# ---- block 1 ----
**Block 1: PDN straps and rails**

Drawn at 3 px/um. Pins as bars on the die edge.
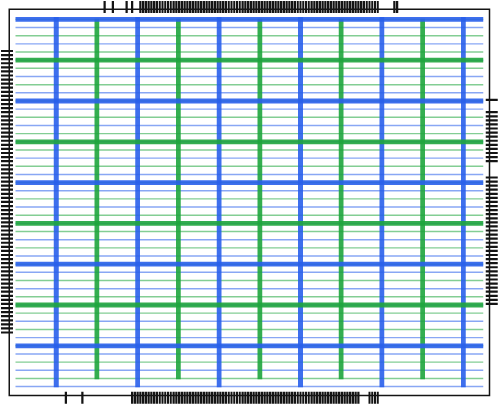

`src/rtl/tpu_pkg.sv`:
```
// Shared definitions for the TPU host bridge: address map,
// bridge FSM states and request classification.
package tpu_pkg;

   localparam logic [31:0] A_BASE     = 32'h0000_0100;
   localparam logic [31:0] A_LIMIT    = 32'h0000_013F;
   localparam logic [31:0] B_BASE     = 32'h0000_0200;
   localparam logic [31:0] B_LIMIT    = 32'h0000_023F;
   localparam logic [31:0] C_BASE     = 32'h0000_0300;
   localparam logic [31:0] C_LIMIT    = 32'h0000_037F;
   localparam logic [31:0] START_ADDR = 32'h0000_0400;

   typedef enum logic [2:0] {
      S_IDLE,
      S_ISSUE,
      S_CAPTURE,
      S_MUL_WAIT,
      S_RSP,
      S_ERR_RSP
   } bridge_state_t;

   typedef struct packed {
      logic mapped;
      logic rd_ok;
   } addr_class_t;

   // Only the C region can be read back; A, B and START are write-only.
   function automatic addr_class_t classify(logic [31:0] a);
      addr_class_t c;
      c.rd_ok  = (a >= C_BASE) && (a <= C_LIMIT);
      c.mapped = ((a >= A_BASE) && (a <= A_LIMIT)) ||
                 ((a >= B_BASE) && (a <= B_LIMIT)) ||
                 c.rd_ok || (a == START_ADDR);
      return c;
   endfunction

endpackage

```
`src/rtl/tpu_host_bridge.sv`:
```
// Host valid/ready front end for the TPU memory-mapped port;
// hides multiply busy time and read capture timing.
module tpu_host_bridge
   import tpu_pkg::*;
#(
   parameter int DIM        = 8,
   parameter int ADDRW      = 16,
   parameter int DATAW      = 64,
   parameter int MUL_CYCLES = 3*DIM-1
) (
   input  logic             clk,
   input  logic             rst_n,
   input  logic             req_valid,
   output logic             req_ready,
   input  logic             req_wr,
   input  logic [ADDRW-1:0] req_addr,
   input  logic [DATAW-1:0] req_data,
   output logic             rsp_valid,
   input  logic             rsp_ready,
   output logic             rsp_err,
   output logic [DATAW-1:0] rsp_data,
   output logic             tpu_r_w,
   output logic [ADDRW-1:0] tpu_addr,
   output logic [DATAW-1:0] tpu_dataIn,
   input  logic [DATAW-1:0] tpu_dataOut,
   output logic             busy
);

   localparam int CW = $clog2(MUL_CYCLES + 1);

   bridge_state_t    r_state;
   bridge_state_t    w_next;
   logic             r_wr;
   logic [ADDRW-1:0] r_addr;
   logic [DATAW-1:0] r_data;
   logic [DATAW-1:0] r_rsp_data;
   logic [CW-1:0]    r_cnt;

   addr_class_t w_cls;
   logic        w_err;
   logic        w_hs;
   logic        w_start;

   assign w_cls   = classify(32'(req_addr));
   assign w_err   = !w_cls.mapped || (!req_wr && !w_cls.rd_ok);
   assign w_hs    = req_valid && (r_state == S_IDLE);
   assign w_start = r_wr && (32'(r_addr) == START_ADDR);

   always_comb begin
      w_next = r_state;
      unique case (r_state)
         S_IDLE: begin
            if (req_valid) w_next = w_err ? S_ERR_RSP : S_ISSUE;
         end
         S_ISSUE: begin
            if (!r_wr)        w_next = S_CAPTURE;
            else if (w_start) w_next = S_MUL_WAIT;
            else              w_next = S_RSP;
         end
         S_CAPTURE:  w_next = S_RSP;
         S_MUL_WAIT: begin
            if (r_cnt == '0) w_next = S_RSP;
         end
         S_RSP, S_ERR_RSP: begin
            if (rsp_ready) w_next = S_IDLE;
         end
         default: w_next = S_IDLE;
      endcase
   end

   // Bus is decoded from state alone so reset idles it asynchronously.
   always_comb begin
      req_ready  = (r_state == S_IDLE);
      busy       = (r_state != S_IDLE);
      rsp_valid  = (r_state == S_RSP) || (r_state == S_ERR_RSP);
      rsp_err    = (r_state == S_ERR_RSP);
      rsp_data   = r_rsp_data;
      tpu_r_w    = 1'b0;
      tpu_addr   = '0;
      tpu_dataIn = '0;
      if (r_state == S_ISSUE) begin
         tpu_r_w    = r_wr;
         tpu_addr   = r_addr;
         tpu_dataIn = r_data;
      end else if (r_state == S_CAPTURE) begin
         tpu_addr   = r_addr;
      end
   end

   always_ff @(posedge clk or negedge rst_n) begin
      if (!rst_n) begin
         r_state    <= S_IDLE;
         r_wr       <= 1'b0;
         r_addr     <= '0;
         r_data     <= '0;
         r_rsp_data <= '0;
         r_cnt      <= '0;
      end else begin
         r_state <= w_next;
         if (w_hs) begin
            r_wr       <= req_wr;
            r_addr     <= req_addr;
            r_data     <= req_data;
            r_rsp_data <= '0;
         end
         if (r_state == S_CAPTURE) r_rsp_data <= tpu_dataOut;
         if ((r_state == S_ISSUE) && w_start)
            r_cnt <= CW'(MUL_CYCLES - 1);
         else if ((r_state == S_MUL_WAIT) && (r_cnt != '0))
            r_cnt <= r_cnt - CW'(1);
      end
   end

endmodule
```
`config.mk`:
```
export PLATFORM = sky130hd
export DESIGN_NAME = tpu_host_bridge
export DESIGN_NICKNAME = d
export VERILOG_FILES = /design/src/rtl/tpu_pkg.sv /design/src/rtl/tpu_host_bridge.sv
export SDC_FILE = /design/constraint.sdc
export NUM_CORES = 1
export LEC_CHECK = 0
export CAP_MARGIN = 40
export CORE_ASPECT_RATIO = 0.8
export CORE_MARGIN = 1.5
export CORE_UTILIZATION = 35
export CTS_CLUSTER_DIAMETER = 40
export CTS_CLUSTER_SIZE = 8
export DETAILED_ROUTE_END_ITERATION = 10
export PLACE_DENSITY = 0.68
export SYNTH_ARGS = -nofsm -noshare
export SYNTH_HDL_FRONTEND = slang
export SYNTH_SLANG_ARGS = --single-unit
```
`constraint.sdc`:
```
create_clock -name clk -period 5.5 [get_ports clk]
set_clock_uncertainty 0.2 [all_clocks]
set_input_delay 1.1 -clock clk [delete_from_list [all_inputs] [get_ports clk]]
set_output_delay 1.1 -clock clk [all_outputs]
set_load 0.02 [all_outputs]
```
# ---- block 2 ----
File: src/rtl/led_fade_driver.sv
// led_fade_driver
//
// Purpose:
//   Downstream stage of the 4-bit running-light pattern generator. It takes
//   the raw on/off pattern and drives the board LEDs with PWM. Each channel
//   ramps its brightness toward full-on when its pattern bit is 1 and toward
//   off when it is 0, so hard LED steps turn into smooth cross-fades.
//
// Ports:
//   clock    in   1  system clock (100 MHz)
//   reset    in   1  synchronous, active-high reset
//   led_in   in   4  pattern from upstream, same clock domain
//   led_out  out  4  PWM drive, active-high, registered
//   busy     out  1  high while any channel level differs from its target
//
// Parameters:
//   PWM_BITS   PWM resolution; levels run 0 .. 2**PWM_BITS-1
//   STEP_DIV   clock cycles between brightness steps (>= 1)
//   STEP_SIZE  level change per step (1 .. 2**PWM_BITS-1)
//
// Configuration:
//   LED_FADE_GAMMA_EN  when defined, duty = (level*level) >> PWM_BITS with
//                      full level forced to full duty (square-law curve);
//                      when undefined, duty = level (linear).

module led_fade_driver #(
  parameter int unsigned PWM_BITS  = 8,
  parameter logic [31:0] STEP_DIV  = 32'd100000,
  parameter int unsigned STEP_SIZE = 1
) (
  input  logic       clock,
  input  logic       reset,
  input  logic [3:0] led_in,
  output logic [3:0] led_out,
  output logic       busy
);

  localparam int NUM_CH = 4;

  localparam logic [PWM_BITS-1:0] PWM_MAX  = '1;
  // The PWM counter stops one short of PWM_MAX so the period is PWM_MAX
  // cycles and a full level keeps the output constantly high.
  localparam logic [PWM_BITS-1:0] PWM_LAST = {{(PWM_BITS-1){1'b1}}, 1'b0};
  localparam logic [PWM_BITS-1:0] PWM_ONE  = PWM_BITS'(1);
  // Ramp arithmetic is one bit wider than the level so saturation is
  // detected instead of wrapping.
  localparam logic [PWM_BITS:0]   MAX_EXT  = {1'b0, PWM_MAX};
  localparam logic [PWM_BITS:0]   STEP_EXT = (PWM_BITS+1)'(STEP_SIZE);
  localparam logic [31:0]         STEP_LAST = STEP_DIV - 32'd1;

  logic [3:0]          led_in_q,   led_in_d;
  logic [PWM_BITS-1:0] pwm_cnt_q,  pwm_cnt_d;
  logic [31:0]         step_cnt_q, step_cnt_d;
  logic [3:0]          led_out_q,  led_out_d;
  logic                step_tick;
  logic [NUM_CH-1:0]   busy_ch;

  // ---------------------------------------------------------------------
  // Shared counters and input register
  // ---------------------------------------------------------------------
  always_comb begin
    led_in_d   = led_in;
    step_tick  = (step_cnt_q == STEP_LAST);
    step_cnt_d = step_tick ? 32'd0 : step_cnt_q + 32'd1;
    pwm_cnt_d  = (pwm_cnt_q == PWM_LAST) ? '0 : pwm_cnt_q + PWM_ONE;
  end

  // NOTE: clocked state is updated with non-blocking assignments so every
  // register samples the values from before the edge, independent of the
  // order of statements or processes.
  always_ff @(posedge clock) begin
    if (reset) begin
      led_in_q   <= '0;
      pwm_cnt_q  <= '0;
      step_cnt_q <= '0;
      led_out_q  <= '0;
    end else begin
      led_in_q   <= led_in_d;
      pwm_cnt_q  <= pwm_cnt_d;
      step_cnt_q <= step_cnt_d;
      led_out_q  <= led_out_d;
    end
  end

  // ---------------------------------------------------------------------
  // Per-channel brightness ramp and PWM compare
  // ---------------------------------------------------------------------
  for (genvar g = 0; g < NUM_CH; g++) begin : g_ch
    logic [PWM_BITS-1:0] level_q, level_d;
    logic [PWM_BITS-1:0] target;
    logic [PWM_BITS-1:0] duty;
    logic [PWM_BITS:0]   up_sum;
    logic [PWM_BITS:0]   dn_diff;

    assign target  = led_in_q[g] ? PWM_MAX : '0;
    assign up_sum  = {1'b0, level_q} + STEP_EXT;
    // The top bit of dn_diff is the borrow: set when the step overshoots 0.
    assign dn_diff = {1'b0, level_q} - STEP_EXT;

    always_comb begin
      // NOTE: level_d gets its hold value first so every path through the
      // block assigns it; a missing default here would infer a latch.
      level_d = level_q;
      if (step_tick) begin
        if (level_q < target) begin
          level_d = (up_sum > MAX_EXT) ? PWM_MAX : up_sum[PWM_BITS-1:0];
        end else if (level_q > target) begin
          level_d = dn_diff[PWM_BITS] ? '0 : dn_diff[PWM_BITS-1:0];
        end
      end
    end

`ifdef LED_FADE_GAMMA_EN
    logic [2*PWM_BITS-1:0] level_sq;
    assign level_sq = {{PWM_BITS{1'b0}}, level_q} * {{PWM_BITS{1'b0}}, level_q};
    // Full level is forced to full duty; the square alone tops out below it.
    assign duty = (level_q == PWM_MAX) ? PWM_MAX : level_sq[2*PWM_BITS-1:PWM_BITS];
`else
    assign duty = level_q;
`endif

    assign led_out_d[g] = (pwm_cnt_q < duty);
    assign busy_ch[g]   = (level_q != target);

    // NOTE: the level register is reset like any other flop: busy and the
    // PWM output are defined straight out of reset, and a reset mid-ramp
    // must restart the fade from dark.
    always_ff @(posedge clock) begin
      if (reset) begin
        level_q <= '0;
      end else begin
        level_q <= level_d;
      end
    end
  end

  assign led_out = led_out_q;
  assign busy    = |busy_ch;

endmodule

File: config.mk
export PLATFORM = sky130hd
export DESIGN_NAME = led_fade_driver
export DESIGN_NICKNAME = d
export VERILOG_FILES = /design/src/rtl/led_fade_driver.sv
export SDC_FILE = /design/constraint.sdc
export NUM_CORES = 1
export LEC_CHECK = 0
export ABC_AREA = 1
export CORE_MARGIN = 3
export CORE_UTILIZATION = 30
export CTS_CLUSTER_DIAMETER = 200
export DETAILED_ROUTE_END_ITERATION = 7
export SYNTH_ARGS = -nofsm -noshare
export SYNTH_HDL_FRONTEND = slang
export SYNTH_SLANG_ARGS = --single-unit
File: constraint.sdc
create_clock -name clock -period 2.85 [get_ports clock]
set_input_delay 0.4275 -clock clock [delete_from_list [all_inputs] [get_ports clock]]
set_output_delay 0.4275 -clock clock [all_outputs]
set_load 0.1 [all_outputs]
**Block 2: routed metal per tile**

Drawn at 2 px/um. 31 x 31 tiles, from dark purple (low) to yellow (high), scaled to the fullest tile. Values are wire area over tile area, all layers added.
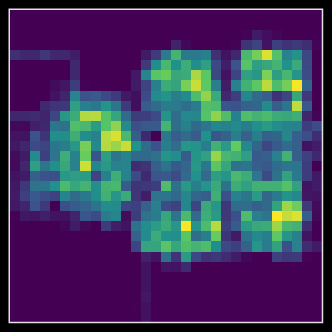
nearly empty tiles = 41%
emptiest ninth of the die = south-west
mean over tiles = 0.11
fullest tile = 0.50
tiles over half the peak = 19%

==> design notes, block 2 <==
The tools report the via count of the first global-routing pass as 6,347. Dividing the final minimum period by the clock period gives 95.1%. Global routing consumed, on the met3 layer, 2.69% of the routing resources. The post-synth count of flops with an enable pin is 0. In the final layout, non-clock buffers account for 1.85% of the cell area. Checking hold timing, the worst path is listed with class flop to flop. The number of buffers and inverters on the critical path works out to 3. The number of antenna violations at the first check in global routing was 0.

The script logs the ratio of routed vias to standard cells as 4.93. The synthesis report lists the Yosys warning total as 0. The timing report gives the clock slew at the launch and capture registers of the worst setup and hold paths as 0.06 ns.

The commonest cells after synthesis are sky130_fd_sc_hd__nand2_1, sky130_fd_sc_hd__nor2_1, sky130_fd_sc_hd__inv_1. The run gives 1,088 for the number of instances in the synthesized netlist. The share of flip-flops with an asynchronous set or reset after synthesis works out to 0%.

The count of different cell masters after synthesis is 40. The endpoint of the worst hold path is reported as step_cnt_q[0]. Listed in order, past its start point the critical path passes inv_1 > ha_1 > nand2_1 > inv_1 > nand3_1 > nor3_1 > nand4_1 > buf_12.

Cell with the biggest individual delay on the critical path: sky130_fd_sc_hd__nor3_1. Number of non-filler instances in the completed layout: 1,382. On the worst path, the slowest cell contributes a delay of 0.42 ns. The destination of the critical timing path was busy. The skew report gives the latency at the later pin of the worst-skew pair as 0.35 ns. The detailed router finished its first iteration with 551 violations.

Synthesis produced a netlist with a net count of 1,168. The run gives 6740 um^2 for the area reported by Yosys stat. The pin count of the biggest net entering global routing was 30. The detailed router placed 6,811 vias in this run.

The fraction of final layout cells sized beyond drive strength 1 came out at 5.17%. Per the detail_route log, met2 wirelength is 7770 um. The area growth from synthesis to layout works out to 10.3%.

For this block, wires on met1 add up to 8610 um. Maximum clock frequency: 369 MHz. The final hold violation count recorded for this run is 0.

The slack of the worst reg-to-reg path is 0.59 ns. Sequential share of power: 45.2%. The global routing stage identified its most utilized layer as met2. For the clock group, total power comes out at 0.00116 W.

The final layout contains routed wiring with a total length of 17,400 um. The maximum buffer depth of the clock tree is 2. Across the whole layout, storage elements account for 1600 um^2. The run finished with clean final reports.

The post-CTS hold buffer count recorded in the log is 0. The post-layout minimum cycle time came out at 2.71 ns. The clock network takes up 3.72% of total cell area after layout. By instance count, the cell type seen most on the critical path is sky130_fd_sc_hd__inv_1. The startpoint identified for the worst hold timing path is step_cnt_q[0].

The logs give 5 for the number of optimization iterations in the first detailed-route pass and 0 for the number of post-CTS setup repair buffers. For this run, the post-layout net count is 1,180. The chip occupies 24,300 um^2. The run gives 156 um for the die height.

The mean post-synth cell area is 6.19 um^2, and the sum of met3 wire segment lengths after detailed routing is 735 um. The area of all placed cells without fillers came out at 7430 um^2. The run gives 0 as the tally of max-capacitance violations. The tools report the detailed-placement wirelength estimate as 13,200 um. The total power was 0.00254 W.

Internal power comes to 0.00189 W. The switching power as a share of total power came out at 25.3%. For the weighted congestion at the end of routability-driven global placement, the log shows 0.883.
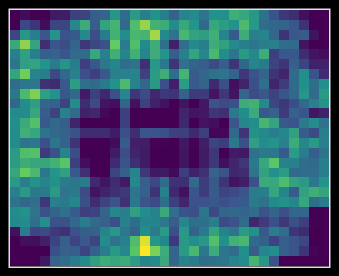
**Above:** block 1 (routed metal per tile).
Drawn at 2 px/um. 32 x 26 tiles, from dark purple (low) to yellow (high), scaled to the fullest tile. Values are wire area over tile area, all layers added.
tiles over half the peak = 19%
emptiest ninth of the die = center
nearly empty tiles = 9.3%
densest ninth of the die = north
total via count in the routed design: 5,406
overall routing resource usage: 18.8%
wirelength, routed: 18,900 um
final routed wire length divided by cell count: 16.1 um

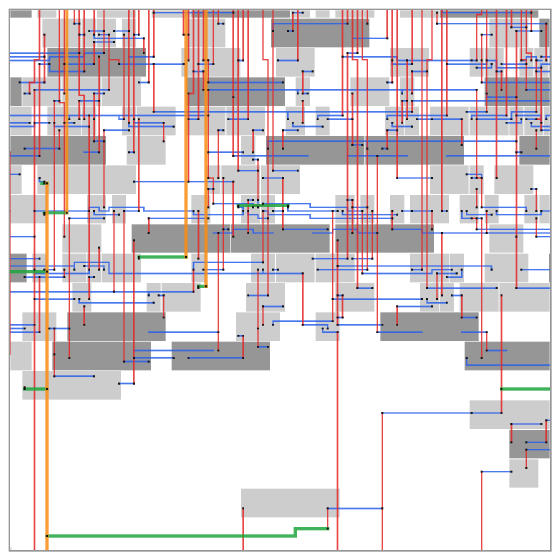
**Above:** block 1 (layout detail).
Window x 55 to 105, y 65 to 115 um. Cells in gray, sequential cells in the stronger gray; small squares are vias.
blue -> met1
green -> met3
red -> met2
orange -> met4
sequential cells in the window = 15
cells with their middle in the window = 103
netlist names of flops here include = rsp_data (14), r_data (1)
most frequent = clkdlybuf4s50_1 (32), nand2_1 (28), dfrtp_1 (15)

## Picture notes: 'PDN straps and rails' of block 1
green -> VDD
blue -> VSS
signal pins = 298
met1 rails = 46
met4 straps = 11
rows = 45
met5 straps = 9
placeable core region: 19,100 um^2
die span in y: 128 um
Max VDD drop: 0.254 mV
die width: 160 um

==> design notes, block 1 <==
The flow ran to the end, and the final reports show no timing, DRC or antenna violations. According to the finish report, the design has a final net count of 1,050. Summed over all nets, the half-perimeter wirelength after detailed placement is 13,200 um. The share of flip-flops with an asynchronous set or reset after synthesis is 100%, and the total number of multi-input combinational cells is 413. The clock buffer instance count of the final layout is 19. Mean number of vias per cell: 4.62.

Of the total synthesized cell area, the portion taken by AND, OR, NAND and NOR gates is 17.6%. Among all flip-flop cells after synthesis, the most frequent one is sky130_fd_sc_hd__dfrtp_1. The run gives 153 as the clock sink count. Warnings raised by the tools during the run amount to 27.

The clock H-tree reported by CTS has 4 levels. The synthesized netlist occupies a cell area of 6860 um^2. Of the total standard cell area in the layout, the multi-input combinational portion is 26.0%. The start point of the critical path is r_state[0]. The run gives 1 for the number of cells traversed by the worst hold path.

The run gives 36.5% for the switching power as a share of total power. For this run, the top clock speed supported by timing is 258 MHz. The leakage power summed over all cells came out at 4.41 nW. Looking at the hold checks, the worst path lands on r_data[16]. The area fraction of the largest cell type after synthesis is 55.8%. Once iteration 0 of detailed routing completed, the report listed 289 DRC markers. The run gives 36.0% as the starting density of the core.

The global routing report lists met1 layer usage as 24.9%. In the layout the commonest cells are sky130_fd_sc_hd__clkdlybuf4s50_1, sky130_fd_sc_hd__dfrtp_1, sky130_fd_sc_hd__nand2_1, sky130_fd_sc_hd__and2_1, sky130_fd_sc_hd__o21ai_0. Top routing layer in use: met4.

The biggest power consumer among the groups is combinational logic. The sum of overflow across all layers after global routing is 0. For the clock group, total power comes out at 0.00116 W.

The count of plain and timing-repair buffers in the layout came out at 308. By startpoint and endpoint, the worst setup path is classified as flop to output pin. Cells fill 55.6% of the core in the end. In the final layout, the fill cell count is 1,644. The timing report attributes the biggest portion of critical-path delay to buffers and inverters. The final layout reports a setup TNS of 0 ns. Per Yosys stat, the portion of area used by sequential elements is 55.8%. The number of top-level pins was 298; the number of warnings issued by yosys was 0. Endpoints failing hold in the final report were tallied at 0. For the pin with the worst max-slew slack, the measured transition is 0.693 ns.

## Gallery

Sizing map.
Plate I
Drawn at 1.5 px/um.
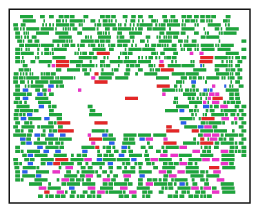
Plate II
Drawn at 2 px/um.
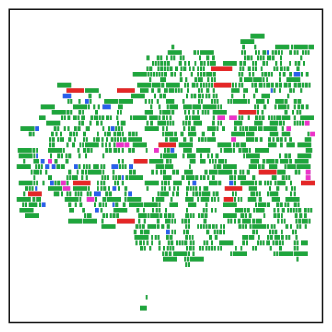
The one with the most cells is Plate II.
| from | picture |
|---|---|
| block 1 | Plate I |
| block 2 | Plate II |


# ---- block 3 ----
**Block 3: layout detail**

Window x 27 to 77, y 47 to 97 um. Cells in gray, sequential cells in the stronger gray; small squares are vias.
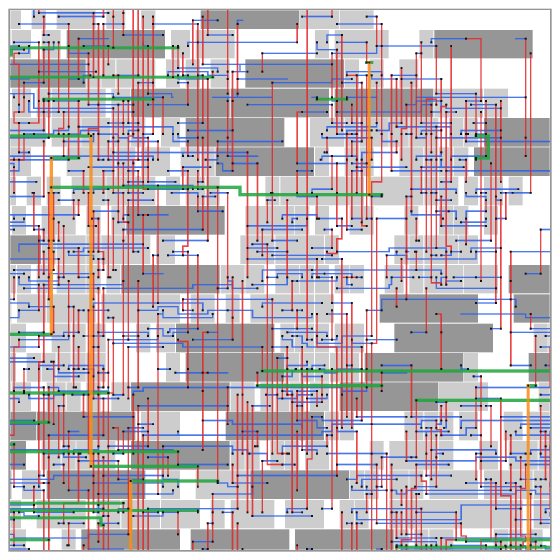

[src/rtl/exp_sig_test_sequencer.sv]
`default_nettype none
// ============================================================================
// Module      : exp_sig_test_sequencer
// Description : Sweeps the exp_sig_gen delay code and reports the signed peak
//               of the filter output for each point.
// Revision    : 1.0 - initial release
// ============================================================================
module exp_sig_test_sequencer #(
   parameter int SIZE_DELAY       = 8,
   parameter int SIZE_FILTER_DATA = 16,
   parameter int SETTLE_CYCLES    = 64,
   parameter int WINDOW_CYCLES    = 256,
   parameter int SIZE_INDEX       = 8
) (
   input  logic                        clk,
   input  logic                        reset,
   input  logic                        start,
   input  logic                        abort,
   input  logic [SIZE_DELAY-1:0]       cfg_delay_first,
   input  logic [SIZE_DELAY-1:0]       cfg_delay_last,
   input  logic [SIZE_DELAY-1:0]       cfg_delay_step,
   input  logic                        cfg_overlay,
   input  logic                        cfg_rate,
   input  logic [SIZE_FILTER_DATA-1:0] filter_data,
   output logic                        test_overlay,
   output logic                        test_rate,
   output logic [SIZE_DELAY-1:0]       test_delay,
   output logic                        busy,
   output logic                        result_valid,
   output logic [SIZE_INDEX-1:0]       result_index,
   output logic [SIZE_DELAY-1:0]       result_delay,
   output logic [SIZE_FILTER_DATA-1:0] result_peak,
   output logic                        done
);

   typedef enum logic [2:0] {
      IDLE    = 3'd0,
      SETTLE  = 3'd1,
      MEASURE = 3'd2,
      REPORT  = 3'd3,
      NEXT    = 3'd4,
      DONE    = 3'd5
   } state_t;

   localparam int c_cnt_max = (SETTLE_CYCLES > WINDOW_CYCLES) ? SETTLE_CYCLES : WINDOW_CYCLES;
   localparam int c_cnt_w   = $clog2(c_cnt_max + 1);
   localparam logic [c_cnt_w-1:0] c_settle_last = c_cnt_w'(SETTLE_CYCLES - 1);
   localparam logic [c_cnt_w-1:0] c_window_last = c_cnt_w'(WINDOW_CYCLES - 1);
   localparam logic [SIZE_FILTER_DATA-1:0] c_peak_min = {1'b1, {(SIZE_FILTER_DATA-1){1'b0}}};

   state_t                        r_state;
   state_t                        w_state_next;
   logic [c_cnt_w-1:0]            r_cnt;
   logic [SIZE_DELAY-1:0]         r_last;
   logic [SIZE_DELAY-1:0]         r_step;
   logic [SIZE_INDEX-1:0]         r_index;
   logic [SIZE_FILTER_DATA-1:0]   r_peak;
   logic [SIZE_DELAY:0]           w_sum;
   logic                          w_sweep_end;
   logic [SIZE_FILTER_DATA-1:0]   w_peak_max;

   always_ff @(posedge clk or posedge reset) begin
      if (reset) r_state <= IDLE;
      else       r_state <= w_state_next;
   end

   always_comb begin
      w_state_next = r_state;
      // Extra bit on the sum catches delay-code overflow before it is driven.
      w_sum        = {1'b0, test_delay} + {1'b0, r_step};
      w_sweep_end  = (r_step == '0) || (w_sum > {1'b0, r_last}) || (test_delay >= r_last);
      w_peak_max   = ($signed(filter_data) > $signed(r_peak)) ? filter_data : r_peak;
      case (r_state)
         IDLE:    if (start) w_state_next = SETTLE;
         SETTLE:  if (r_cnt == c_settle_last) w_state_next = MEASURE;
         MEASURE: if (r_cnt == c_window_last) w_state_next = REPORT;
         REPORT:  w_state_next = NEXT;
         NEXT:    w_state_next = w_sweep_end ? DONE : SETTLE;
         DONE:    w_state_next = IDLE;
         default: w_state_next = IDLE;
      endcase
      if ((r_state != IDLE) && abort) w_state_next = IDLE;
   end

   // Outputs are registered from the next state so pulses line up with the state.
   always_ff @(posedge clk or posedge reset) begin
      if (reset) begin
         test_overlay <= 1'b0;
         test_rate    <= 1'b0;
         test_delay   <= '0;
         busy         <= 1'b0;
         result_valid <= 1'b0;
         result_index <= '0;
         result_delay <= '0;
         result_peak  <= '0;
         done         <= 1'b0;
         r_cnt        <= '0;
         r_last       <= '0;
         r_step       <= '0;
         r_index      <= '0;
         r_peak       <= '0;
      end else begin
         busy         <= (w_state_next != IDLE);
         result_valid <= (w_state_next == REPORT);
         done         <= (w_state_next == DONE);
         case (r_state)
            IDLE: begin
               if (start) begin
                  test_overlay <= cfg_overlay;
                  test_rate    <= cfg_rate;
                  test_delay   <= cfg_delay_first;
                  r_last       <= cfg_delay_last;
                  r_step       <= cfg_delay_step;
                  r_index      <= '0;
                  r_cnt        <= '0;
               end
            end
            SETTLE: begin
               if (r_cnt == c_settle_last) begin
                  r_cnt  <= '0;
                  r_peak <= c_peak_min;
               end else begin
                  r_cnt <= r_cnt + c_cnt_w'(1);
               end
            end
            MEASURE: begin
               r_peak <= w_peak_max;
               if (r_cnt == c_window_last) r_cnt <= '0;
               else                        r_cnt <= r_cnt + c_cnt_w'(1);
               if (w_state_next == REPORT) begin
                  result_peak  <= w_peak_max;
                  result_delay <= test_delay;
                  result_index <= r_index;
               end
            end
            NEXT: begin
               if (w_state_next == SETTLE) begin
                  test_delay <= w_sum[SIZE_DELAY-1:0];
                  r_index    <= r_index + SIZE_INDEX'(1);
               end
            end
            default: ;
         endcase
         if (w_state_next == IDLE) begin
            test_overlay <= 1'b0;
            test_rate    <= 1'b0;
         end
      end
   end

endmodule
`default_nettype wire

[config.mk]
export PLATFORM = sky130hd
export DESIGN_NAME = exp_sig_test_sequencer
export DESIGN_NICKNAME = d
export VERILOG_FILES = /design/src/rtl/exp_sig_test_sequencer.sv
export SDC_FILE = /design/constraint.sdc
export NUM_CORES = 1
export LEC_CHECK = 0
export ABC_AREA = 1
export CORE_MARGIN = 1
export CORE_UTILIZATION = 54
export DETAILED_ROUTE_END_ITERATION = 7
export PLACE_DENSITY = 0.93
export SYNTH_ARGS = -nofsm -noshare
export SYNTH_HDL_FRONTEND = slang
export SYNTH_SLANG_ARGS = --single-unit
[constraint.sdc]
create_clock -name clk -period 3.9 [get_ports clk]
set_clock_uncertainty 0.05 [all_clocks]
set_input_delay 0.78 -clock clk [delete_from_list [all_inputs] [get_ports clk]]
set_output_delay 0.78 -clock clk [all_outputs]
set_load 0.01 [all_outputs]
# ---- block 4 ----
**src/rtl/pattern_scan_ctrl.sv**
```systemverilog
// pattern_scan_ctrl: accepts parallel words over valid/ready and shifts them
// MSB-first into a programmable serial pattern detector. It counts the
// overlapping matches in each word and returns the count over a second
// valid/ready handshake.
//
// Build option: define PSC_STREAM_EN to keep the detector history and the
// fill count across words, so that matches spanning a word boundary are found.
// Without it, every accepted word starts from an empty history.
module pattern_scan_ctrl #(
  parameter int WORD_W = 16,
  parameter int PAT_W  = 8,
  parameter int CNT_W  = 5   // must satisfy 2**CNT_W > WORD_W so the count cannot wrap
) (
  input  logic              clk,
  input  logic              rst,
  input  logic              cfg_we,
  input  logic [PAT_W-1:0]  cfg_pat,
  input  logic [3:0]        cfg_len,
  input  logic              in_valid,
  output logic              in_ready,
  input  logic [WORD_W-1:0] in_data,
  output logic              busy,
  output logic              bit_out,
  output logic              match,
  output logic              res_valid,
  output logic [CNT_W-1:0]  res_count,
  input  logic              res_ready
);

  localparam int IDX_W = (WORD_W > 1) ? $clog2(WORD_W) : 1;
  // Length and fill share one width, wide enough for PAT_W and for cfg_len.
  localparam int LEN_W = ($clog2(PAT_W + 1) > 4) ? $clog2(PAT_W + 1) : 4;

  localparam logic [IDX_W-1:0] LAST_IDX = IDX_W'(WORD_W - 1);
  localparam logic [LEN_W-1:0] LEN_MAX  = LEN_W'(PAT_W);
  localparam logic [LEN_W-1:0] LEN_RST  = LEN_W'(5);
  localparam logic [PAT_W-1:0] PAT_RST  = PAT_W'(8'h12);

`ifdef PSC_STREAM_EN
  localparam bit STREAM_MODE = 1'b1;
`else
  localparam bit STREAM_MODE = 1'b0;
`endif

  typedef enum logic [1:0] {
    S_IDLE   = 2'd0,
    S_SHIFT  = 2'd1,
    S_REPORT = 2'd2
  } state_t;

  state_t             state_q, state_d;
  logic [PAT_W-1:0]   pat_q, pat_d;
  logic [LEN_W-1:0]   len_q, len_d;
  logic [PAT_W-1:0]   hist_q, hist_d;
  logic [LEN_W-1:0]   fill_q, fill_d;
  logic [WORD_W-1:0]  shreg_q, shreg_d;
  logic [IDX_W-1:0]   idx_q, idx_d;
  logic [CNT_W-1:0]   cnt_q, cnt_d;
  logic               match_q, match_d;

  logic [LEN_W-1:0]   cfg_len_c;
  logic [PAT_W-1:0]   len_mask;
  logic               scan_bit;
  logic [PAT_W-1:0]   hist_shift;
  logic [LEN_W-1:0]   fill_inc;
  logic               match_c;

  // Clamp the requested length into 1..PAT_W before it is stored.
  always_comb begin
    cfg_len_c = LEN_W'(cfg_len);
    if (cfg_len == 4'd0) begin
      cfg_len_c = LEN_W'(1);
    end else if (LEN_W'(cfg_len) > LEN_MAX) begin
      cfg_len_c = LEN_MAX;
    end
  end

  // One mask bit per history position: only the newest len bits take part.
  generate
    for (genvar gi = 0; gi < PAT_W; gi++) begin : g_mask
      assign len_mask[gi] = (LEN_W'(gi) < len_q);
    end
  endgenerate

  // Detector view of the current scan cycle, evaluated on the updated history.
  always_comb begin
    scan_bit   = shreg_q[WORD_W-1];
    hist_shift = {hist_q[PAT_W-2:0], scan_bit};
    fill_inc   = (fill_q == LEN_MAX) ? fill_q : fill_q + LEN_W'(1);
    match_c    = (fill_inc >= len_q) &&
                 ((hist_shift & len_mask) == (pat_q & len_mask));
  end

  // Next-state logic for the IDLE -> SHIFT -> REPORT sequencer and its datapath.
  always_comb begin
    state_d = state_q;
    pat_d   = pat_q;
    len_d   = len_q;
    hist_d  = hist_q;
    fill_d  = fill_q;
    shreg_d = shreg_q;
    idx_d   = idx_q;
    cnt_d   = cnt_q;
    match_d = 1'b0;

    case (state_q)
      S_IDLE: begin
        // Configuration is applied first, so a word accepted in the same
        // cycle is scanned with the new pattern.
        if (cfg_we) begin
          pat_d  = cfg_pat;
          len_d  = cfg_len_c;
          hist_d = '0;
          fill_d = '0;
        end
        if (in_valid) begin
          shreg_d = in_data;
          idx_d   = '0;
          cnt_d   = '0;
          state_d = S_SHIFT;
          if (!STREAM_MODE) begin
            hist_d = '0;
            fill_d = '0;
          end
        end
      end

      S_SHIFT: begin
        // Configuration writes are ignored while a word is in flight.
        hist_d  = hist_shift;
        fill_d  = fill_inc;
        shreg_d = {shreg_q[WORD_W-2:0], 1'b0};
        idx_d   = idx_q + IDX_W'(1);
        match_d = match_c;
        if (match_c) begin
          cnt_d = cnt_q + CNT_W'(1);
        end
        if (idx_q == LAST_IDX) begin
          state_d = S_REPORT;
        end
      end

      S_REPORT: begin
        if (res_ready) begin
          state_d = S_IDLE;
        end
      end

      default: begin
        state_d = S_IDLE;
      end
    endcase
  end

  // State and datapath registers; reset also restores the default pattern.
  always_ff @(posedge clk) begin
    if (rst) begin
      state_q <= S_IDLE;
      pat_q   <= PAT_RST;
      len_q   <= LEN_RST;
      hist_q  <= '0;
      fill_q  <= '0;
      shreg_q <= '0;
      idx_q   <= '0;
      cnt_q   <= '0;
      match_q <= 1'b0;
    end else begin
      state_q <= state_d;
      pat_q   <= pat_d;
      len_q   <= len_d;
      hist_q  <= hist_d;
      fill_q  <= fill_d;
      shreg_q <= shreg_d;
      idx_q   <= idx_d;
      cnt_q   <= cnt_d;
      match_q <= match_d;
    end
  end

  assign in_ready  = (state_q == S_IDLE);
  assign busy      = (state_q != S_IDLE);
  assign res_valid = (state_q == S_REPORT);
  assign res_count = cnt_q;
  assign bit_out   = hist_q[0];
  assign match     = match_q;

endmodule

```
**config.mk**
```make
export PLATFORM = sky130hd
export DESIGN_NAME = pattern_scan_ctrl
export DESIGN_NICKNAME = d
export VERILOG_FILES = /design/src/rtl/pattern_scan_ctrl.sv
export SDC_FILE = /design/constraint.sdc
export NUM_CORES = 1
export LEC_CHECK = 0
export ABC_AREA = 1
export CAP_MARGIN = 15
export CORE_ASPECT_RATIO = 0.6
export CORE_MARGIN = 2
export CORE_UTILIZATION = 47
export DETAILED_ROUTE_END_ITERATION = 16
export PLACE_DENSITY = 0.75
export SYNTH_ARGS = -nofsm -noshare
export SYNTH_HDL_FRONTEND = slang
export SYNTH_SLANG_ARGS = --single-unit
export TNS_END_PERCENT = 50
```
**constraint.sdc**
```tcl
create_clock -name clk -period 1.7 [get_ports clk]
set_input_delay 0.34 -clock clk [delete_from_list [all_inputs] [get_ports clk]]
set_output_delay 0.34 -clock clk [all_outputs]
set_load 0.03 [all_outputs]
```
# ---- block 5 ----
==> src/rtl/mem_burst_master.sv <==
// Burst initiator for the word-wide memory: turns one (dir, base, length) request into
// consecutive single-word accesses, fed by a valid/ready write stream, returning a valid-only read stream.
module mem_burst_master #(
    parameter int LEN_W      = 16,
    parameter int RD_LATENCY = 1
) (
    input  logic             clk,
    input  logic             rst,
    input  logic             req_valid,
    output logic             req_ready,
    input  logic             req_wr,
    input  logic [31:0]      req_addr,
    input  logic [LEN_W-1:0] req_len,
    input  logic [31:0]      wdata,
    input  logic             wdata_valid,
    output logic             wdata_ready,
    output logic [31:0]      rdata,
    output logic             rdata_valid,
    output logic             busy,
    output logic             done,
    output logic             err,
    output logic             mem_wr,
    output logic [31:0]      mem_addr,
    output logic [31:0]      mem_data_in,
    input  logic [31:0]      mem_data_out,
    input  logic             mem_data_valid
);

    // Handshakes: a request or write word transfers in a cycle where valid&ready is high at the
    // rising edge; the sender holds its payload until then. rdata_valid has no backpressure.

    typedef enum logic [2:0] {
        S_IDLE,
        S_WRITE,
        S_READ,
        S_DRAIN,
        S_DONE
    } state_t;

    state_t                state;
    state_t                state_nxt;
    logic [31:0]           cur_addr;
    logic [31:0]           addr_hold;
    logic [LEN_W-1:0]      remaining;
    logic [LEN_W-1:0]      outstanding;
    logic [RD_LATENCY-1:0] rd_pipe;
    logic                  accept;
    logic                  wr_beat;
    logic                  rd_issue;
    logic                  rd_sample;
    logic                  last;
    logic                  unused_addr_lsbs;

    assign unused_addr_lsbs = ^req_addr[1:0];

    assign last      = (remaining == LEN_W'(1));
    assign accept    = (state == S_IDLE) && req_valid;
    assign wr_beat   = (state == S_WRITE) && wdata_valid;
    assign rd_issue  = (state == S_READ);
    assign rd_sample = rd_pipe[RD_LATENCY-1];

    always_ff @(posedge clk) begin
        if (rst) begin
            state <= S_IDLE;
        end else begin
            state <= state_nxt;
        end
    end

    always_comb begin
        state_nxt = state;
        case (state)
            S_IDLE: begin
                if (req_valid) begin
                    if (req_len == '0) begin
                        state_nxt = S_DONE;
                    end else if (req_wr) begin
                        state_nxt = S_WRITE;
                    end else begin
                        state_nxt = S_READ;
                    end
                end
            end
            S_WRITE: begin
                if (wdata_valid && last) begin
                    state_nxt = S_DONE;
                end
            end
            S_READ: begin
                if (last) begin
                    state_nxt = S_DRAIN;
                end
            end
            S_DRAIN: begin
                if (outstanding == '0) begin
                    state_nxt = S_DONE;
                end
            end
            S_DONE:  state_nxt = S_IDLE;
            default: state_nxt = S_IDLE;
        endcase
    end

    always_ff @(posedge clk) begin
        if (rst) begin
            cur_addr    <= '0;
            addr_hold   <= '0;
            remaining   <= '0;
            outstanding <= '0;
            rd_pipe     <= '0;
            rdata       <= '0;
            rdata_valid <= 1'b0;
            err         <= 1'b0;
        end else begin
            // Valid bits march toward the sample point; data is captured only there.
            rd_pipe     <= RD_LATENCY'({rd_pipe, rd_issue});
            rdata_valid <= rd_sample;
            if (rd_sample) begin
                rdata <= mem_data_out;
            end
            if (accept) begin
                cur_addr  <= {req_addr[31:2], 2'b00};
                remaining <= req_len;
                err       <= 1'b0;
            end else begin
                if (wr_beat || rd_issue) begin
                    cur_addr  <= cur_addr + 32'd4;
                    remaining <= remaining - LEN_W'(1);
                end
                if (rd_sample && !mem_data_valid) begin
                    err <= 1'b1;
                end
            end
            if ((state == S_WRITE) || (state == S_READ)) begin
                addr_hold <= cur_addr;
            end
            if (rd_issue && !rd_sample) begin
                outstanding <= outstanding + LEN_W'(1);
            end else if (!rd_issue && rd_sample) begin
                outstanding <= outstanding - LEN_W'(1);
            end
        end
    end

    assign req_ready   = (state == S_IDLE) && !rst;
    assign wdata_ready = (state == S_WRITE);
    assign busy        = (state != S_IDLE);
    assign done        = (state == S_DONE);
    assign mem_wr      = wr_beat;
    assign mem_data_in = (state == S_WRITE) ? wdata : '0;
    // Between bursts the bus shows the last address actually presented, not the advanced pointer.
    assign mem_addr    = ((state == S_WRITE) || (state == S_READ)) ? cur_addr : addr_hold;

endmodule

==> config.mk <==
export PLATFORM = sky130hd
export DESIGN_NAME = mem_burst_master
export DESIGN_NICKNAME = d
export VERILOG_FILES = /design/src/rtl/mem_burst_master.sv
export SDC_FILE = /design/constraint.sdc
export NUM_CORES = 1
export LEC_CHECK = 0
export ABC_AREA = 1
export CORE_MARGIN = 2
export CORE_UTILIZATION = 40
export DETAILED_ROUTE_END_ITERATION = 8
export PLACE_DENSITY = 0.79
export SETUP_SLACK_MARGIN = 0.05
export SYNTH_ARGS = -nofsm -noshare
export SYNTH_HDL_FRONTEND = slang
export SYNTH_SLANG_ARGS = --single-unit
==> constraint.sdc <==
create_clock -name clk -period 2.7 [get_ports clk]
set_input_delay 0.27 -clock clk [delete_from_list [all_inputs] [get_ports clk]]
set_output_delay 0.27 -clock clk [all_outputs]
set_load 0.005 [all_outputs]
**Block 4: routed metal per tile**

Drawn at 4 px/um. 19 x 12 tiles, from dark purple (low) to yellow (high), scaled to the fullest tile. Values are wire area over tile area, all layers added.
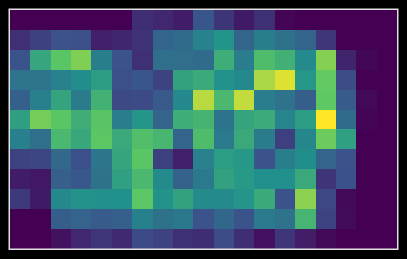
nearly empty tiles = 17%
fullest tile = 0.48
mean over tiles = 0.16
tiles over half the peak = 28%
emptiest ninth of the die = south-east

==> design notes, block 4 <==
The run finished, with violations left. The final reports fail on negative setup slack. The clock tree root buffer cell is sky130_fd_sc_hd__clkbuf_8. The tools report the final-report hold violation count as 0.

The biggest power consumer among the groups was registers. During tapcell insertion the tool placed 66 well taps. The worst setup path is captured at a flop.

Excluding fillers, the count of instances in the completed layout stands at 467. The tools report the smallest setup slack after layout as -0.193 ns. Ranking logic cells in the layout by count gives the top entries sky130_fd_sc_hd__nand2_1, sky130_fd_sc_hd__dfxtp_1, sky130_fd_sc_hd__clkdlybuf4s50_1, sky130_fd_sc_hd__a21oi_1, sky130_fd_sc_hd__inv_1. The run reported a max-capacitance violation count of 0. The gate family responsible for the most delay along the worst path was simple AND/OR/NAND/NOR gates. The share of total power dissipated in combinational logic is 24.4%.

In this run the cell area measured after placement is 3050 um^2. Number of nets in the layout: 441. The run gives 0.00136 W for the power in sequential cells.

The run gives 21.3% for the overall track demand over capacity in global routing. With the number of buffers and inverters on the critical path at 1, the source-to-sink clock delay at the later pin of the worst-skew pair is 0.30 ns. Internal power comes to 0.00187 W.

The run gives 0% for the share of flip-flops with an asynchronous set or reset after synthesis. The largest vdd supply drop is 0.443 mV. The run gives 0.000659 W for the combinational logic power. The most common logic cell in the final layout is sky130_fd_sc_hd__nand2_1.

The number of I/O port buffers was 42. The tools report the global-route track usage on met1 as 28.0%. For this sky-water flow run, the detailed-routed wirelength per cell is reported as 12.5 um. The starting density of the core was 48.5%. There are 51 flip-flops and latches.

Looking at the critical path, the single cell with the biggest stage delay is sky130_fd_sc_hd__dfxtp_4. For the first-pass GRT wire length, the log shows 9750 um. Hold timing on the final database bottoms out at a slack of 0.463 ns. With the via count of the first global-routing pass at 2,120, the post-layout minimum cycle time is 1.89 ns. For this design the total switching power over the nets is 0.000824 W. The run gives 18 as the post-cts gate resize count. For this run, the final setup violation count is recorded as 6. The start point of the critical path was fill_q[0]. The area reported by Yosys stat is 2430 um^2.

The number of optimization iterations in the first detailed-route pass came out at 4. Among all cell classes, the greatest summed area belongs to logic gates. The biggest cell delay along the critical path came out at 0.37 ns. Power in the clock group: 0.000678 W. The main area contributors are sky130_fd_sc_hd__dfxtp_1, sky130_fd_sc_hd__nand2_1, sky130_fd_sc_hd__a21oi_1, sky130_fd_sc_hd__a31oi_1, sky130_fd_sc_hd__ha_1. Per the hold report, the tightest min-delay path originates at shreg_q[0]. Per the post-synthesis report, the number of cells in the design is 344. The run gives 0.09 ns for the clock slew at the register clock pins of the worst setup and hold paths. The run gives 16 for the number of flip-flops in the largest register.
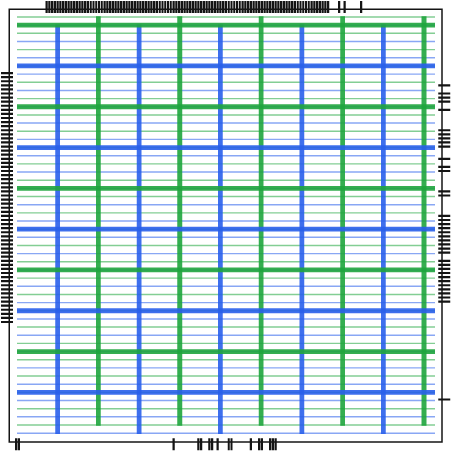
**Above:** block 5 (PDN straps and rails).
Drawn at 3 px/um. Pins as bars on the die edge.
green -> VDD
blue -> VSS
met1 rails = 52
signal pins = 221
met4 straps = 10
die span in y: 144 um
die width: 144 um

==> design notes, block 5 <==
The registers of the reported paths see a clock transition of 0.06 ns. The first routing iteration left 628 violations. The share of total power dissipated in sequential elements is 24.5%. All stages included, the depth of the critical timing path comes to 7.

In the layout the commonest cells are sky130_fd_sc_hd__nand2_1, sky130_fd_sc_hd__nor2_1, sky130_fd_sc_hd__clkdlybuf4s50_1, sky130_fd_sc_hd__inv_1, sky130_fd_sc_hd__dfxtp_1. In the global route stage, met3 resource usage came out at 5.40%. Summing the areas of all fa, ha and maj instances in the mapped netlist gives 3.30% of the synthesized area. STA classifies the critical path startpoint as a flop. For the combinational logic power, the log shows 0.00662 W. With the maximum clock frequency at 403 MHz, the number of placed instances, taps included is 1,740.

The flow ran to the end, and the final reports show no timing, DRC or antenna violations. The run gives 19,300 um^2 as the placeable core region. The final report gives the core utilization as 56.4%.

For the completed layout, the total cell area is recorded as 10,900 um^2. Largest family of logic cells by area: simple AND/OR/NAND/NOR gates. Final routed wire length divided by cell count: 13.5 um.

Entering global routing, the biggest net connects 71 pins. The final sum of negative setup slack is 0 ns. Cell with the biggest individual delay on the critical path: sky130_fd_sc_hd__clkdlybuf4s50_1.

OpenROAD emitted warnings numbering 30. The number of optimization iterations in the first detailed-route pass was 6. After layout the clock buffers and inverters come to 5.64% of cell area.
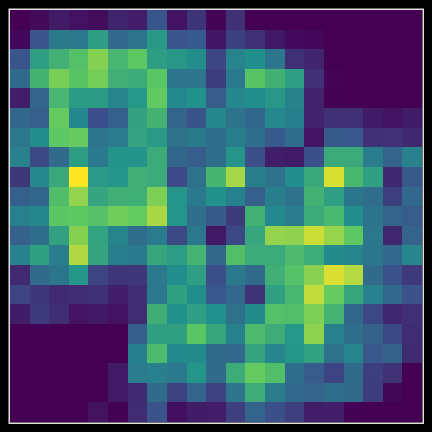
**Above:** block 3 (routed metal per tile).
Drawn at 4 px/um. 21 x 21 tiles, from dark purple (low) to yellow (high), scaled to the fullest tile. Values are wire area over tile area, all layers added.
emptiest ninth of the die = south-west
nearly empty tiles = 14%
mean over tiles = 0.20
fullest tile = 0.58

Notes on 'layout detail' of block 3 above:
orange -> met4
blue -> met1
red -> met2
green -> met3
sequential cells in the window = 29
cells with their middle in the window = 232
netlist names of flops here include = r_cnt (9), r_peak (6), r_state (3)
most frequent = nand2_1 (45), inv_1 (30), dfrtp_1 (29)

==> design notes, block 3 <==
The run finished with clean final reports. Worst hold path class: flop to flop. After synthesis, the netlist uses 42 different library cells. The post-cts gate resize count was 0. The net switching power in the latest report is 0.00155 W.

The first global-routing pass estimated 21,700 um of wire. The largest vdd supply drop was 0.344 mV; the area fraction in full adders, half adders and majority gates was 10.3%. The clock slew at the register clock pins of the worst setup and hold paths works out to 0.10 ns. The final wirelength was 13,300 um; the count of endpoints failing setup in the final report was 0.

The script logs the mean routed wire length per placed instance as 15.4 um. In the post-route analysis, the smallest setup slack over all paths is 0.428 ns. In the final layout, the fill cell count is 741.

The combinational logic power is 0.00172 W. The worst setup path is captured at a flop. The run gives 5520 um^2 for the area reported by Yosys stat.

For reference, the post-synthesis area per instance comes to 8.59 um^2. Across all layers, the routed design uses 4,800 vias. CTS added clock buffers totalling 9. For this run, asynchronously set or reset flops after synthesis account for 100%.

TritonCTS built the clock tree. The count of plain and timing-repair buffers in the layout came out at 95. The detailed router reports a met2 wire length of 6560 um. The number of optimization iterations in the first detailed-route pass was 5; the placeable core region was 9860 um^2. The flow measured a signed area growth from synthesis to layout of 22.0%. By count the netlist is led by sky130_fd_sc_hd__nand2_1, sky130_fd_sc_hd__dfrtp_1, sky130_fd_sc_hd__inv_1. With the via count of the first global-routing pass at 4,678, the met2 capacity usage during global routing is 46.1%. The most numerous cell type found on the critical path is sky130_fd_sc_hd__nand2_1. Buffers placed on the I/O ports in this run total 90. The clock distribution area overhead in the final layout is 3.01%, and the leakage power summed over all cells is 3.37 nW.

Per the layout area report, the sequential fraction of cell area is 36.0%. The final weighted congestion recorded by global placement is 0.899. The run gives 35.6% as the sequential share of power. Listed in order, past its start point the critical path passes ha_1 > fa_1 > nand3_1 > nand2_1 > xor2_1 > ha_1 > nand2_1 > nor2_1 > nand2_1 > nand3_1 > nand2_1 > nand2_1 > nand2_1 > nand2_1 > nand2_1 > nand3_1 > nand2_1 > nand2_1 > nand2_1 > nand2_4 > nand2_4 > nand2_1 > nand2_1. With the number of sequential storage elements at 97, the final period utilization is 89.0%. The mean number of vias per cell works out to 5.54. After layout, the minimum clock period comes to 3.47 ns.

The run gives 1 for the number of cells traversed by the worst hold path. Adding up every negative setup slack in the final design gives 0 ns. According to the CTS report, the clock sink count is 97. The clock buffer instance count of the final layout is 10. The part of the Yosys area used for sequential elements came out at 44.0%. Leading cell type by number of instances after synthesis: sky130_fd_sc_hd__nand2_1.

Entering global routing, the biggest net connects 57 pins. By area the synthesized netlist is led by sky130_fd_sc_hd__dfrtp_1, sky130_fd_sc_hd__ha_1, sky130_fd_sc_hd__nand2_1, sky130_fd_sc_hd__nand3_1, sky130_fd_sc_hd__inv_1.

# ---- block 6 ----
**Block 6: layout detail**

Window x 38 to 88, y 63 to 113 um. Cells in gray, sequential cells in the stronger gray; small squares are vias.
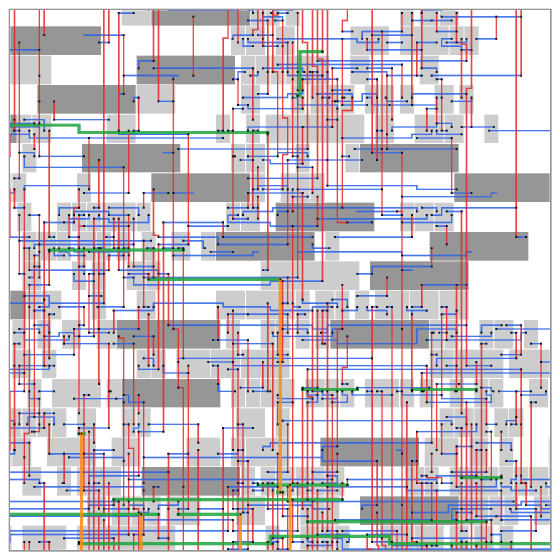

$ cat config.mk
export PLATFORM = sky130hd
export DESIGN_NAME = jtpopeye_romload_ctrl_flat
export DESIGN_NICKNAME = d
export VERILOG_FILES = /design/src/rtl/jtpopeye_pkg.sv /design/src/rtl/jtpopeye_romload_ctrl_if.sv /design/src/rtl/jtpopeye_romload_dec.sv /design/src/rtl/jtpopeye_romload_ctrl.sv /design/src/flat_wrapper.sv
export SDC_FILE = /design/constraint.sdc
export NUM_CORES = 1
export LEC_CHECK = 0
export ABC_AREA = 1
export CORE_MARGIN = 2
export CORE_UTILIZATION = 25
export CTS_CLUSTER_SIZE = 28
export DETAILED_ROUTE_END_ITERATION = 16
export GPL_TIMING_DRIVEN = 0
export SYNTH_ARGS = -nofsm -noshare
export SYNTH_HDL_FRONTEND = slang
export SYNTH_SLANG_ARGS = --single-unit
$ cat constraint.sdc
create_clock -name clk -period 2.1 [get_ports clk]
set_input_delay 0.315 -clock clk [delete_from_list [all_inputs] [get_ports clk]]
set_output_delay 0.315 -clock clk [all_outputs]
set_load 0.05 [all_outputs]
$ cat src/rtl/jtpopeye_pkg.sv
// Shared definitions for the Popeye ROM download path: region map,
// download sequencer states and the prog_we strobe layout.
package jtpopeye_pkg;

  // First address past each region; each region starts at the previous end
  localparam logic [21:0] MAIN_END = 22'h08000;
  localparam logic [21:0] CHR_END  = 22'h09000;
  localparam logic [21:0] OBJ_END  = 22'h11000;
  localparam logic [21:0] PROM_END = 22'h11340;

  // Default number of cycles the game stays in reset after the last byte
  localparam int HOLD_CYC_DEF = 16;

  // Bit positions inside the one-hot prog_we strobe
  localparam int WE_MAIN = 0;
  localparam int WE_CHR  = 1;
  localparam int WE_OBJ  = 2;
  localparam int WE_PROM = 3;

  typedef enum logic [2:0] {
    IDLE  = 3'd0,
    LOAD  = 3'd1,
    FLUSH = 3'd2,
    HOLD  = 3'd3,
    RUN   = 3'd4
  } romload_st_t;

endpackage

$ cat src/rtl/jtpopeye_romload_ctrl_if.sv
// ioctl download stream in, region write port out.
// master: the download source / ROM store side (hps_io + game memories).
// slave : the download sequencer.
interface jtpopeye_romload_ctrl_if;

  logic        downloading;
  logic [21:0] ioctl_addr;
  logic [7:0]  ioctl_data;
  logic        ioctl_wr;
  logic [14:0] prog_addr;
  logic [7:0]  prog_data;
  logic [3:0]  prog_we;

  modport master (
    output downloading, ioctl_addr, ioctl_data, ioctl_wr,
    input  prog_addr, prog_data, prog_we
  );

  modport slave (
    input  downloading, ioctl_addr, ioctl_data, ioctl_wr,
    output prog_addr, prog_data, prog_we
  );

endinterface

$ cat src/rtl/jtpopeye_romload_dec.sv
// Combinational region decoder: linear download address to one-hot region
// strobe and region-relative offset. Shared with the simulation preloader.
import jtpopeye_pkg::*;

module jtpopeye_romload_dec (
  input  logic [21:0] addr,
  output logic [3:0]  we,
  output logic [14:0] off,
  output logic        bad
);

  logic [21:0] rel;

  // Ordered unsigned compares pick the first region whose end lies above addr
  always_comb begin
    we  = '0;
    bad = 1'b0;
    rel = '0;
    if (addr < MAIN_END) begin
      we[WE_MAIN] = 1'b1;
      rel         = addr;
    end else if (addr < CHR_END) begin
      we[WE_CHR] = 1'b1;
      rel        = addr - MAIN_END;
    end else if (addr < OBJ_END) begin
      we[WE_OBJ] = 1'b1;
      rel        = addr - CHR_END;
    end else if (addr < PROM_END) begin
      we[WE_PROM] = 1'b1;
      rel         = addr - OBJ_END;
    end else begin
      bad = 1'b1;
    end
    off = rel[14:0];
  end

endmodule

$ cat src/rtl/jtpopeye_romload_ctrl.sv
// ROM download sequencer: routes ioctl bytes into the ROM regions, owns the
// game reset and reports whether the loaded image was complete and in range.
import jtpopeye_pkg::*;

module jtpopeye_romload_ctrl #(
  parameter int HOLD_CYC = HOLD_CYC_DEF
) (
  input  logic                    clk,
  input  logic                    rst,
  jtpopeye_romload_ctrl_if.slave  io,
  output logic                    game_rst,
  output logic                    load_done,
  output logic                    rom_short,
  output logic                    bad_addr
);

  localparam int CNT_W = (HOLD_CYC > 1) ? $clog2(HOLD_CYC) : 1;

  romload_st_t      st;
  logic [CNT_W-1:0] hold_cnt;
  logic [21:0]      max_addr;
  logic             seen;
  logic [3:0]       dec_we;
  logic [14:0]      dec_off;
  logic             dec_bad;
  logic             wr_ok;
  logic [22:0]      img_end;

  jtpopeye_romload_dec u_dec (
    .addr (io.ioctl_addr),
    .we   (dec_we),
    .off  (dec_off),
    .bad  (dec_bad)
  );

  // A strobe counts only while loading; the LOAD cycle in which downloading
  // drops is still LOAD, so the final byte is captured and drained by FLUSH.
  assign wr_ok   = (st == LOAD) && io.ioctl_wr;
  assign img_end = {1'b0, max_addr} + 23'd1;

  // The game is held unless running; a new download raises it before the
  // state register has even moved.
  assign game_rst = (st != RUN) || io.downloading;

  // Sequencer, hold counter, address tracker and sticky status flags
  always_ff @(posedge clk or posedge rst) begin
    if (rst) begin
      st        <= IDLE;
      hold_cnt  <= '0;
      max_addr  <= '0;
      seen      <= 1'b0;
      load_done <= 1'b0;
      rom_short <= 1'b0;
      bad_addr  <= 1'b0;
    end else begin
      if (wr_ok) begin
        seen <= 1'b1;
        if (!seen || io.ioctl_addr > max_addr) max_addr <= io.ioctl_addr;
        if (dec_bad) bad_addr <= 1'b1;
      end
      case (st)
        IDLE, RUN: begin
          if (io.downloading) begin
            st        <= LOAD;
            load_done <= 1'b0;
            rom_short <= 1'b0;
            bad_addr  <= 1'b0;
            seen      <= 1'b0;
            max_addr  <= '0;
          end
        end
        LOAD: begin
          if (!io.downloading) st <= FLUSH;
        end
        FLUSH: begin
          rom_short <= !seen || (img_end < {1'b0, PROM_END});
          hold_cnt  <= '0;
          st        <= HOLD;
        end
        HOLD: begin
          if (io.downloading) begin
            st        <= LOAD;
            load_done <= 1'b0;
            rom_short <= 1'b0;
            bad_addr  <= 1'b0;
            seen      <= 1'b0;
            max_addr  <= '0;
          end else if (hold_cnt == CNT_W'(HOLD_CYC - 1)) begin
            st        <= RUN;
            load_done <= 1'b1;
          end else begin
            hold_cnt <= hold_cnt + 1'b1;
          end
        end
        default: st <= IDLE;
      endcase
    end
  end

  // Write port: one registered strobe per accepted byte, one cycle later
  always_ff @(posedge clk or posedge rst) begin
    if (rst) begin
      io.prog_we   <= '0;
      io.prog_addr <= '0;
      io.prog_data <= '0;
    end else begin
      io.prog_we <= wr_ok ? dec_we : 4'd0;
      if (wr_ok) begin
        io.prog_addr <= dec_off;
        io.prog_data <= io.ioctl_data;
      end
    end
  end

endmodule

$ cat src/flat_wrapper.sv
// flat-port wrapper written by rule: the top's interface ports become plain ports
module jtpopeye_romload_ctrl_flat 
#(
  parameter int HOLD_CYC = HOLD_CYC_DEF
)
  (clk, rst, game_rst, load_done, rom_short, bad_addr, io_downloading, io_ioctl_addr, io_ioctl_data, io_ioctl_wr, io_prog_addr, io_prog_data, io_prog_we);
  jtpopeye_romload_ctrl_if io_i ();
  input  logic clk;
  input  logic rst;
  output logic game_rst;
  output logic load_done;
  output logic rom_short;
  output logic bad_addr;
  input wire logic [$bits(io_i.downloading)-1:0] io_downloading;
  input wire logic [$bits(io_i.ioctl_addr)-1:0] io_ioctl_addr;
  input wire logic [$bits(io_i.ioctl_data)-1:0] io_ioctl_data;
  input wire logic [$bits(io_i.ioctl_wr)-1:0] io_ioctl_wr;
  output wire logic [$bits(io_i.prog_addr)-1:0] io_prog_addr;
  output wire logic [$bits(io_i.prog_data)-1:0] io_prog_data;
  output wire logic [$bits(io_i.prog_we)-1:0] io_prog_we;
  assign io_i.downloading = io_downloading;
  assign io_i.ioctl_addr = io_ioctl_addr;
  assign io_i.ioctl_data = io_ioctl_data;
  assign io_i.ioctl_wr = io_ioctl_wr;
  assign io_prog_addr = io_i.prog_addr;
  assign io_prog_data = io_i.prog_data;
  assign io_prog_we = io_i.prog_we;
  jtpopeye_romload_ctrl #(.HOLD_CYC(HOLD_CYC)) u_core (.clk(clk), .rst(rst), .io(io_i), .game_rst(game_rst), .load_done(load_done), .rom_short(rom_short), .bad_addr(bad_addr));
endmodule
# ---- block 7 ----
$ cat config.mk
export PLATFORM = sky130hd
export DESIGN_NAME = tdm_demux1to4
export DESIGN_NICKNAME = d
export VERILOG_FILES = /design/src/rtl/tdm_demux1to4.sv
export SDC_FILE = /design/constraint.sdc
export NUM_CORES = 1
export LEC_CHECK = 0
export CAP_MARGIN = 20
export CORE_ASPECT_RATIO = 1.4
export CORE_MARGIN = 2
export CORE_UTILIZATION = 45
export CTS_CLUSTER_SIZE = 14
export DETAILED_ROUTE_END_ITERATION = 10
export MAX_ROUTING_LAYER = met4
export PLACE_DENSITY = 0.78
export SYNTH_ARGS = -nofsm -noshare
export SYNTH_HDL_FRONTEND = slang
export SYNTH_SLANG_ARGS = --single-unit
export TNS_END_PERCENT = 50
$ cat constraint.sdc
create_clock -name clk -period 1.9 [get_ports clk]
set_input_delay 0.38 -clock clk [delete_from_list [all_inputs] [get_ports clk]]
set_output_delay 0.38 -clock clk [all_outputs]
set_load 0.01 [all_outputs]
$ cat src/rtl/tdm_demux1to4.sv
// Receive-side TDM demultiplexer: recovers four channels from a slot-interleaved
// stream, acquires and tracks frame alignment, and publishes one full frame at a time.
module tdm_demux1to4 #(
    parameter int WIDTH      = 1,
    parameter int MISS_LIMIT = 2
) (
    input  logic                 clk,
    input  logic                 rst,
    input  logic [WIDTH-1:0]     y_in,
    input  logic                 en,
    input  logic                 fsync,
    output logic [4*WIDTH-1:0]   w_out,
    output logic [1:0]           s_cur,
    output logic                 frame_valid,
    output logic                 locked
);

    typedef enum logic [1:0] {
        ST_HUNT   = 2'd0,
        ST_VERIFY = 2'd1,
        ST_LOCKED = 2'd2
    } state_e;

    localparam logic [2:0] MISS_LIM = 3'(MISS_LIMIT);

    state_e              state_q;
    logic [1:0]          slot_q;
    logic [1:0]          slot_d;
    logic [2:0]          miss_q;
    logic [2:0]          miss_d;
    logic [WIDTH-1:0]    sh0_q;
    logic [WIDTH-1:0]    sh1_q;
    logic [WIDTH-1:0]    sh2_q;
    logic [4*WIDTH-1:0]  w_q;
    logic                fv_q;
    logic                locked_q;

    logic                slot0;
    logic                miss_evt;
    logic                miss_hit;

    assign slot_d   = slot_q + 2'd1;
    assign miss_d   = miss_q + 3'd1;
    assign slot0    = (slot_q == 2'd0);
    // A sync check fails when fsync is absent at slot 0 or present anywhere else.
    assign miss_evt = slot0 ? !fsync : fsync;
    assign miss_hit = miss_evt && (miss_d >= MISS_LIM);

    // NOTE: every register in this block uses non-blocking assignment so all
    // branches read the pre-edge values regardless of statement order.
    always_ff @(posedge clk) begin
        if (rst) begin
            state_q  <= ST_HUNT;
            slot_q   <= 2'd0;
            miss_q   <= 3'd0;
            sh0_q    <= '0;
            sh1_q    <= '0;
            sh2_q    <= '0;
            w_q      <= '0;
            fv_q     <= 1'b0;
            locked_q <= 1'b0;
        end else begin
            fv_q <= 1'b0;
            if (en) begin
                case (state_q)
                    ST_HUNT: begin
                        if (fsync) begin
                            sh0_q   <= y_in;
                            slot_q  <= 2'd1;
                            state_q <= ST_VERIFY;
                        end
                    end

                    ST_VERIFY: begin
                        if (fsync) begin
                            // Either the confirming sync at slot 0 or a realignment mid-frame.
                            sh0_q  <= y_in;
                            slot_q <= 2'd1;
                            if (slot0) begin
                                miss_q   <= 3'd0;
                                state_q  <= ST_LOCKED;
                                locked_q <= 1'b1;
                            end
                        end else if (slot0) begin
                            slot_q  <= 2'd0;
                            state_q <= ST_HUNT;
                        end else begin
                            case (slot_q)
                                2'd1:    sh1_q <= y_in;
                                2'd2:    sh2_q <= y_in;
                                default: ;
                            endcase
                            slot_q <= slot_d;
                        end
                    end

                    ST_LOCKED: begin
                        // The slot-3 publish happens even if this same sample drops lock.
                        if (slot_q == 2'd3) begin
                            w_q  <= {y_in, sh2_q, sh1_q, sh0_q};
                            fv_q <= 1'b1;
                        end
                        if (miss_hit) begin
                            slot_q   <= 2'd0;
                            miss_q   <= 3'd0;
                            state_q  <= ST_HUNT;
                            locked_q <= 1'b0;
                        end else begin
                            case (slot_q)
                                2'd0:    sh0_q <= y_in;
                                2'd1:    sh1_q <= y_in;
                                2'd2:    sh2_q <= y_in;
                                default: ;
                            endcase
                            slot_q <= slot_d;
                            if (miss_evt) begin
                                miss_q <= miss_d;
                            end else if (slot0) begin
                                miss_q <= 3'd0;
                            end
                        end
                    end

                    default: begin
                        slot_q   <= 2'd0;
                        state_q  <= ST_HUNT;
                        locked_q <= 1'b0;
                    end
                endcase
            end
        end
    end

    assign w_out       = w_q;
    assign s_cur       = slot_q;
    assign frame_valid = fv_q;
    assign locked      = locked_q;

endmodule

# ---- block 8 ----
## src/rtl/pipelined_mac_array.sv

```systemverilog
// pipelined_mac_array: N-lane unsigned multiply-accumulate, four register stages.
// S1 operand capture, S2 lane products, S3 lane sum, S4 saturating accumulator.
// A beat sampled at edge N is reflected on oValid/oResult after edge N+3.
module pipelined_mac_array #(
  parameter int unsigned WIDTH = 8,
  parameter int unsigned LANES = 2,
  parameter int unsigned ACC_W = 20
) (
  input  logic                     iCLK,
  input  logic                     iRST_N,
  input  logic                     iValid,
  input  logic [LANES*WIDTH-1:0]   iA,
  input  logic [LANES*WIDTH-1:0]   iB,
  input  logic                     iAccum,
  input  logic                     iClear,
  output logic                     oValid,
  output logic [ACC_W-1:0]         oResult,
  output logic                     oOverflow
);

  localparam int unsigned PROD_W = 2 * WIDTH;

  // The lane sum must fit the accumulator without wrapping.
  generate
    if (LANES < 1 || ACC_W < 2 * WIDTH + $clog2(LANES)) begin : g_bad_params
      $error("pipelined_mac_array: LANES must be >= 1 and ACC_W >= 2*WIDTH + clog2(LANES)");
    end
  endgenerate

  logic [LANES*WIDTH-1:0] s1_a;
  logic [LANES*WIDTH-1:0] s1_b;
  logic                   s1_valid;
  logic                   s1_accum;

  logic [PROD_W-1:0]      prod_next [LANES];
  logic [PROD_W-1:0]      s2_prod   [LANES];
  logic                   s2_valid;
  logic                   s2_accum;

  logic [ACC_W-1:0]       sum_next;
  logic [ACC_W-1:0]       s3_sum;
  logic                   s3_valid;
  logic                   s3_accum;

  logic [ACC_W:0]         acc_wide;
  logic [ACC_W-1:0]       acc;
  logic                   ovf;
  logic                   out_valid;

  // S1: capture operands and beat qualifiers.
  always_ff @(posedge iCLK or negedge iRST_N) begin
    if (!iRST_N) begin
      s1_a     <= '0;
      s1_b     <= '0;
      s1_valid <= 1'b0;
      s1_accum <= 1'b0;
    end else begin
      s1_a     <= iA;
      s1_b     <= iB;
      s1_valid <= iValid;
      s1_accum <= iAccum;
    end
  end

  // Per-lane unsigned products, widened before multiplying.
  always_comb begin
    for (int unsigned k = 0; k < LANES; k++) begin
      prod_next[k] = PROD_W'(s1_a[k*WIDTH +: WIDTH]) * PROD_W'(s1_b[k*WIDTH +: WIDTH]);
    end
  end

  // S2: register lane products.
  always_ff @(posedge iCLK or negedge iRST_N) begin
    if (!iRST_N) begin
      for (int unsigned k = 0; k < LANES; k++) begin
        s2_prod[k] <= '0;
      end
      s2_valid <= 1'b0;
      s2_accum <= 1'b0;
    end else begin
      for (int unsigned k = 0; k < LANES; k++) begin
        s2_prod[k] <= prod_next[k];
      end
      s2_valid <= s1_valid;
      s2_accum <= s1_accum;
    end
  end

  // Adder tree over all lanes, zero-extended to the accumulator width.
  always_comb begin
    sum_next = '0;
    for (int unsigned k = 0; k < LANES; k++) begin
      sum_next = sum_next + ACC_W'(s2_prod[k]);
    end
  end

  // S3: register lane sum.
  always_ff @(posedge iCLK or negedge iRST_N) begin
    if (!iRST_N) begin
      s3_sum   <= '0;
      s3_valid <= 1'b0;
      s3_accum <= 1'b0;
    end else begin
      s3_sum   <= sum_next;
      s3_valid <= s2_valid;
      s3_accum <= s2_accum;
    end
  end

  // One extra bit exposes the carry used for saturation.
  always_comb begin
    acc_wide = {1'b0, acc} + {1'b0, s3_sum};
  end

  // S4: accumulator with saturation, sticky overflow and synchronous clear.
  // A clear coinciding with a beat zeroes first, so the beat simply loads its sum.
  always_ff @(posedge iCLK or negedge iRST_N) begin
    if (!iRST_N) begin
      acc       <= '0;
      ovf       <= 1'b0;
      out_valid <= 1'b0;
    end else begin
      out_valid <= s3_valid;
      if (s3_valid) begin
        if (s3_accum && !iClear) begin
          if (acc_wide[ACC_W]) begin
            acc <= '1;
            ovf <= 1'b1;
          end else begin
            acc <= acc_wide[ACC_W-1:0];
          end
        end else begin
          acc <= s3_sum;
          ovf <= 1'b0;
        end
      end else if (iClear) begin
        acc <= '0;
        ovf <= 1'b0;
      end
    end
  end

  assign oValid    = out_valid;
  assign oResult   = acc;
  assign oOverflow = ovf;

endmodule

```

## config.mk

```make
export PLATFORM = sky130hd
export DESIGN_NAME = pipelined_mac_array
export DESIGN_NICKNAME = d
export VERILOG_FILES = /design/src/rtl/pipelined_mac_array.sv
export SDC_FILE = /design/constraint.sdc
export NUM_CORES = 1
export LEC_CHECK = 0
export CAP_MARGIN = 20
export CELL_PAD_IN_SITES_DETAIL_PLACEMENT = 1
export CELL_PAD_IN_SITES_GLOBAL_PLACEMENT = 1
export CORE_ASPECT_RATIO = 0.9
export CORE_MARGIN = 4
export CORE_UTILIZATION = 43
export CTS_CLUSTER_DIAMETER = 40
export DETAILED_ROUTE_END_ITERATION = 7
export HOLD_SLACK_MARGIN = 0.06
export PLACE_DENSITY_LB_ADDON = 0.1
export SETUP_SLACK_MARGIN = 0.3
export SLEW_MARGIN = 0
export SYNTH_ARGS = -nofsm -noshare
export SYNTH_HDL_FRONTEND = slang
export SYNTH_SLANG_ARGS = --single-unit
```

## constraint.sdc

```tcl
create_clock -name iCLK -period 4.6 [get_ports iCLK]
set_clock_uncertainty 0.2 [all_clocks]
set_input_delay 0.92 -clock iCLK [delete_from_list [all_inputs] [get_ports iCLK]]
set_output_delay 0.92 -clock iCLK [all_outputs]
set_load 0.02 [all_outputs]
```

**Block 6: PDN straps and rails**

Drawn at 4 px/um. Pins as bars on the die edge.
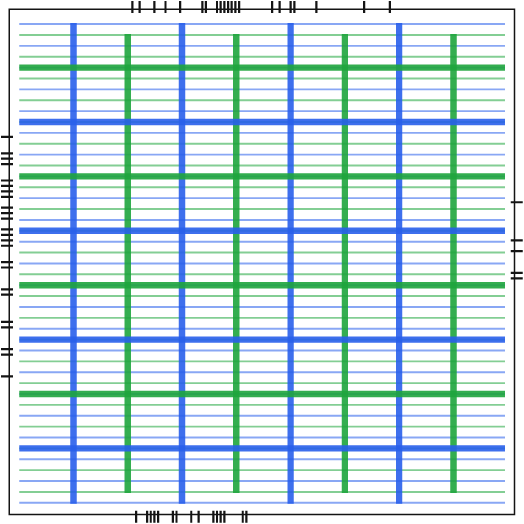
green -> VDD
blue -> VSS
met1 rails = 45
signal pins = 65
rows = 44
Max VDD drop: 0.646 mV
die span in y: 126 um
die width: 126 um
placeable core region: 14,500 um^2

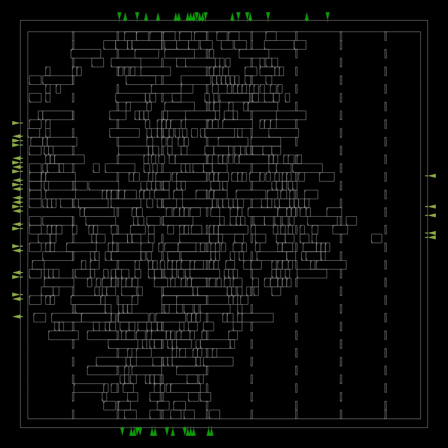
**Above:** block 6 (placed standard cells).
fin cells: 803
final core utilization: 36.1%
seq_cells: 60
Row Count: 44

Notes on 'layout detail' of block 6 above:
red -> met2
blue -> met1
green -> met3
orange -> met4
cells with their middle in the window = 212
most frequent = nand2_1 (43), nor2_1 (34), inv_1 (26)
netlist names of flops here include = u_core.max_addr (7), u_core.io.prog_we (3), u_core.st (3)
sequential cells in the window = 18

==> design notes, block 6 <==
The violation count after the first detailed-route iteration is 160. The run gives 0.707% for the synthesized-area fraction occupied by xor and xnor cells. The logs give 2.61 nW for the leakage power summed over all cells and 0 for the total count of max-transition violations in the final report. From synthesis to final layout, the design area changed by 41.1%.

Hold-check failures listed in the final report amount to 0. For reference, simple AND, OR, NAND and NOR cells occupy 33.8% of the area reported after synthesis. The kind of cell with the highest combined delay along the critical path is simple AND/OR/NAND/NOR gates. The run finished, with violations left.

Buffers placed on the I/O ports in this run total 64. For the final wirelength, the log shows 10,800 um. Entering global routing, the biggest net connects 32 pins. The worst register-to-register path depth is 12. With the global-route track usage on met1 at 17.0%, the detailed-placement wirelength estimate is 7700 um. The run gives 7 for the count of endpoints failing setup in the final report. The largest total area in the synthesized netlist belongs to sky130_fd_sc_hd__dfrtp_1. Summed over the clock group, the power is 0.00132 W. The largest registers in the layout are u_core.max_addr: 22 flops, u_core.io.prog_addr: 15 flops, u_core.io.prog_data: 8 flops.

The tools report the number of placed instances, taps included as 766. Share of the synthesized area in the top cell type: 40.4%. Routing resource usage on met3 recorded by global route was 3.06%. In the layout the commonest cells are sky130_fd_sc_hd__nand2_1, sky130_fd_sc_hd__nor2_1, sky130_fd_sc_hd__dfrtp_1, sky130_fd_sc_hd__inv_1, sky130_fd_sc_hd__clkdlybuf4s50_1. The register with the most flip-flops in the layout has 22 of them. The final reports fail on negative setup slack.

For the smallest setup slack after layout, the log shows -0.0133 ns. Setup slack on the worst path after placement came out at -0.574 ns.
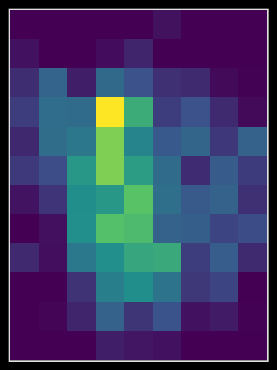
**Above:** block 7 (routed metal per tile).
Drawn at 6 px/um. 9 x 12 tiles, from dark purple (low) to yellow (high), scaled to the fullest tile. Values are wire area over tile area, all layers added.
nearly empty tiles = 26%
emptiest ninth of the die = north-east
tiles over half the peak = 11%
fullest tile = 0.52
densest ninth of the die = center
overall routing resource usage: 16.7%
final routed wire length divided by cell count: 12.9 um
total via count in the routed design: 768

==> design notes, block 7 <==
With the tally of max-capacitance violations at 0, the combinational logic power is 0.0000897 W. The count of warning messages emitted by the tools was 31. The run gives 1 for the CTS H-tree depth.

The worst register-to-register path ends at s_cur[0]. Summed over all nets, the half-perimeter wirelength after detailed placement is 1300 um. The total number of multi-input combinational cells is 73.

The final layout report lists a filler cell count of 188. After synthesis, the share of flip-flops with an asynchronous set or reset is 0%. The tools report the count of different cell masters after synthesis as 39.

The most common logic cell in the final layout is sky130_fd_sc_hd__dfxtp_1. The fraction of final cell area spent on non-clock buffers in this run is 14.1%. The report lists the number of standard-cell rows as 19. The mean post-synth cell area was 9.51 um^2. The run finished with clean final reports.

The run gives 16 for the clock sink count. The run gives 3 for the number of clock buffers inserted by TritonCTS. Among all flip-flop cells after synthesis, the most frequent one is sky130_fd_sc_hd__dfxtp_1.
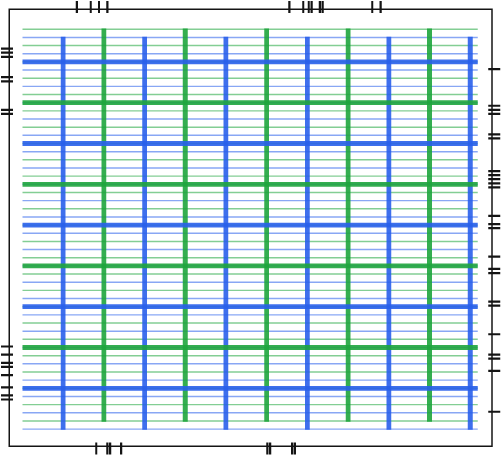
**Above:** block 8 (PDN straps and rails).
Drawn at 3 px/um. Pins as bars on the die edge.
green -> VDD
blue -> VSS
rows = 49
met1 rails = 50
met5 straps = 9
signal pins = 59
met4 straps = 11

==> design notes, block 8 <==
The number of standard cells reported by yosys came out at 902. For reference, the final report shows the max-slew violation count at 0. Slack of the worst reg-to-reg path: 0.31 ns.

The largest family of logic cells by area is adder cells. Per the gpl log, the routability congestion estimate is 0.849. The critical path depth works out to 15. A synthesized cell averages 9.96 um^2.

For this run, the share of the core covered by cells in the final layout is 54.5%. The leakage power summed over all cells is 5.11 nW. The layout report lists the multi-input gate area as 6150 um^2.

Gate family responsible for the most delay along the worst path: adder cells. The final period utilization was 93.3%. During placement, the flow inserted port buffers numbering 58. Combinational power for this build is 0.00421 W. The filler cells instantiated in the layout total 2,239.

With the total number of multi-input combinational cells at 679, the number of post-CTS setup repair buffers is 42. The capturing point of the worst reg2reg path was s2_prod[14]. In the synthesized netlist the async set-or-reset flop fraction comes to 100%. The run finished with clean final reports. From left edge to right edge, the die measures 160 um.

# ---- block 9 ----
**Block 9: placed standard cells**

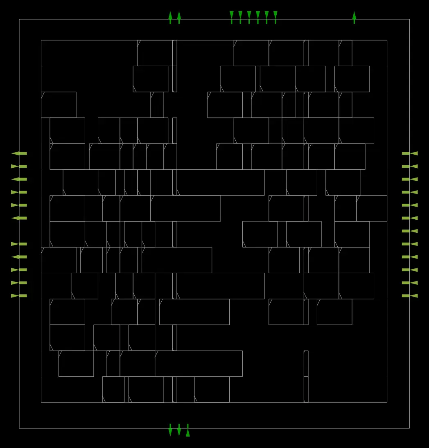

`src/rtl/pipeline_ctrl.sv`:
```
// Stall/flush controller for the 5-stage core: PC/pipeline-register holds, bubble requests,
// mul/div occupancy and wrong-path fetch discard. Optional stall counter: PIPELINE_CTRL_PERF_EN.
module pipeline_ctrl #(
  parameter int REG_AW = 5,
  parameter int PERF_W = 32
) (
  input  logic              clk_i,
  input  logic              rst_i,
  input  logic [REG_AW-1:0] id_rs1_i,
  input  logic [REG_AW-1:0] id_rs2_i,
  input  logic              id_use_rs1_i,
  input  logic              id_use_rs2_i,
  input  logic [REG_AW-1:0] ex_rd_i,
  input  logic              ex_is_load_i,
  input  logic              ex_branch_taken_i,
  input  logic              imem_ready_i,
  input  logic              dmem_req_i,
  input  logic              dmem_ready_i,
  input  logic              md_start_i,
  input  logic              md_done_i,
  output logic              pc_gate_o,
  output logic [3:0]        gate_o,
  output logic [3:0]        flush_o
`ifdef PIPELINE_CTRL_PERF_EN
  ,
  output logic [PERF_W-1:0] stall_cnt_o
`endif
);

  typedef enum logic {RUN, MD_WAIT} state_e;

  state_e state_q, state_d;
  logic   md_done_pend_q, md_done_pend_d;
  logic   drop_pend_q, drop_pend_d;

  logic dmem_stall, ex_stall, redirect, redirect_win, load_use, drop_resp, fetch_wait;
  logic rs1_hit, rs2_hit;

  assign dmem_stall   = dmem_req_i & ~dmem_ready_i;
  assign ex_stall     = (state_q == MD_WAIT) & ~md_done_i & ~md_done_pend_q;
  assign redirect     = ex_branch_taken_i;
  assign redirect_win = redirect & ~dmem_stall & ~ex_stall;
  assign rs1_hit      = id_use_rs1_i & (id_rs1_i == ex_rd_i);
  assign rs2_hit      = id_use_rs2_i & (id_rs2_i == ex_rd_i);
  assign load_use     = ex_is_load_i & (ex_rd_i != '0) & (rs1_hit | rs2_hit);
  assign drop_resp    = drop_pend_q & imem_ready_i;
  assign fetch_wait   = ~imem_ready_i | drop_resp;

  // NOTE: every output of a combinational block gets a default first, so no path leaves it unassigned (no latch).
  always_comb begin
    pc_gate_o = 1'b0;
    gate_o    = 4'b0000;
    flush_o   = 4'b0000;
    if (rst_i) begin
      pc_gate_o = 1'b1;
      flush_o   = 4'b1111;
    end else if (dmem_stall) begin
      pc_gate_o = 1'b1;
      gate_o    = 4'b0111;
      flush_o   = 4'b1000;
    end else if (ex_stall) begin
      pc_gate_o = 1'b1;
      gate_o    = 4'b0011;
      flush_o   = 4'b0100;
    end else if (redirect) begin
      flush_o   = 4'b0011;
    end else if (load_use) begin
      pc_gate_o = 1'b1;
      gate_o    = 4'b0001;
      flush_o   = 4'b0010;
    end else if (fetch_wait) begin
      pc_gate_o = 1'b1;
      flush_o   = 4'b0001;
    end
  end

  always_comb begin
    state_d        = state_q;
    md_done_pend_d = md_done_pend_q;
    drop_pend_d    = drop_pend_q;

    unique case (state_q)
      RUN: begin
        // A start with its result in the same cycle never occupies EX.
        if (md_start_i & ~md_done_i & ~dmem_stall) state_d = MD_WAIT;
      end
      MD_WAIT: begin
        if ((md_done_i | md_done_pend_q) & ~dmem_stall) begin
          state_d        = RUN;
          md_done_pend_d = 1'b0;
        end else if (md_done_i & dmem_stall) begin
          md_done_pend_d = 1'b1;
        end
      end
      default: state_d = RUN;
    endcase

    // Only one fetch can be outstanding, so a single flag tracks the wrong-path response.
    if (redirect_win) drop_pend_d = drop_pend_q | ~imem_ready_i;
    else if (drop_resp) drop_pend_d = 1'b0;
  end

  // NOTE: state registers use non-blocking assignments so every flop samples pre-edge values.
  always_ff @(posedge clk_i) begin
    if (rst_i) begin
      state_q        <= RUN;
      md_done_pend_q <= 1'b0;
      drop_pend_q    <= 1'b0;
    end else begin
      state_q        <= state_d;
      md_done_pend_q <= md_done_pend_d;
      drop_pend_q    <= drop_pend_d;
    end
  end

`ifdef PIPELINE_CTRL_PERF_EN
  logic [PERF_W-1:0] stall_cnt_q, stall_cnt_d;

  // Fetch-wait cycles (flush of IF/ID) are not counted as stalls.
  always_comb begin
    stall_cnt_d = stall_cnt_q;
    if (pc_gate_o & ~flush_o[0]) stall_cnt_d = stall_cnt_q + 1'b1;
  end

  always_ff @(posedge clk_i) begin
    if (rst_i) stall_cnt_q <= '0;
    else       stall_cnt_q <= stall_cnt_d;
  end

  assign stall_cnt_o = stall_cnt_q;
`endif

endmodule
```
`config.mk`:
```
export PLATFORM = sky130hd
export DESIGN_NAME = pipeline_ctrl
export DESIGN_NICKNAME = d
export VERILOG_FILES = /design/src/rtl/pipeline_ctrl.sv
export SDC_FILE = /design/constraint.sdc
export NUM_CORES = 1
export LEC_CHECK = 0
export CORE_AREA = 2 2 39 41
export CTS_BUF_LIST = sky130_fd_sc_hd__clkbuf_16
export CTS_CLUSTER_DIAMETER = 200
export DETAILED_ROUTE_END_ITERATION = 8
export DIE_AREA = 0 0 41 43
export PLACE_DENSITY = 0.81
export SYNTH_ARGS = -nofsm -noshare
export SYNTH_HDL_FRONTEND = slang
export SYNTH_SLANG_ARGS = --single-unit
```
`constraint.sdc`:
```
create_clock -name clk_i -period 3.63 [get_ports clk_i]
set_input_delay 0.726 -clock clk_i [delete_from_list [all_inputs] [get_ports clk_i]]
set_output_delay 0.726 -clock clk_i [all_outputs]
set_load 0.02 [all_outputs]
```
# ---- block 10 ----
`src/rtl/clock_mode_sequencer_pkg.sv`:
```
// Shared definitions for the alarm clock sequencer: mode encoding, display codes,
// BCD limits and the BCD increment-with-wrap used by every time/alarm field.
package clock_pkg;

    typedef enum logic [2:0] {
        RUN       = 3'd0,
        SET_HOUR  = 3'd1,
        SET_MIN   = 3'd2,
        SET_AHOUR = 3'd3,
        SET_AMIN  = 3'd4
    } mode_t;

    localparam logic [1:0] EDIT_NONE = 2'b00;
    localparam logic [1:0] EDIT_HOUR = 2'b01;
    localparam logic [1:0] EDIT_MIN  = 2'b10;

    localparam logic [7:0] HOUR_MAX = 8'h23;
    localparam logic [7:0] MIN_MAX  = 8'h59;
    localparam logic [7:0] SEC_MAX  = 8'h59;

    localparam logic [7:0] ALARM_DEF_HOUR = 8'h07;
    localparam logic [7:0] ALARM_DEF_MIN  = 8'h00;

    // Two-digit BCD increment; wraps to 00 once the field limit is reached.
    function automatic logic [7:0] bcd_inc(input logic [7:0] val, input logic [7:0] max_val);
        logic [7:0] res;
        if (val == max_val)
            res = 8'h00;
        else if (val[3:0] == 4'd9)
            res = {val[7:4] + 4'd1, 4'd0};
        else
            res = {val[7:4], val[3:0] + 4'd1};
        return res;
    endfunction

    function automatic mode_t next_mode(input mode_t cur);
        mode_t nxt;
        case (cur)
            RUN:       nxt = SET_HOUR;
            SET_HOUR:  nxt = SET_MIN;
            SET_MIN:   nxt = SET_AHOUR;
            SET_AHOUR: nxt = SET_AMIN;
            default:   nxt = RUN;
        endcase
        return nxt;
    endfunction

endpackage

```
`src/rtl/clock_mode_sequencer_if.sv`:
```
// Tick strobes, raw buttons and display/alarm outputs of the clock sequencer.
interface clock_mode_sequencer_if;
    logic        tick_1hz;
    logic        tick_1khz;
    logic [1:0]  buttonsInput;
    logic [15:0] big_bin;
    logic [1:0]  edit_field;
    logic        alarm_view;
    logic        alarm;

    modport master (
        output tick_1hz, tick_1khz, buttonsInput,
        input  big_bin, edit_field, alarm_view, alarm
    );

    modport slave (
        input  tick_1hz, tick_1khz, buttonsInput,
        output big_bin, edit_field, alarm_view, alarm
    );
endinterface

```
`src/rtl/clock_mode_sequencer_btn_debounce.sv`:
```
// One front-panel button: 2-FF synchronizer, tick-sampled debounce, press pulse
// on the accepted rising edge and optional hold-to-repeat.
module btn_debounce #(
    parameter int DEBOUNCE_MS     = 20,
    parameter int REPEAT_DELAY_MS = 500,
    parameter int REPEAT_MS       = 100,
    parameter bit REPEAT_EN       = 1'b0
) (
    input  logic clk,
    input  logic rst,
    input  logic tick_1khz,
    input  logic btn_raw,
    output logic evt
);
    localparam int DCW = $clog2(DEBOUNCE_MS + 1);
    localparam int RCW = $clog2(REPEAT_DELAY_MS + 1);

    logic           meta_q, meta_d;
    logic           sync_q, sync_d;
    logic           level_q, level_d;
    logic [DCW-1:0] dcnt_q, dcnt_d;
    logic [RCW-1:0] rcnt_q, rcnt_d;
    logic           evt_q, evt_d;

    always_comb begin
        meta_d  = btn_raw;
        sync_d  = meta_q;
        level_d = level_q;
        dcnt_d  = dcnt_q;
        rcnt_d  = rcnt_q;
        evt_d   = 1'b0;

        // A sample matching the accepted level restarts the count toward a change.
        if (tick_1khz) begin
            if (sync_q == level_q) begin
                dcnt_d = '0;
            end else if (dcnt_q == DCW'(DEBOUNCE_MS - 1)) begin
                level_d = sync_q;
                dcnt_d  = '0;
            end else begin
                dcnt_d = dcnt_q + DCW'(1);
            end
        end

        if (level_d && !level_q) begin
            evt_d  = 1'b1;
            rcnt_d = REPEAT_EN ? RCW'(REPEAT_DELAY_MS) : '0;
        end else if (!level_d) begin
            rcnt_d = '0;
        end else if (REPEAT_EN && tick_1khz) begin
            if (rcnt_q == RCW'(1)) begin
                evt_d  = 1'b1;
                rcnt_d = RCW'(REPEAT_MS);
            end else begin
                rcnt_d = rcnt_q - RCW'(1);
            end
        end
    end

    always_ff @(posedge clk) begin
        if (rst) begin
            meta_q  <= 1'b0;
            sync_q  <= 1'b0;
            level_q <= 1'b0;
            dcnt_q  <= '0;
            rcnt_q  <= '0;
            evt_q   <= 1'b0;
        end else begin
            meta_q  <= meta_d;
            sync_q  <= sync_d;
            level_q <= level_d;
            dcnt_q  <= dcnt_d;
            rcnt_q  <= rcnt_d;
            evt_q   <= evt_d;
        end
    end

    assign evt = evt_q;
endmodule

```
`src/rtl/clock_mode_sequencer.sv`:
```
// Alarm clock mode sequencer: button handling, mode FSM, BCD time/alarm registers,
// alarm ring timer and the registered 4-digit display word.
//
//   state     | meaning
//   RUN       | clock running, alarm armed, display shows time
//   SET_HOUR  | time frozen, increment bumps time hour
//   SET_MIN   | time frozen, increment bumps time minute
//   SET_AHOUR | time running, display/increment on alarm hour
//   SET_AMIN  | time running, display/increment on alarm minute
module clock_mode_sequencer #(
    parameter int DEBOUNCE_MS     = 20,
    parameter int REPEAT_DELAY_MS = 500,
    parameter int REPEAT_MS       = 100,
    parameter int ALARM_SECS      = 60
) (
    input  logic                  clk,
    input  logic                  rst,
    clock_mode_sequencer_if.slave bus
);
    import clock_pkg::*;

    localparam int ACW = $clog2(ALARM_SECS + 1);

    mode_t          state_q, state_d;
    logic [7:0]     hh_q, hh_d, mm_q, mm_d, ss_q, ss_d;
    logic [7:0]     ahh_q, ahh_d, amm_q, amm_d;
    logic           alarm_q, alarm_d;
    logic [ACW-1:0] acnt_q, acnt_d;
    logic           match_pend_q, match_pend_d;
    logic [15:0]    big_bin_q, big_bin_d;
    logic [1:0]     edit_field_q, edit_field_d;
    logic           alarm_view_q, alarm_view_d;

    logic sel_evt, inc_evt, ack, frozen, alarm_set;

    btn_debounce #(
        .DEBOUNCE_MS(DEBOUNCE_MS), .REPEAT_DELAY_MS(REPEAT_DELAY_MS),
        .REPEAT_MS(REPEAT_MS), .REPEAT_EN(1'b0)
    ) u_sel (
        .clk(clk), .rst(rst), .tick_1khz(bus.tick_1khz),
        .btn_raw(bus.buttonsInput[0]), .evt(sel_evt)
    );

    btn_debounce #(
        .DEBOUNCE_MS(DEBOUNCE_MS), .REPEAT_DELAY_MS(REPEAT_DELAY_MS),
        .REPEAT_MS(REPEAT_MS), .REPEAT_EN(1'b1)
    ) u_inc (
        .clk(clk), .rst(rst), .tick_1khz(bus.tick_1khz),
        .btn_raw(bus.buttonsInput[1]), .evt(inc_evt)
    );

    always_comb begin
        state_d      = state_q;
        hh_d         = hh_q;
        mm_d         = mm_q;
        ss_d         = ss_q;
        ahh_d        = ahh_q;
        amm_d        = amm_q;
        alarm_d      = alarm_q;
        acnt_d       = acnt_q;
        match_pend_d = bus.tick_1hz && (state_q == RUN);

        ack       = alarm_q && (sel_evt || inc_evt);
        frozen    = (state_q == SET_HOUR) || (state_q == SET_MIN);
        alarm_set = (state_q == SET_AHOUR) || (state_q == SET_AMIN);

        if (bus.tick_1hz && !frozen) begin
            ss_d = bcd_inc(ss_q, SEC_MAX);
            if (ss_q == SEC_MAX) begin
                mm_d = bcd_inc(mm_q, MIN_MAX);
                if (mm_q == MIN_MAX)
                    hh_d = bcd_inc(hh_q, HOUR_MAX);
            end
        end

        // Select beats increment; an acknowledging press does nothing else.
        if (sel_evt && !ack) begin
            state_d = next_mode(state_q);
            if (state_d == SET_HOUR)
                ss_d = 8'h00;
        end else if (inc_evt && !ack) begin
            case (state_q)
                SET_HOUR:  hh_d  = bcd_inc(hh_q, HOUR_MAX);
                SET_MIN:   mm_d  = bcd_inc(mm_q, MIN_MAX);
                SET_AHOUR: ahh_d = bcd_inc(ahh_q, HOUR_MAX);
                SET_AMIN:  amm_d = bcd_inc(amm_q, MIN_MAX);
                default:   ;
            endcase
        end

        if (alarm_q && bus.tick_1hz) begin
            acnt_d = acnt_q - ACW'(1);
            if (acnt_q == ACW'(1))
                alarm_d = 1'b0;
        end

        // Match is checked the cycle after the tick, against the updated time.
        if (match_pend_q && (state_q == RUN) && (hh_q == ahh_q) && (mm_q == amm_q) && (ss_q == 8'h00)) begin
            alarm_d = 1'b1;
            acnt_d  = ACW'(ALARM_SECS);
        end

        if (ack || (state_d != RUN)) begin
            alarm_d = 1'b0;
            acnt_d  = '0;
        end

        big_bin_d    = alarm_set ? {ahh_q, amm_q} : {hh_q, mm_q};
        alarm_view_d = alarm_set;
        case (state_q)
            SET_HOUR, SET_AHOUR: edit_field_d = EDIT_HOUR;
            SET_MIN, SET_AMIN:   edit_field_d = EDIT_MIN;
            default:             edit_field_d = EDIT_NONE;
        endcase
    end

    always_ff @(posedge clk) begin
        if (rst) begin
            state_q      <= RUN;
            hh_q         <= 8'h00;
            mm_q         <= 8'h00;
            ss_q         <= 8'h00;
            ahh_q        <= ALARM_DEF_HOUR;
            amm_q        <= ALARM_DEF_MIN;
            alarm_q      <= 1'b0;
            acnt_q       <= '0;
            match_pend_q <= 1'b0;
            big_bin_q    <= 16'h0000;
            edit_field_q <= EDIT_NONE;
            alarm_view_q <= 1'b0;
        end else begin
            state_q      <= state_d;
            hh_q         <= hh_d;
            mm_q         <= mm_d;
            ss_q         <= ss_d;
            ahh_q        <= ahh_d;
            amm_q        <= amm_d;
            alarm_q      <= alarm_d;
            acnt_q       <= acnt_d;
            match_pend_q <= match_pend_d;
            big_bin_q    <= big_bin_d;
            edit_field_q <= edit_field_d;
            alarm_view_q <= alarm_view_d;
        end
    end

    assign bus.big_bin    = big_bin_q;
    assign bus.edit_field = edit_field_q;
    assign bus.alarm_view = alarm_view_q;
    assign bus.alarm      = alarm_q;
endmodule

```
`src/flat_wrapper.sv`:
```
// flat-port wrapper written by rule: the top's interface ports become plain ports
module clock_mode_sequencer_flat import clock_pkg::*;
#(
    parameter int DEBOUNCE_MS     = 20,
    parameter int REPEAT_DELAY_MS = 500,
    parameter int REPEAT_MS       = 100,
    parameter int ALARM_SECS      = 60
)
  (clk, rst, bus_tick_1hz, bus_tick_1khz, bus_buttonsInput, bus_big_bin, bus_edit_field, bus_alarm_view, bus_alarm);
  clock_mode_sequencer_if bus_i ();
  input  logic clk;
  input  logic rst;
  input wire logic [$bits(bus_i.tick_1hz)-1:0] bus_tick_1hz;
  input wire logic [$bits(bus_i.tick_1khz)-1:0] bus_tick_1khz;
  input wire logic [$bits(bus_i.buttonsInput)-1:0] bus_buttonsInput;
  output wire logic [$bits(bus_i.big_bin)-1:0] bus_big_bin;
  output wire logic [$bits(bus_i.edit_field)-1:0] bus_edit_field;
  output wire logic [$bits(bus_i.alarm_view)-1:0] bus_alarm_view;
  output wire logic [$bits(bus_i.alarm)-1:0] bus_alarm;
  assign bus_i.tick_1hz = bus_tick_1hz;
  assign bus_i.tick_1khz = bus_tick_1khz;
  assign bus_i.buttonsInput = bus_buttonsInput;
  assign bus_big_bin = bus_i.big_bin;
  assign bus_edit_field = bus_i.edit_field;
  assign bus_alarm_view = bus_i.alarm_view;
  assign bus_alarm = bus_i.alarm;
  clock_mode_sequencer #(.DEBOUNCE_MS(DEBOUNCE_MS), .REPEAT_DELAY_MS(REPEAT_DELAY_MS), .REPEAT_MS(REPEAT_MS), .ALARM_SECS(ALARM_SECS)) u_core (.clk(clk), .rst(rst), .bus(bus_i));
endmodule
```
`config.mk`:
```
export PLATFORM = sky130hd
export DESIGN_NAME = clock_mode_sequencer_flat
export DESIGN_NICKNAME = d
export VERILOG_FILES = /design/src/rtl/clock_mode_sequencer_pkg.sv /design/src/rtl/clock_mode_sequencer_if.sv /design/src/rtl/clock_mode_sequencer_btn_debounce.sv /design/src/rtl/clock_mode_sequencer.sv /design/src/flat_wrapper.sv
export SDC_FILE = /design/constraint.sdc
export NUM_CORES = 1
export LEC_CHECK = 0
export CAP_MARGIN = 20
export CORE_UTILIZATION = 52
export DETAILED_ROUTE_END_ITERATION = 16
export PLACE_DENSITY = 0.74
export SLEW_MARGIN = 10
export SYNTH_ARGS = -nofsm -noshare
export SYNTH_HDL_FRONTEND = slang
export SYNTH_SLANG_ARGS = --single-unit
```
`constraint.sdc`:
```
create_clock -name clk -period 3.9 [get_ports clk]
set_input_delay 0.39 -clock clk [delete_from_list [all_inputs] [get_ports clk]]
set_output_delay 0.39 -clock clk [all_outputs]
set_load 0.05 [all_outputs]
```
# ---- block 11 ----
## config.mk

```make
export PLATFORM = sky130hd
export DESIGN_NAME = jtdd2_snd_romarb
export DESIGN_NICKNAME = d
export VERILOG_FILES = /design/src/rtl/jtdd2_snd_romarb.sv
export SDC_FILE = /design/constraint.sdc
export NUM_CORES = 1
export LEC_CHECK = 0
export ABC_AREA = 1
export CAP_MARGIN = 40
export CORE_MARGIN = 5
export CORE_UTILIZATION = 45
export CTS_CLUSTER_SIZE = 20
export DETAILED_ROUTE_END_ITERATION = 6
export PLACE_DENSITY = 0.7
export SYNTH_ARGS = -nofsm -noshare
export SYNTH_HDL_FRONTEND = slang
export SYNTH_SLANG_ARGS = --single-unit
```

## constraint.sdc

```tcl
create_clock -name clk -period 2.3 [get_ports clk]
set_input_delay 0.345 -clock clk [delete_from_list [all_inputs] [get_ports clk]]
set_output_delay 0.345 -clock clk [all_outputs]
set_load 0.05 [all_outputs]
```

## src/rtl/jtdd2_snd_romarb.sv

```systemverilog
// Sound ROM arbiter: Z80 program ROM and ADPCM ROM share one SDRAM read slot.
// Optional macro JTDD2_ROMARB_PCMPRIO_EN gives ADPCM fixed priority on simultaneous misses.
module jtdd2_snd_romarb #(
  parameter int               CPU_AW     = 15,
  parameter int               PCM_AW     = 18,
  parameter int               SD_AW      = 19,
  parameter logic [SD_AW-1:0] PCM_OFFSET = 19'h08000
)(
  input  logic              clk,
  input  logic              rst_n,
  input  logic [CPU_AW-1:0] cpu_addr,
  input  logic              cpu_cs,
  output logic [7:0]        cpu_data,
  output logic              cpu_ok,
  input  logic [PCM_AW-1:0] pcm_addr,
  input  logic              pcm_cs,
  output logic [7:0]        pcm_data,
  output logic              pcm_ok,
  output logic [SD_AW-1:0]  sd_addr,
  output logic              sd_cs,
  input  logic [7:0]        sd_data,
  input  logic              sd_ok
);
  localparam int PW = (CPU_AW > PCM_AW) ? CPU_AW : PCM_AW;

  typedef enum logic [1:0] {IDLE, GUARD, WAIT} st_t;
  st_t st;

  logic [CPU_AW-1:0] tag_cpu;
  logic [PCM_AW-1:0] tag_pcm;
  logic [7:0]        dat_cpu, dat_pcm;
  logic              vld_cpu, vld_pcm;
  logic [PW-1:0]     pend_addr;
  logic              gnt_pcm;
  logic              hit_cpu, hit_pcm, miss_cpu, miss_pcm, pick_pcm;

  assign hit_cpu  = vld_cpu & (cpu_addr == tag_cpu);
  assign hit_pcm  = vld_pcm & (pcm_addr == tag_pcm);
  assign miss_cpu = cpu_cs & ~hit_cpu;
  assign miss_pcm = pcm_cs & ~hit_pcm;
  assign cpu_ok   = cpu_cs & hit_cpu;
  assign pcm_ok   = pcm_cs & hit_pcm;
  assign cpu_data = dat_cpu;
  assign pcm_data = dat_pcm;

`ifdef JTDD2_ROMARB_PCMPRIO_EN
  assign pick_pcm = miss_pcm;
`else
  // rr_pcm: who wins the next simultaneous miss; only contended grants move it
  logic rr_pcm;
  assign pick_pcm = miss_pcm & (~miss_cpu | rr_pcm);

  always_ff @(posedge clk or negedge rst_n)
    if (!rst_n)
      rr_pcm <= 1'b0;
    else if (st == IDLE && miss_cpu && miss_pcm)
      rr_pcm <= ~pick_pcm;
`endif

  always_ff @(posedge clk or negedge rst_n)
    if (!rst_n) begin
      st        <= IDLE;
      sd_cs     <= 1'b0;
      sd_addr   <= '0;
      pend_addr <= '0;
      gnt_pcm   <= 1'b0;
      tag_cpu   <= '0;
      tag_pcm   <= '0;
      dat_cpu   <= '0;
      dat_pcm   <= '0;
      vld_cpu   <= 1'b0;
      vld_pcm   <= 1'b0;
    end else begin
      case (st)
        IDLE:
          if (miss_cpu || miss_pcm) begin
            gnt_pcm <= pick_pcm;
            sd_cs   <= 1'b1;
            st      <= GUARD;
            if (pick_pcm) begin
              sd_addr   <= PCM_OFFSET + SD_AW'(pcm_addr);
              pend_addr <= PW'(pcm_addr);
            end else begin
              sd_addr   <= SD_AW'(cpu_addr);
              pend_addr <= PW'(cpu_addr);
            end
          end
        // sd_ok may still belong to the previous address here
        GUARD: st <= WAIT;
        WAIT:
          if (sd_ok) begin
            sd_cs <= 1'b0;
            st    <= IDLE;
            if (gnt_pcm) begin
              dat_pcm <= sd_data;
              tag_pcm <= pend_addr[PCM_AW-1:0];
              vld_pcm <= 1'b1;
            end else begin
              dat_cpu <= sd_data;
              tag_cpu <= pend_addr[CPU_AW-1:0];
              vld_cpu <= 1'b1;
            end
          end
        default: st <= IDLE;
      endcase
    end
endmodule

```

# ---- block 12 ----
[config.mk]
export PLATFORM = sky130hd
export DESIGN_NAME = ycocg2rgb_pipe
export DESIGN_NICKNAME = d
export VERILOG_FILES = /design/src/rtl/ycocg2rgb_pipe.sv
export SDC_FILE = /design/constraint.sdc
export NUM_CORES = 1
export LEC_CHECK = 0
export ABC_AREA = 0
export ABC_CLOCK_PERIOD_IN_PS = 5400
export CELL_PAD_IN_SITES_DETAIL_PLACEMENT = 1
export CELL_PAD_IN_SITES_GLOBAL_PLACEMENT = 1
export CORE_MARGIN = 10
export CORE_UTILIZATION = 25
export DETAILED_ROUTE_END_ITERATION = 7
export GPL_TIMING_DRIVEN = 0
export PLACE_DENSITY = 0.54
export SETUP_SLACK_MARGIN = 0.3
export SLEW_MARGIN = 20
export SYNTH_ARGS = -nofsm -noshare
export SYNTH_HDL_FRONTEND = slang
export SYNTH_SLANG_ARGS = --single-unit
[constraint.sdc]
create_clock -name clk -period 5.4 [get_ports clk]
set_input_delay 1.08 -clock clk [delete_from_list [all_inputs] [get_ports clk]]
set_output_delay 1.08 -clock clk [all_outputs]
set_load 0.1 [all_outputs]
[src/rtl/ycocg2rgb_pipe.sv]
// Two-stage YCoCg-R to RGB inverse lifting pipeline with valid/ready handshakes,
// optional per-depth clamping, and per-line / clip counters.
module ycocg2rgb_pipe #(
  parameter bit CLIP_EN = 1'b1
) (
  input  logic               clk,
  input  logic               rst_n,
  input  logic [1:0]         bpc_sel,
  input  logic               in_valid,
  output logic               in_ready,
  input  logic signed [13:0] in_y,
  input  logic signed [13:0] in_co,
  input  logic signed [13:0] in_cg,
  input  logic               in_last,
  output logic               out_valid,
  input  logic               out_ready,
  output logic [11:0]        out_r,
  output logic [11:0]        out_g,
  output logic [11:0]        out_b,
  output logic               out_last,
  output logic [15:0]        clip_cnt,
  output logic [15:0]        pix_cnt
);

  typedef struct packed {
    logic        clip;
    logic [11:0] val;
  } comp_t;

  // Clamp a 15-bit signed component to [0, max_v]; flags whether it was clamped.
  function automatic comp_t clamp_comp(input logic signed [14:0] v,
                                       input logic [11:0]        max_v);
    comp_t c;
    c.clip = 1'b0;
    c.val  = v[11:0];
    if (CLIP_EN) begin
      if (v < 15'sd0) begin
        c.clip = 1'b1;
        c.val  = 12'd0;
      end else if (v > $signed({3'b000, max_v})) begin
        c.clip = 1'b1;
        c.val  = max_v;
      end
    end
    return c;
  endfunction

  // Stage 1 state
  logic               s1_valid_q, s1_valid_d;
  logic signed [14:0] s1_t_q,  s1_t_d;
  logic signed [14:0] s1_g_q,  s1_g_d;
  logic signed [14:0] s1_co_q, s1_co_d;
  logic               s1_last_q, s1_last_d;

  // Stage 2 (output) state
  logic        out_valid_q, out_valid_d;
  logic [11:0] out_r_q, out_r_d;
  logic [11:0] out_g_q, out_g_d;
  logic [11:0] out_b_q, out_b_d;
  logic        out_last_q, out_last_d;
  logic        out_clip_q, out_clip_d;

  logic [15:0] clip_cnt_q, clip_cnt_d;
  logic [15:0] pix_cnt_q,  pix_cnt_d;

  logic               adv2, adv1, in_hs, out_hs;
  logic signed [14:0] y_x, co_x, cg_x, t_x, g_x;
  logic signed [14:0] b_x, r_x;
  logic [11:0]        max_v;
  comp_t              r_c, g_c, b_c;

  assign adv2     = !out_valid_q || out_ready;
  assign adv1     = !s1_valid_q || adv2;
  assign in_ready = adv1;
  assign in_hs    = in_valid && adv1;
  assign out_hs   = out_valid_q && out_ready;

  // First lifting half: recover t and g from the incoming sample.
  assign y_x  = {in_y[13],  in_y};
  assign co_x = {in_co[13], in_co};
  assign cg_x = {in_cg[13], in_cg};
  assign t_x  = y_x - (cg_x >>> 1);
  assign g_x  = cg_x + t_x;

  // Second lifting half: recover b and r from the stage-1 registers.
  assign b_x = s1_t_q - (s1_co_q >>> 1);
  assign r_x = b_x + s1_co_q;

  always_comb begin
    case (bpc_sel)
      2'd0:    max_v = 12'h0FF;
      2'd1:    max_v = 12'h3FF;
      default: max_v = 12'hFFF;
    endcase
  end

  assign r_c = clamp_comp(r_x,    max_v);
  assign g_c = clamp_comp(s1_g_q, max_v);
  assign b_c = clamp_comp(b_x,    max_v);

  // NOTE: every variable gets a hold-value default first so no path leaves it unassigned (no latch).
  always_comb begin
    s1_valid_d  = s1_valid_q;
    s1_t_d      = s1_t_q;
    s1_g_d      = s1_g_q;
    s1_co_d     = s1_co_q;
    s1_last_d   = s1_last_q;
    out_valid_d = out_valid_q;
    out_r_d     = out_r_q;
    out_g_d     = out_g_q;
    out_b_d     = out_b_q;
    out_last_d  = out_last_q;
    out_clip_d  = out_clip_q;
    clip_cnt_d  = clip_cnt_q;
    pix_cnt_d   = pix_cnt_q;

    if (adv1) begin
      s1_valid_d = in_valid;
      if (in_hs) begin
        s1_t_d    = t_x;
        s1_g_d    = g_x;
        s1_co_d   = co_x;
        s1_last_d = in_last;
      end
    end

    if (adv2) begin
      out_valid_d = s1_valid_q;
      if (s1_valid_q) begin
        out_r_d    = r_c.val;
        out_g_d    = g_c.val;
        out_b_d    = b_c.val;
        out_last_d = s1_last_q;
        out_clip_d = r_c.clip || g_c.clip || b_c.clip;
      end
    end

    if (out_hs) begin
      pix_cnt_d = out_last_q ? 16'd0 : pix_cnt_q + 16'd1;
      if (out_clip_q && (clip_cnt_q != 16'hFFFF)) begin
        clip_cnt_d = clip_cnt_q + 16'd1;
      end
    end
  end

  // NOTE: non-blocking assignments keep every register sampling pre-edge values.
  // NOTE: datapath registers are reset too so outputs read as zero during reset.
  always_ff @(posedge clk or negedge rst_n) begin
    if (!rst_n) begin
      s1_valid_q  <= 1'b0;
      s1_t_q      <= '0;
      s1_g_q      <= '0;
      s1_co_q     <= '0;
      s1_last_q   <= 1'b0;
      out_valid_q <= 1'b0;
      out_r_q     <= '0;
      out_g_q     <= '0;
      out_b_q     <= '0;
      out_last_q  <= 1'b0;
      out_clip_q  <= 1'b0;
      clip_cnt_q  <= '0;
      pix_cnt_q   <= '0;
    end else begin
      s1_valid_q  <= s1_valid_d;
      s1_t_q      <= s1_t_d;
      s1_g_q      <= s1_g_d;
      s1_co_q     <= s1_co_d;
      s1_last_q   <= s1_last_d;
      out_valid_q <= out_valid_d;
      out_r_q     <= out_r_d;
      out_g_q     <= out_g_d;
      out_b_q     <= out_b_d;
      out_last_q  <= out_last_d;
      out_clip_q  <= out_clip_d;
      clip_cnt_q  <= clip_cnt_d;
      pix_cnt_q   <= pix_cnt_d;
    end
  end

  assign out_valid = out_valid_q;
  assign out_r     = out_r_q;
  assign out_g     = out_g_q;
  assign out_b     = out_b_q;
  assign out_last  = out_last_q;
  assign clip_cnt  = clip_cnt_q;
  assign pix_cnt   = pix_cnt_q;

endmodule

==> gallery <==
Placed standard cells.
image #1
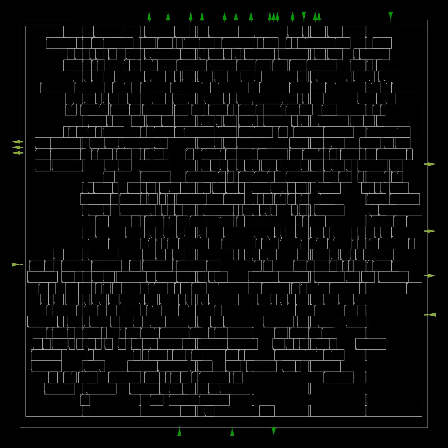
image #2
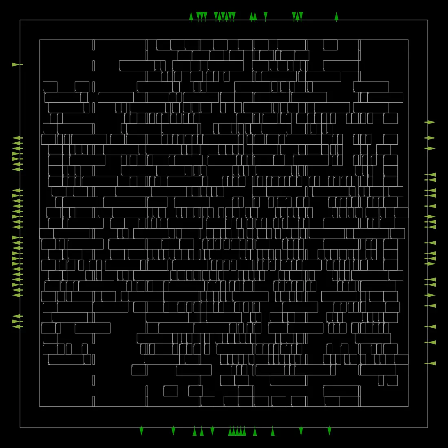
image #3
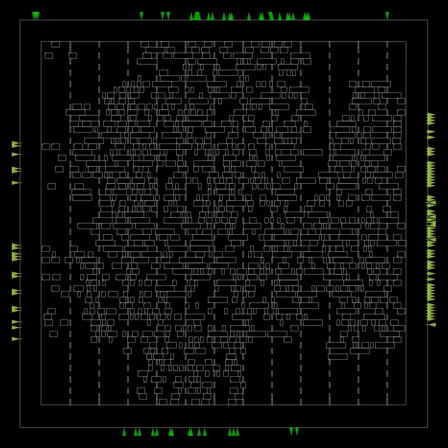
The one with the most cells is image #3.
The one with the fewest sequential cells is image #2.
block 12: image #3
block 10: image #1
block 11: image #2

**Block 9: signal wires on met2**

Drawn at 12 px/um.
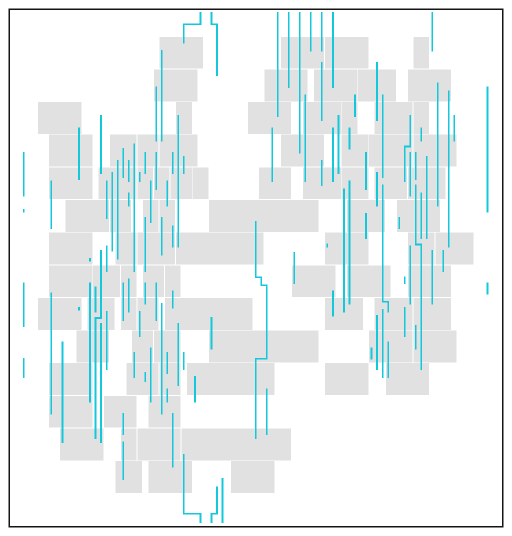
longest straight run = 12.9 um
share of all routed wire = 47%
nets with wire on the layer = 100

About 'placed standard cells' of block 9:
final core utilization: 56.6%
fill cell total of the finished layout: 131

==> design notes, block 9 <==
Pre-CTS setup slack: 0.158 ns. Most used flip-flop cell after synthesis: sky130_fd_sc_hd__dfxtp_1. Walking the critical path from launch to capture passes 6 cell instances. The kind of capture point of the worst setup path was an output pin. The layout has 33 buffers outside the clock class. The mean post-synth cell area is 7.03 um^2, and the post-route antenna net violation count is 0. The number of DRC violations after detailed routing came out at 0. Counting stages on the worst path, the most repeated cell is sky130_fd_sc_hd__clkdlybuf4s50_1.

The run finished with clean final reports. At the end of the flow, the number of nets in the layout was 114. The clock network takes up 10.1% of total cell area after layout. The tools report the first-pass GRT wire length as 1460 um. The clock sink count was 3. Summed over all sequential cells, the power is 0.0000367 W.
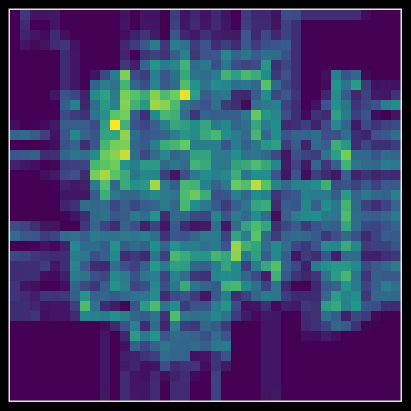
**Above:** block 12 (routed metal per tile).
Drawn at 2 px/um. 39 x 39 tiles, from dark purple (low) to yellow (high), scaled to the fullest tile. Values are wire area over tile area, all layers added.
tiles over half the peak = 10%
mean over tiles = 0.096
nearly empty tiles = 26%
densest ninth of the die = center
fullest tile = 0.43

==> design notes, block 12 <==
The synthesis report lists the Yosys warning total as 0. The number of antenna diodes in the final layout is 0. The via count of the first global-routing pass is 6,937.

The most numerous cell on the critical path was sky130_fd_sc_hd__or3_4. The run gives 16.9% for the global-route track usage on met1. The synthesized design contains 0 enable-type register cells. In the final design, more cell area goes to logic gates than to any other class. The worst setup path is launched from a flop. The tools report the count of fill cells added during filler insertion as 3,488. Setup repair after global routing could not meet its margin everywhere. The flow ran to the end, and the final reports show no timing, DRC or antenna violations. Entering global routing, the biggest net connects 69 pins. Per the TritonCTS log, the buffer count is 17.

The final layout contains 1,101 nets. The tools report the total power as 0.00742 W. The tools report the capturing point of the worst reg2reg path as out_r[8].

Detailed-route iteration 0 reported a violation count of 242. The power in the clock group was 0.00121 W; the count of plain and timing-repair buffers in the layout was 161. The area recorded from the Yosys report for this design is 7680 um^2. The tally of max-capacitance violations is 0, and the number of standard cells reported by yosys is 820.

The floorplan report gives the top-level pin count as 120. The library cell occupying the most area in the post-synthesis netlist was sky130_fd_sc_hd__dfrtp_1.
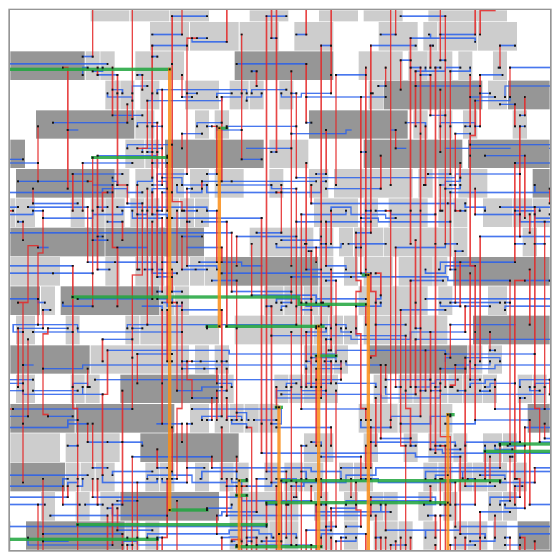
**Above:** block 11 (layout detail).
Window x 28 to 78, y 49 to 99 um. Cells in gray, sequential cells in the stronger gray; small squares are vias.
red -> met2
blue -> met1
green -> met3
orange -> met4
sequential cells in the window = 24
netlist names of flops here include = tag_pcm (7), sd_addr (6), tag_cpu (4)
cells with their middle in the window = 216
most frequent = nand2_1 (69), inv_1 (30), dfrtp_1 (24)

==> design notes, block 11 <==
The run finished with clean final reports. The number of antenna violations at the first check in global routing was 0. Critical register-to-register path startpoint: tag_pcm[7].

In this run, the synthesized area fraction spent on and/or/nand/nor cells is recorded as 31.4%. Cell internal power was estimated by the tool at 0.00389 W. Looking at the critical path, the single cell with the biggest stage delay is sky130_fd_sc_hd__clkdlybuf4s50_1.

With the switching power as a share of total power at 46.8%, the detailed-route via count is 3,777. The number of buffers added to fix hold violations after cts is 1. The final max-slew violation count recorded for this run is 0. The filler cells instantiated in the layout total 861.

The element type at the critical path start is an input port. The logic gate share of total power was 50.4%. In this run the vertical extent of the chip is 106 um. The number of sequential storage elements is 78, and the clock sink count is 78. The design received a total of 111 well taps at floorplan.

The tool flagged a number of max-cap violations equal to 0. Recorded from the global router log, the overflow total was 0. The cell sitting at the root of the clock tree is a sky130_fd_sc_hd__clkbuf_8.

For the pin with the worst max-slew slack, the measured transition is 0.526 ns. The final-layout non-clock buffer area share was 18.5%. The leading cell category by total area was flip-flops and latches. The part of the Yosys area used for sequential elements is 47.3%.

Of the total standard cell area in the layout, the sequential portion is 36.9%. At the worst endpoint, the required time is 1.96 ns. The number of nets in the layout came out at 703.

With the clock slew at the register clock pins of the worst setup and hold paths at 0.09 ns, the slack of the worst reg-to-reg path is 0.46 ns. The tools report the combinational logic power as 0.00369 W. For the global-route track usage on met1, the log shows 25.1%. Buffers placed on the I/O ports in this run total 83. Counting every instance in the synthesized netlist gives 584. The startpoint of the tightest hold check path is pcm_addr[17]. Counting flops with an async set or reset pin after synthesis yields a share of 100%.

For the worst flop-to-flop path, the logic depth is 12. Setup repair after global routing left no endpoint under its margin. In the final layout, the registers with the most flip-flops are sd_addr: 19 flops, tag_pcm: 18 flops, tag_cpu: 15 flops.
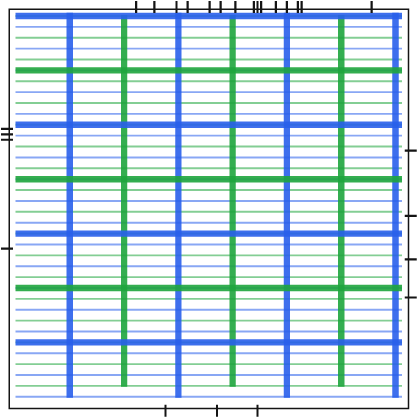
**Above:** block 10 (PDN straps and rails).
Drawn at 4 px/um. Pins as bars on the die edge.
green -> VDD
blue -> VSS
signal pins = 26
met1 rails = 36
met4 straps = 7

==> design notes, block 10 <==
The registers of the reported paths see a clock transition of 0.10 ns. The critical path is of the flop to output pin type. The power per cell area was 304 nW/um^2; the maximum clock frequency was 468 MHz. The tools report the detailed-placement wirelength estimate as 7270 um.

The worst hold path begins at u_core.u_inc.meta_q. Fraction of standard cell area that is sequential: 35.8%. Per the timing report, the most critical flop-to-flop path finishes at u_core.hh_q[7].

Per the detailed-route log, wirelength across all metal layers totals 10,400 um. After routing the design area is 5420 um^2. The detailed-route via count was 4,056. Sorting the synthesized cells by how often they occur yields sky130_fd_sc_hd__dfxtp_1, sky130_fd_sc_hd__nor2_1, sky130_fd_sc_hd__nand2_1. The number of warnings issued by yosys came out at 0.

In the power breakdown, the biggest contributor is registers. Summing the areas of all compound-gate instances in the mapped netlist gives 13.9% of the synthesized area. The sum of met3 wire segment lengths after detailed routing was 350 um. The run gives 4.43% for the global routing met3 resource utilization. Across the whole layout, storage elements account for 1940 um^2. The mean post-synth cell area came out at 8.73 um^2. The clock sink count is 97.

The data arrival at the endpoint of the critical path is 1.75 ns, and the number of post-CTS setup repair buffers is 0. After detailed routing, the met2 layer carries 5000 um of wire. The tools report the hold path endpoint as u_core.u_inc.sync_q. Proportion of power drawn by the clock network: 36.1%.

The tools report the clock tree root buffer cell as sky130_fd_sc_hd__clkbuf_8. For reference, the critical path cell chain is clkdlybuf4s50_1. Number of buffers added to fix hold violations after cts: 0. Global-route track usage on met1: 28.5%. The detailed router used layers up to and including met4. According to the timing report, the critical path is captured at bus_alarm.

Number of sequential storage elements: 97. With the count of different cell masters after synthesis at 68, the number of I/O port buffers is 25. The run gives 421 as the total number of multi-input combinational cells. The tools report the critical register-to-register path startpoint as u_core.mm_q[0]. The logs give 0.203 mV for the largest vdd supply drop and 4930 um^2 for the synthesized cell area. The total area inside the core boundary comes to 9200 um^2. The part of the Yosys area used for sequential elements is 39.4%, and the number of cells traversed by the worst hold path is 1.

The cell type that accounts for the most area after synthesis is sky130_fd_sc_hd__dfxtp_1. The script extracted a net switching power of 0.000399 W. The tool warning count for the run is 40. Combinational cells account for 3.1% of the total power. The final timing report lists a max-slew violation count of 0. Across all setup checks in the final design, the least slack found is 1.76 ns. With the fraction of final layout cells sized beyond drive strength 1 at 5.95%, the number of enable flip-flop cells is 0. The pin count of the biggest net entering global routing is 70. Per the placement report, the placed cell count is 683.

The element type at the critical path start was a flop. The run gives 2.18 nW as the leakage power summed over all cells. The cell with the biggest individual delay on the critical path was sky130_fd_sc_hd__clkdlybuf4s50_1. Kind of capture point of the worst setup path: an output pin. After layout, the setup clock skew is reported as 0.0148 ns.

In the post-synthesis netlist, the cell with the most instances is sky130_fd_sc_hd__dfxtp_1. The count of plain and timing-repair buffers in the layout is 28, and the weighted congestion at the end of routability-driven global placement is 0.838. The flow ran to the end, and the final reports show no timing, DRC or antenna violations.


## Gallery

Routed metal per tile.
panel A
Drawn at 2 px/um. 32 x 29 tiles, from dark purple (low) to yellow (high), scaled to the fullest tile. Values are wire area over tile area, all layers added.
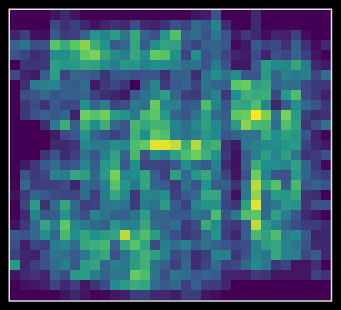
panel B
Drawn at 2 px/um. 29 x 29 tiles, from dark purple (low) to yellow (high), scaled to the fullest tile. Values are wire area over tile area, all layers added.
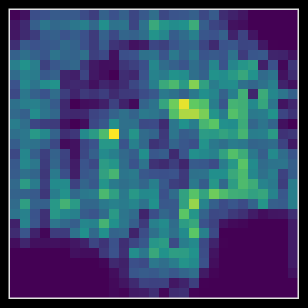
panel C
Drawn at 3 px/um. 25 x 25 tiles, from dark purple (low) to yellow (high), scaled to the fullest tile. Values are wire area over tile area, all layers added.
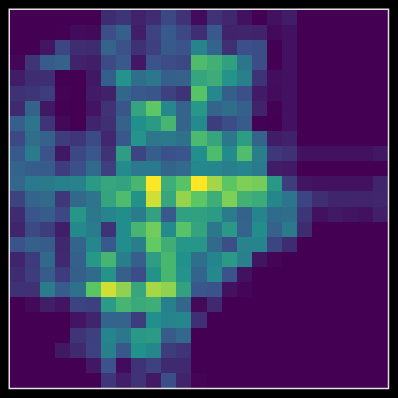
panel D
Drawn at 4 px/um. 21 x 21 tiles, from dark purple (low) to yellow (high), scaled to the fullest tile. Values are wire area over tile area, all layers added.
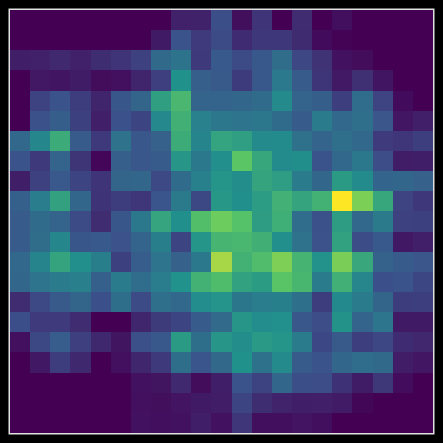
panel E
Drawn at 8 px/um. 8 x 9 tiles, from dark purple (low) to yellow (high), scaled to the fullest tile. Values are wire area over tile area, all layers added.
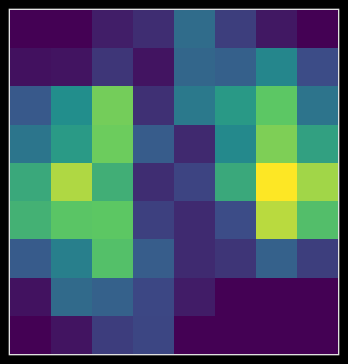
panel F
Drawn at 4 px/um. 20 x 20 tiles, from dark purple (low) to yellow (high), scaled to the fullest tile. Values are wire area over tile area, all layers added.
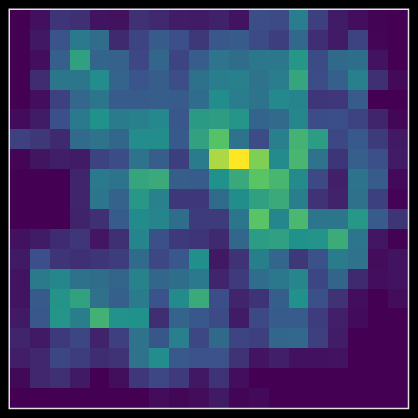
block 8 -> panel A
block 6 -> panel C
block 11 -> panel D
block 5 -> panel B
block 10 -> panel F
block 9 -> panel E
- smallest die: panel E

Key to panel C:
nearly empty tiles = 36%
fullest tile = 0.52
mean over tiles = 0.11
densest ninth of the die = center
tiles over half the peak = 13%
emptiest ninth of the die = south-east


==> notes/layouts.md <==
Pictures saved along the way, in no particular order.

PDN straps and rails.
(a)
Drawn at 4 px/um. Pins as bars on the die edge.
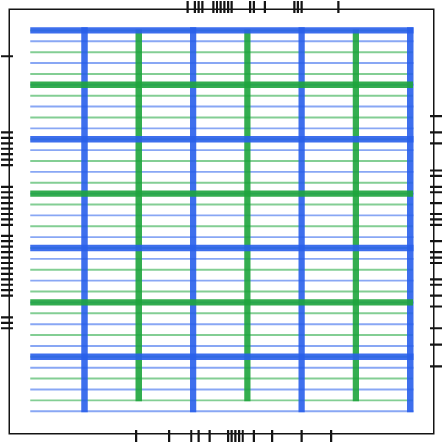
(b)
Drawn at 3 px/um. Pins as bars on the die edge.
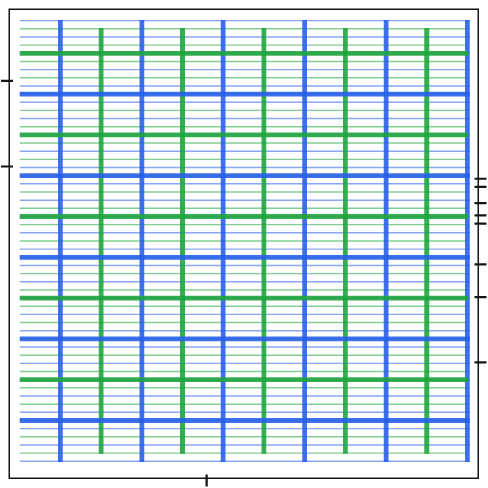
(c)
Drawn at 8 px/um. Pins as bars on the die edge.
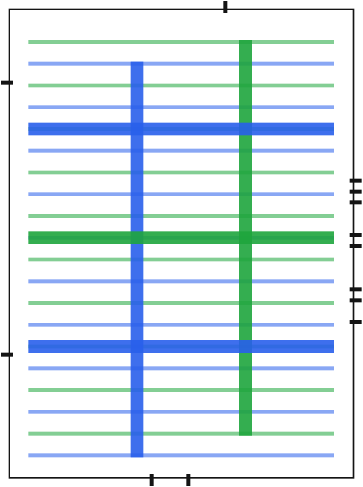
(d)
Drawn at 12 px/um. Pins as bars on the die edge.
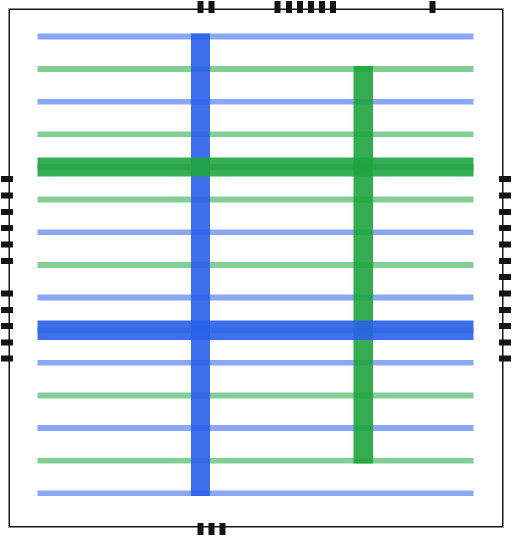
(e)
Drawn at 2 px/um. Pins as bars on the die edge.
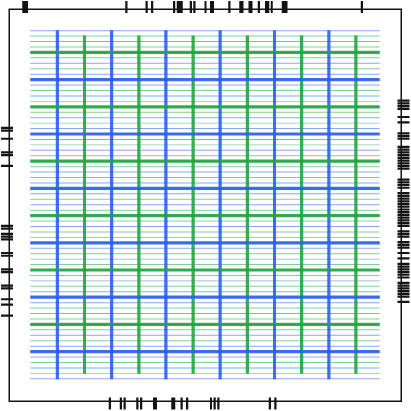
(f)
Drawn at 6 px/um. Pins as bars on the die edge.
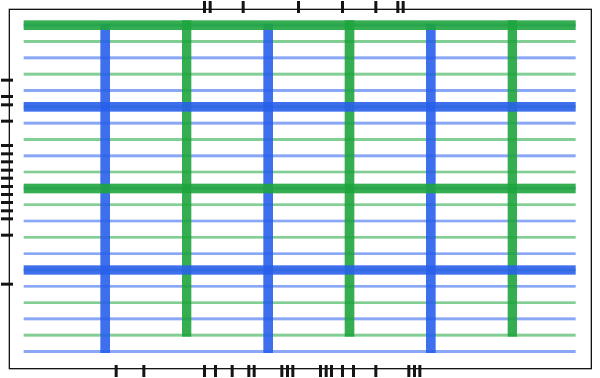
block 12: (e)
block 11: (a)
block 4: (f)
block 2: (b)
block 9: (d)
block 7: (c)
The one with the smallest die is (d).
The one with the most pins is (e).

Power figures rest on the tool's default switching activity, not on a simulated workload.
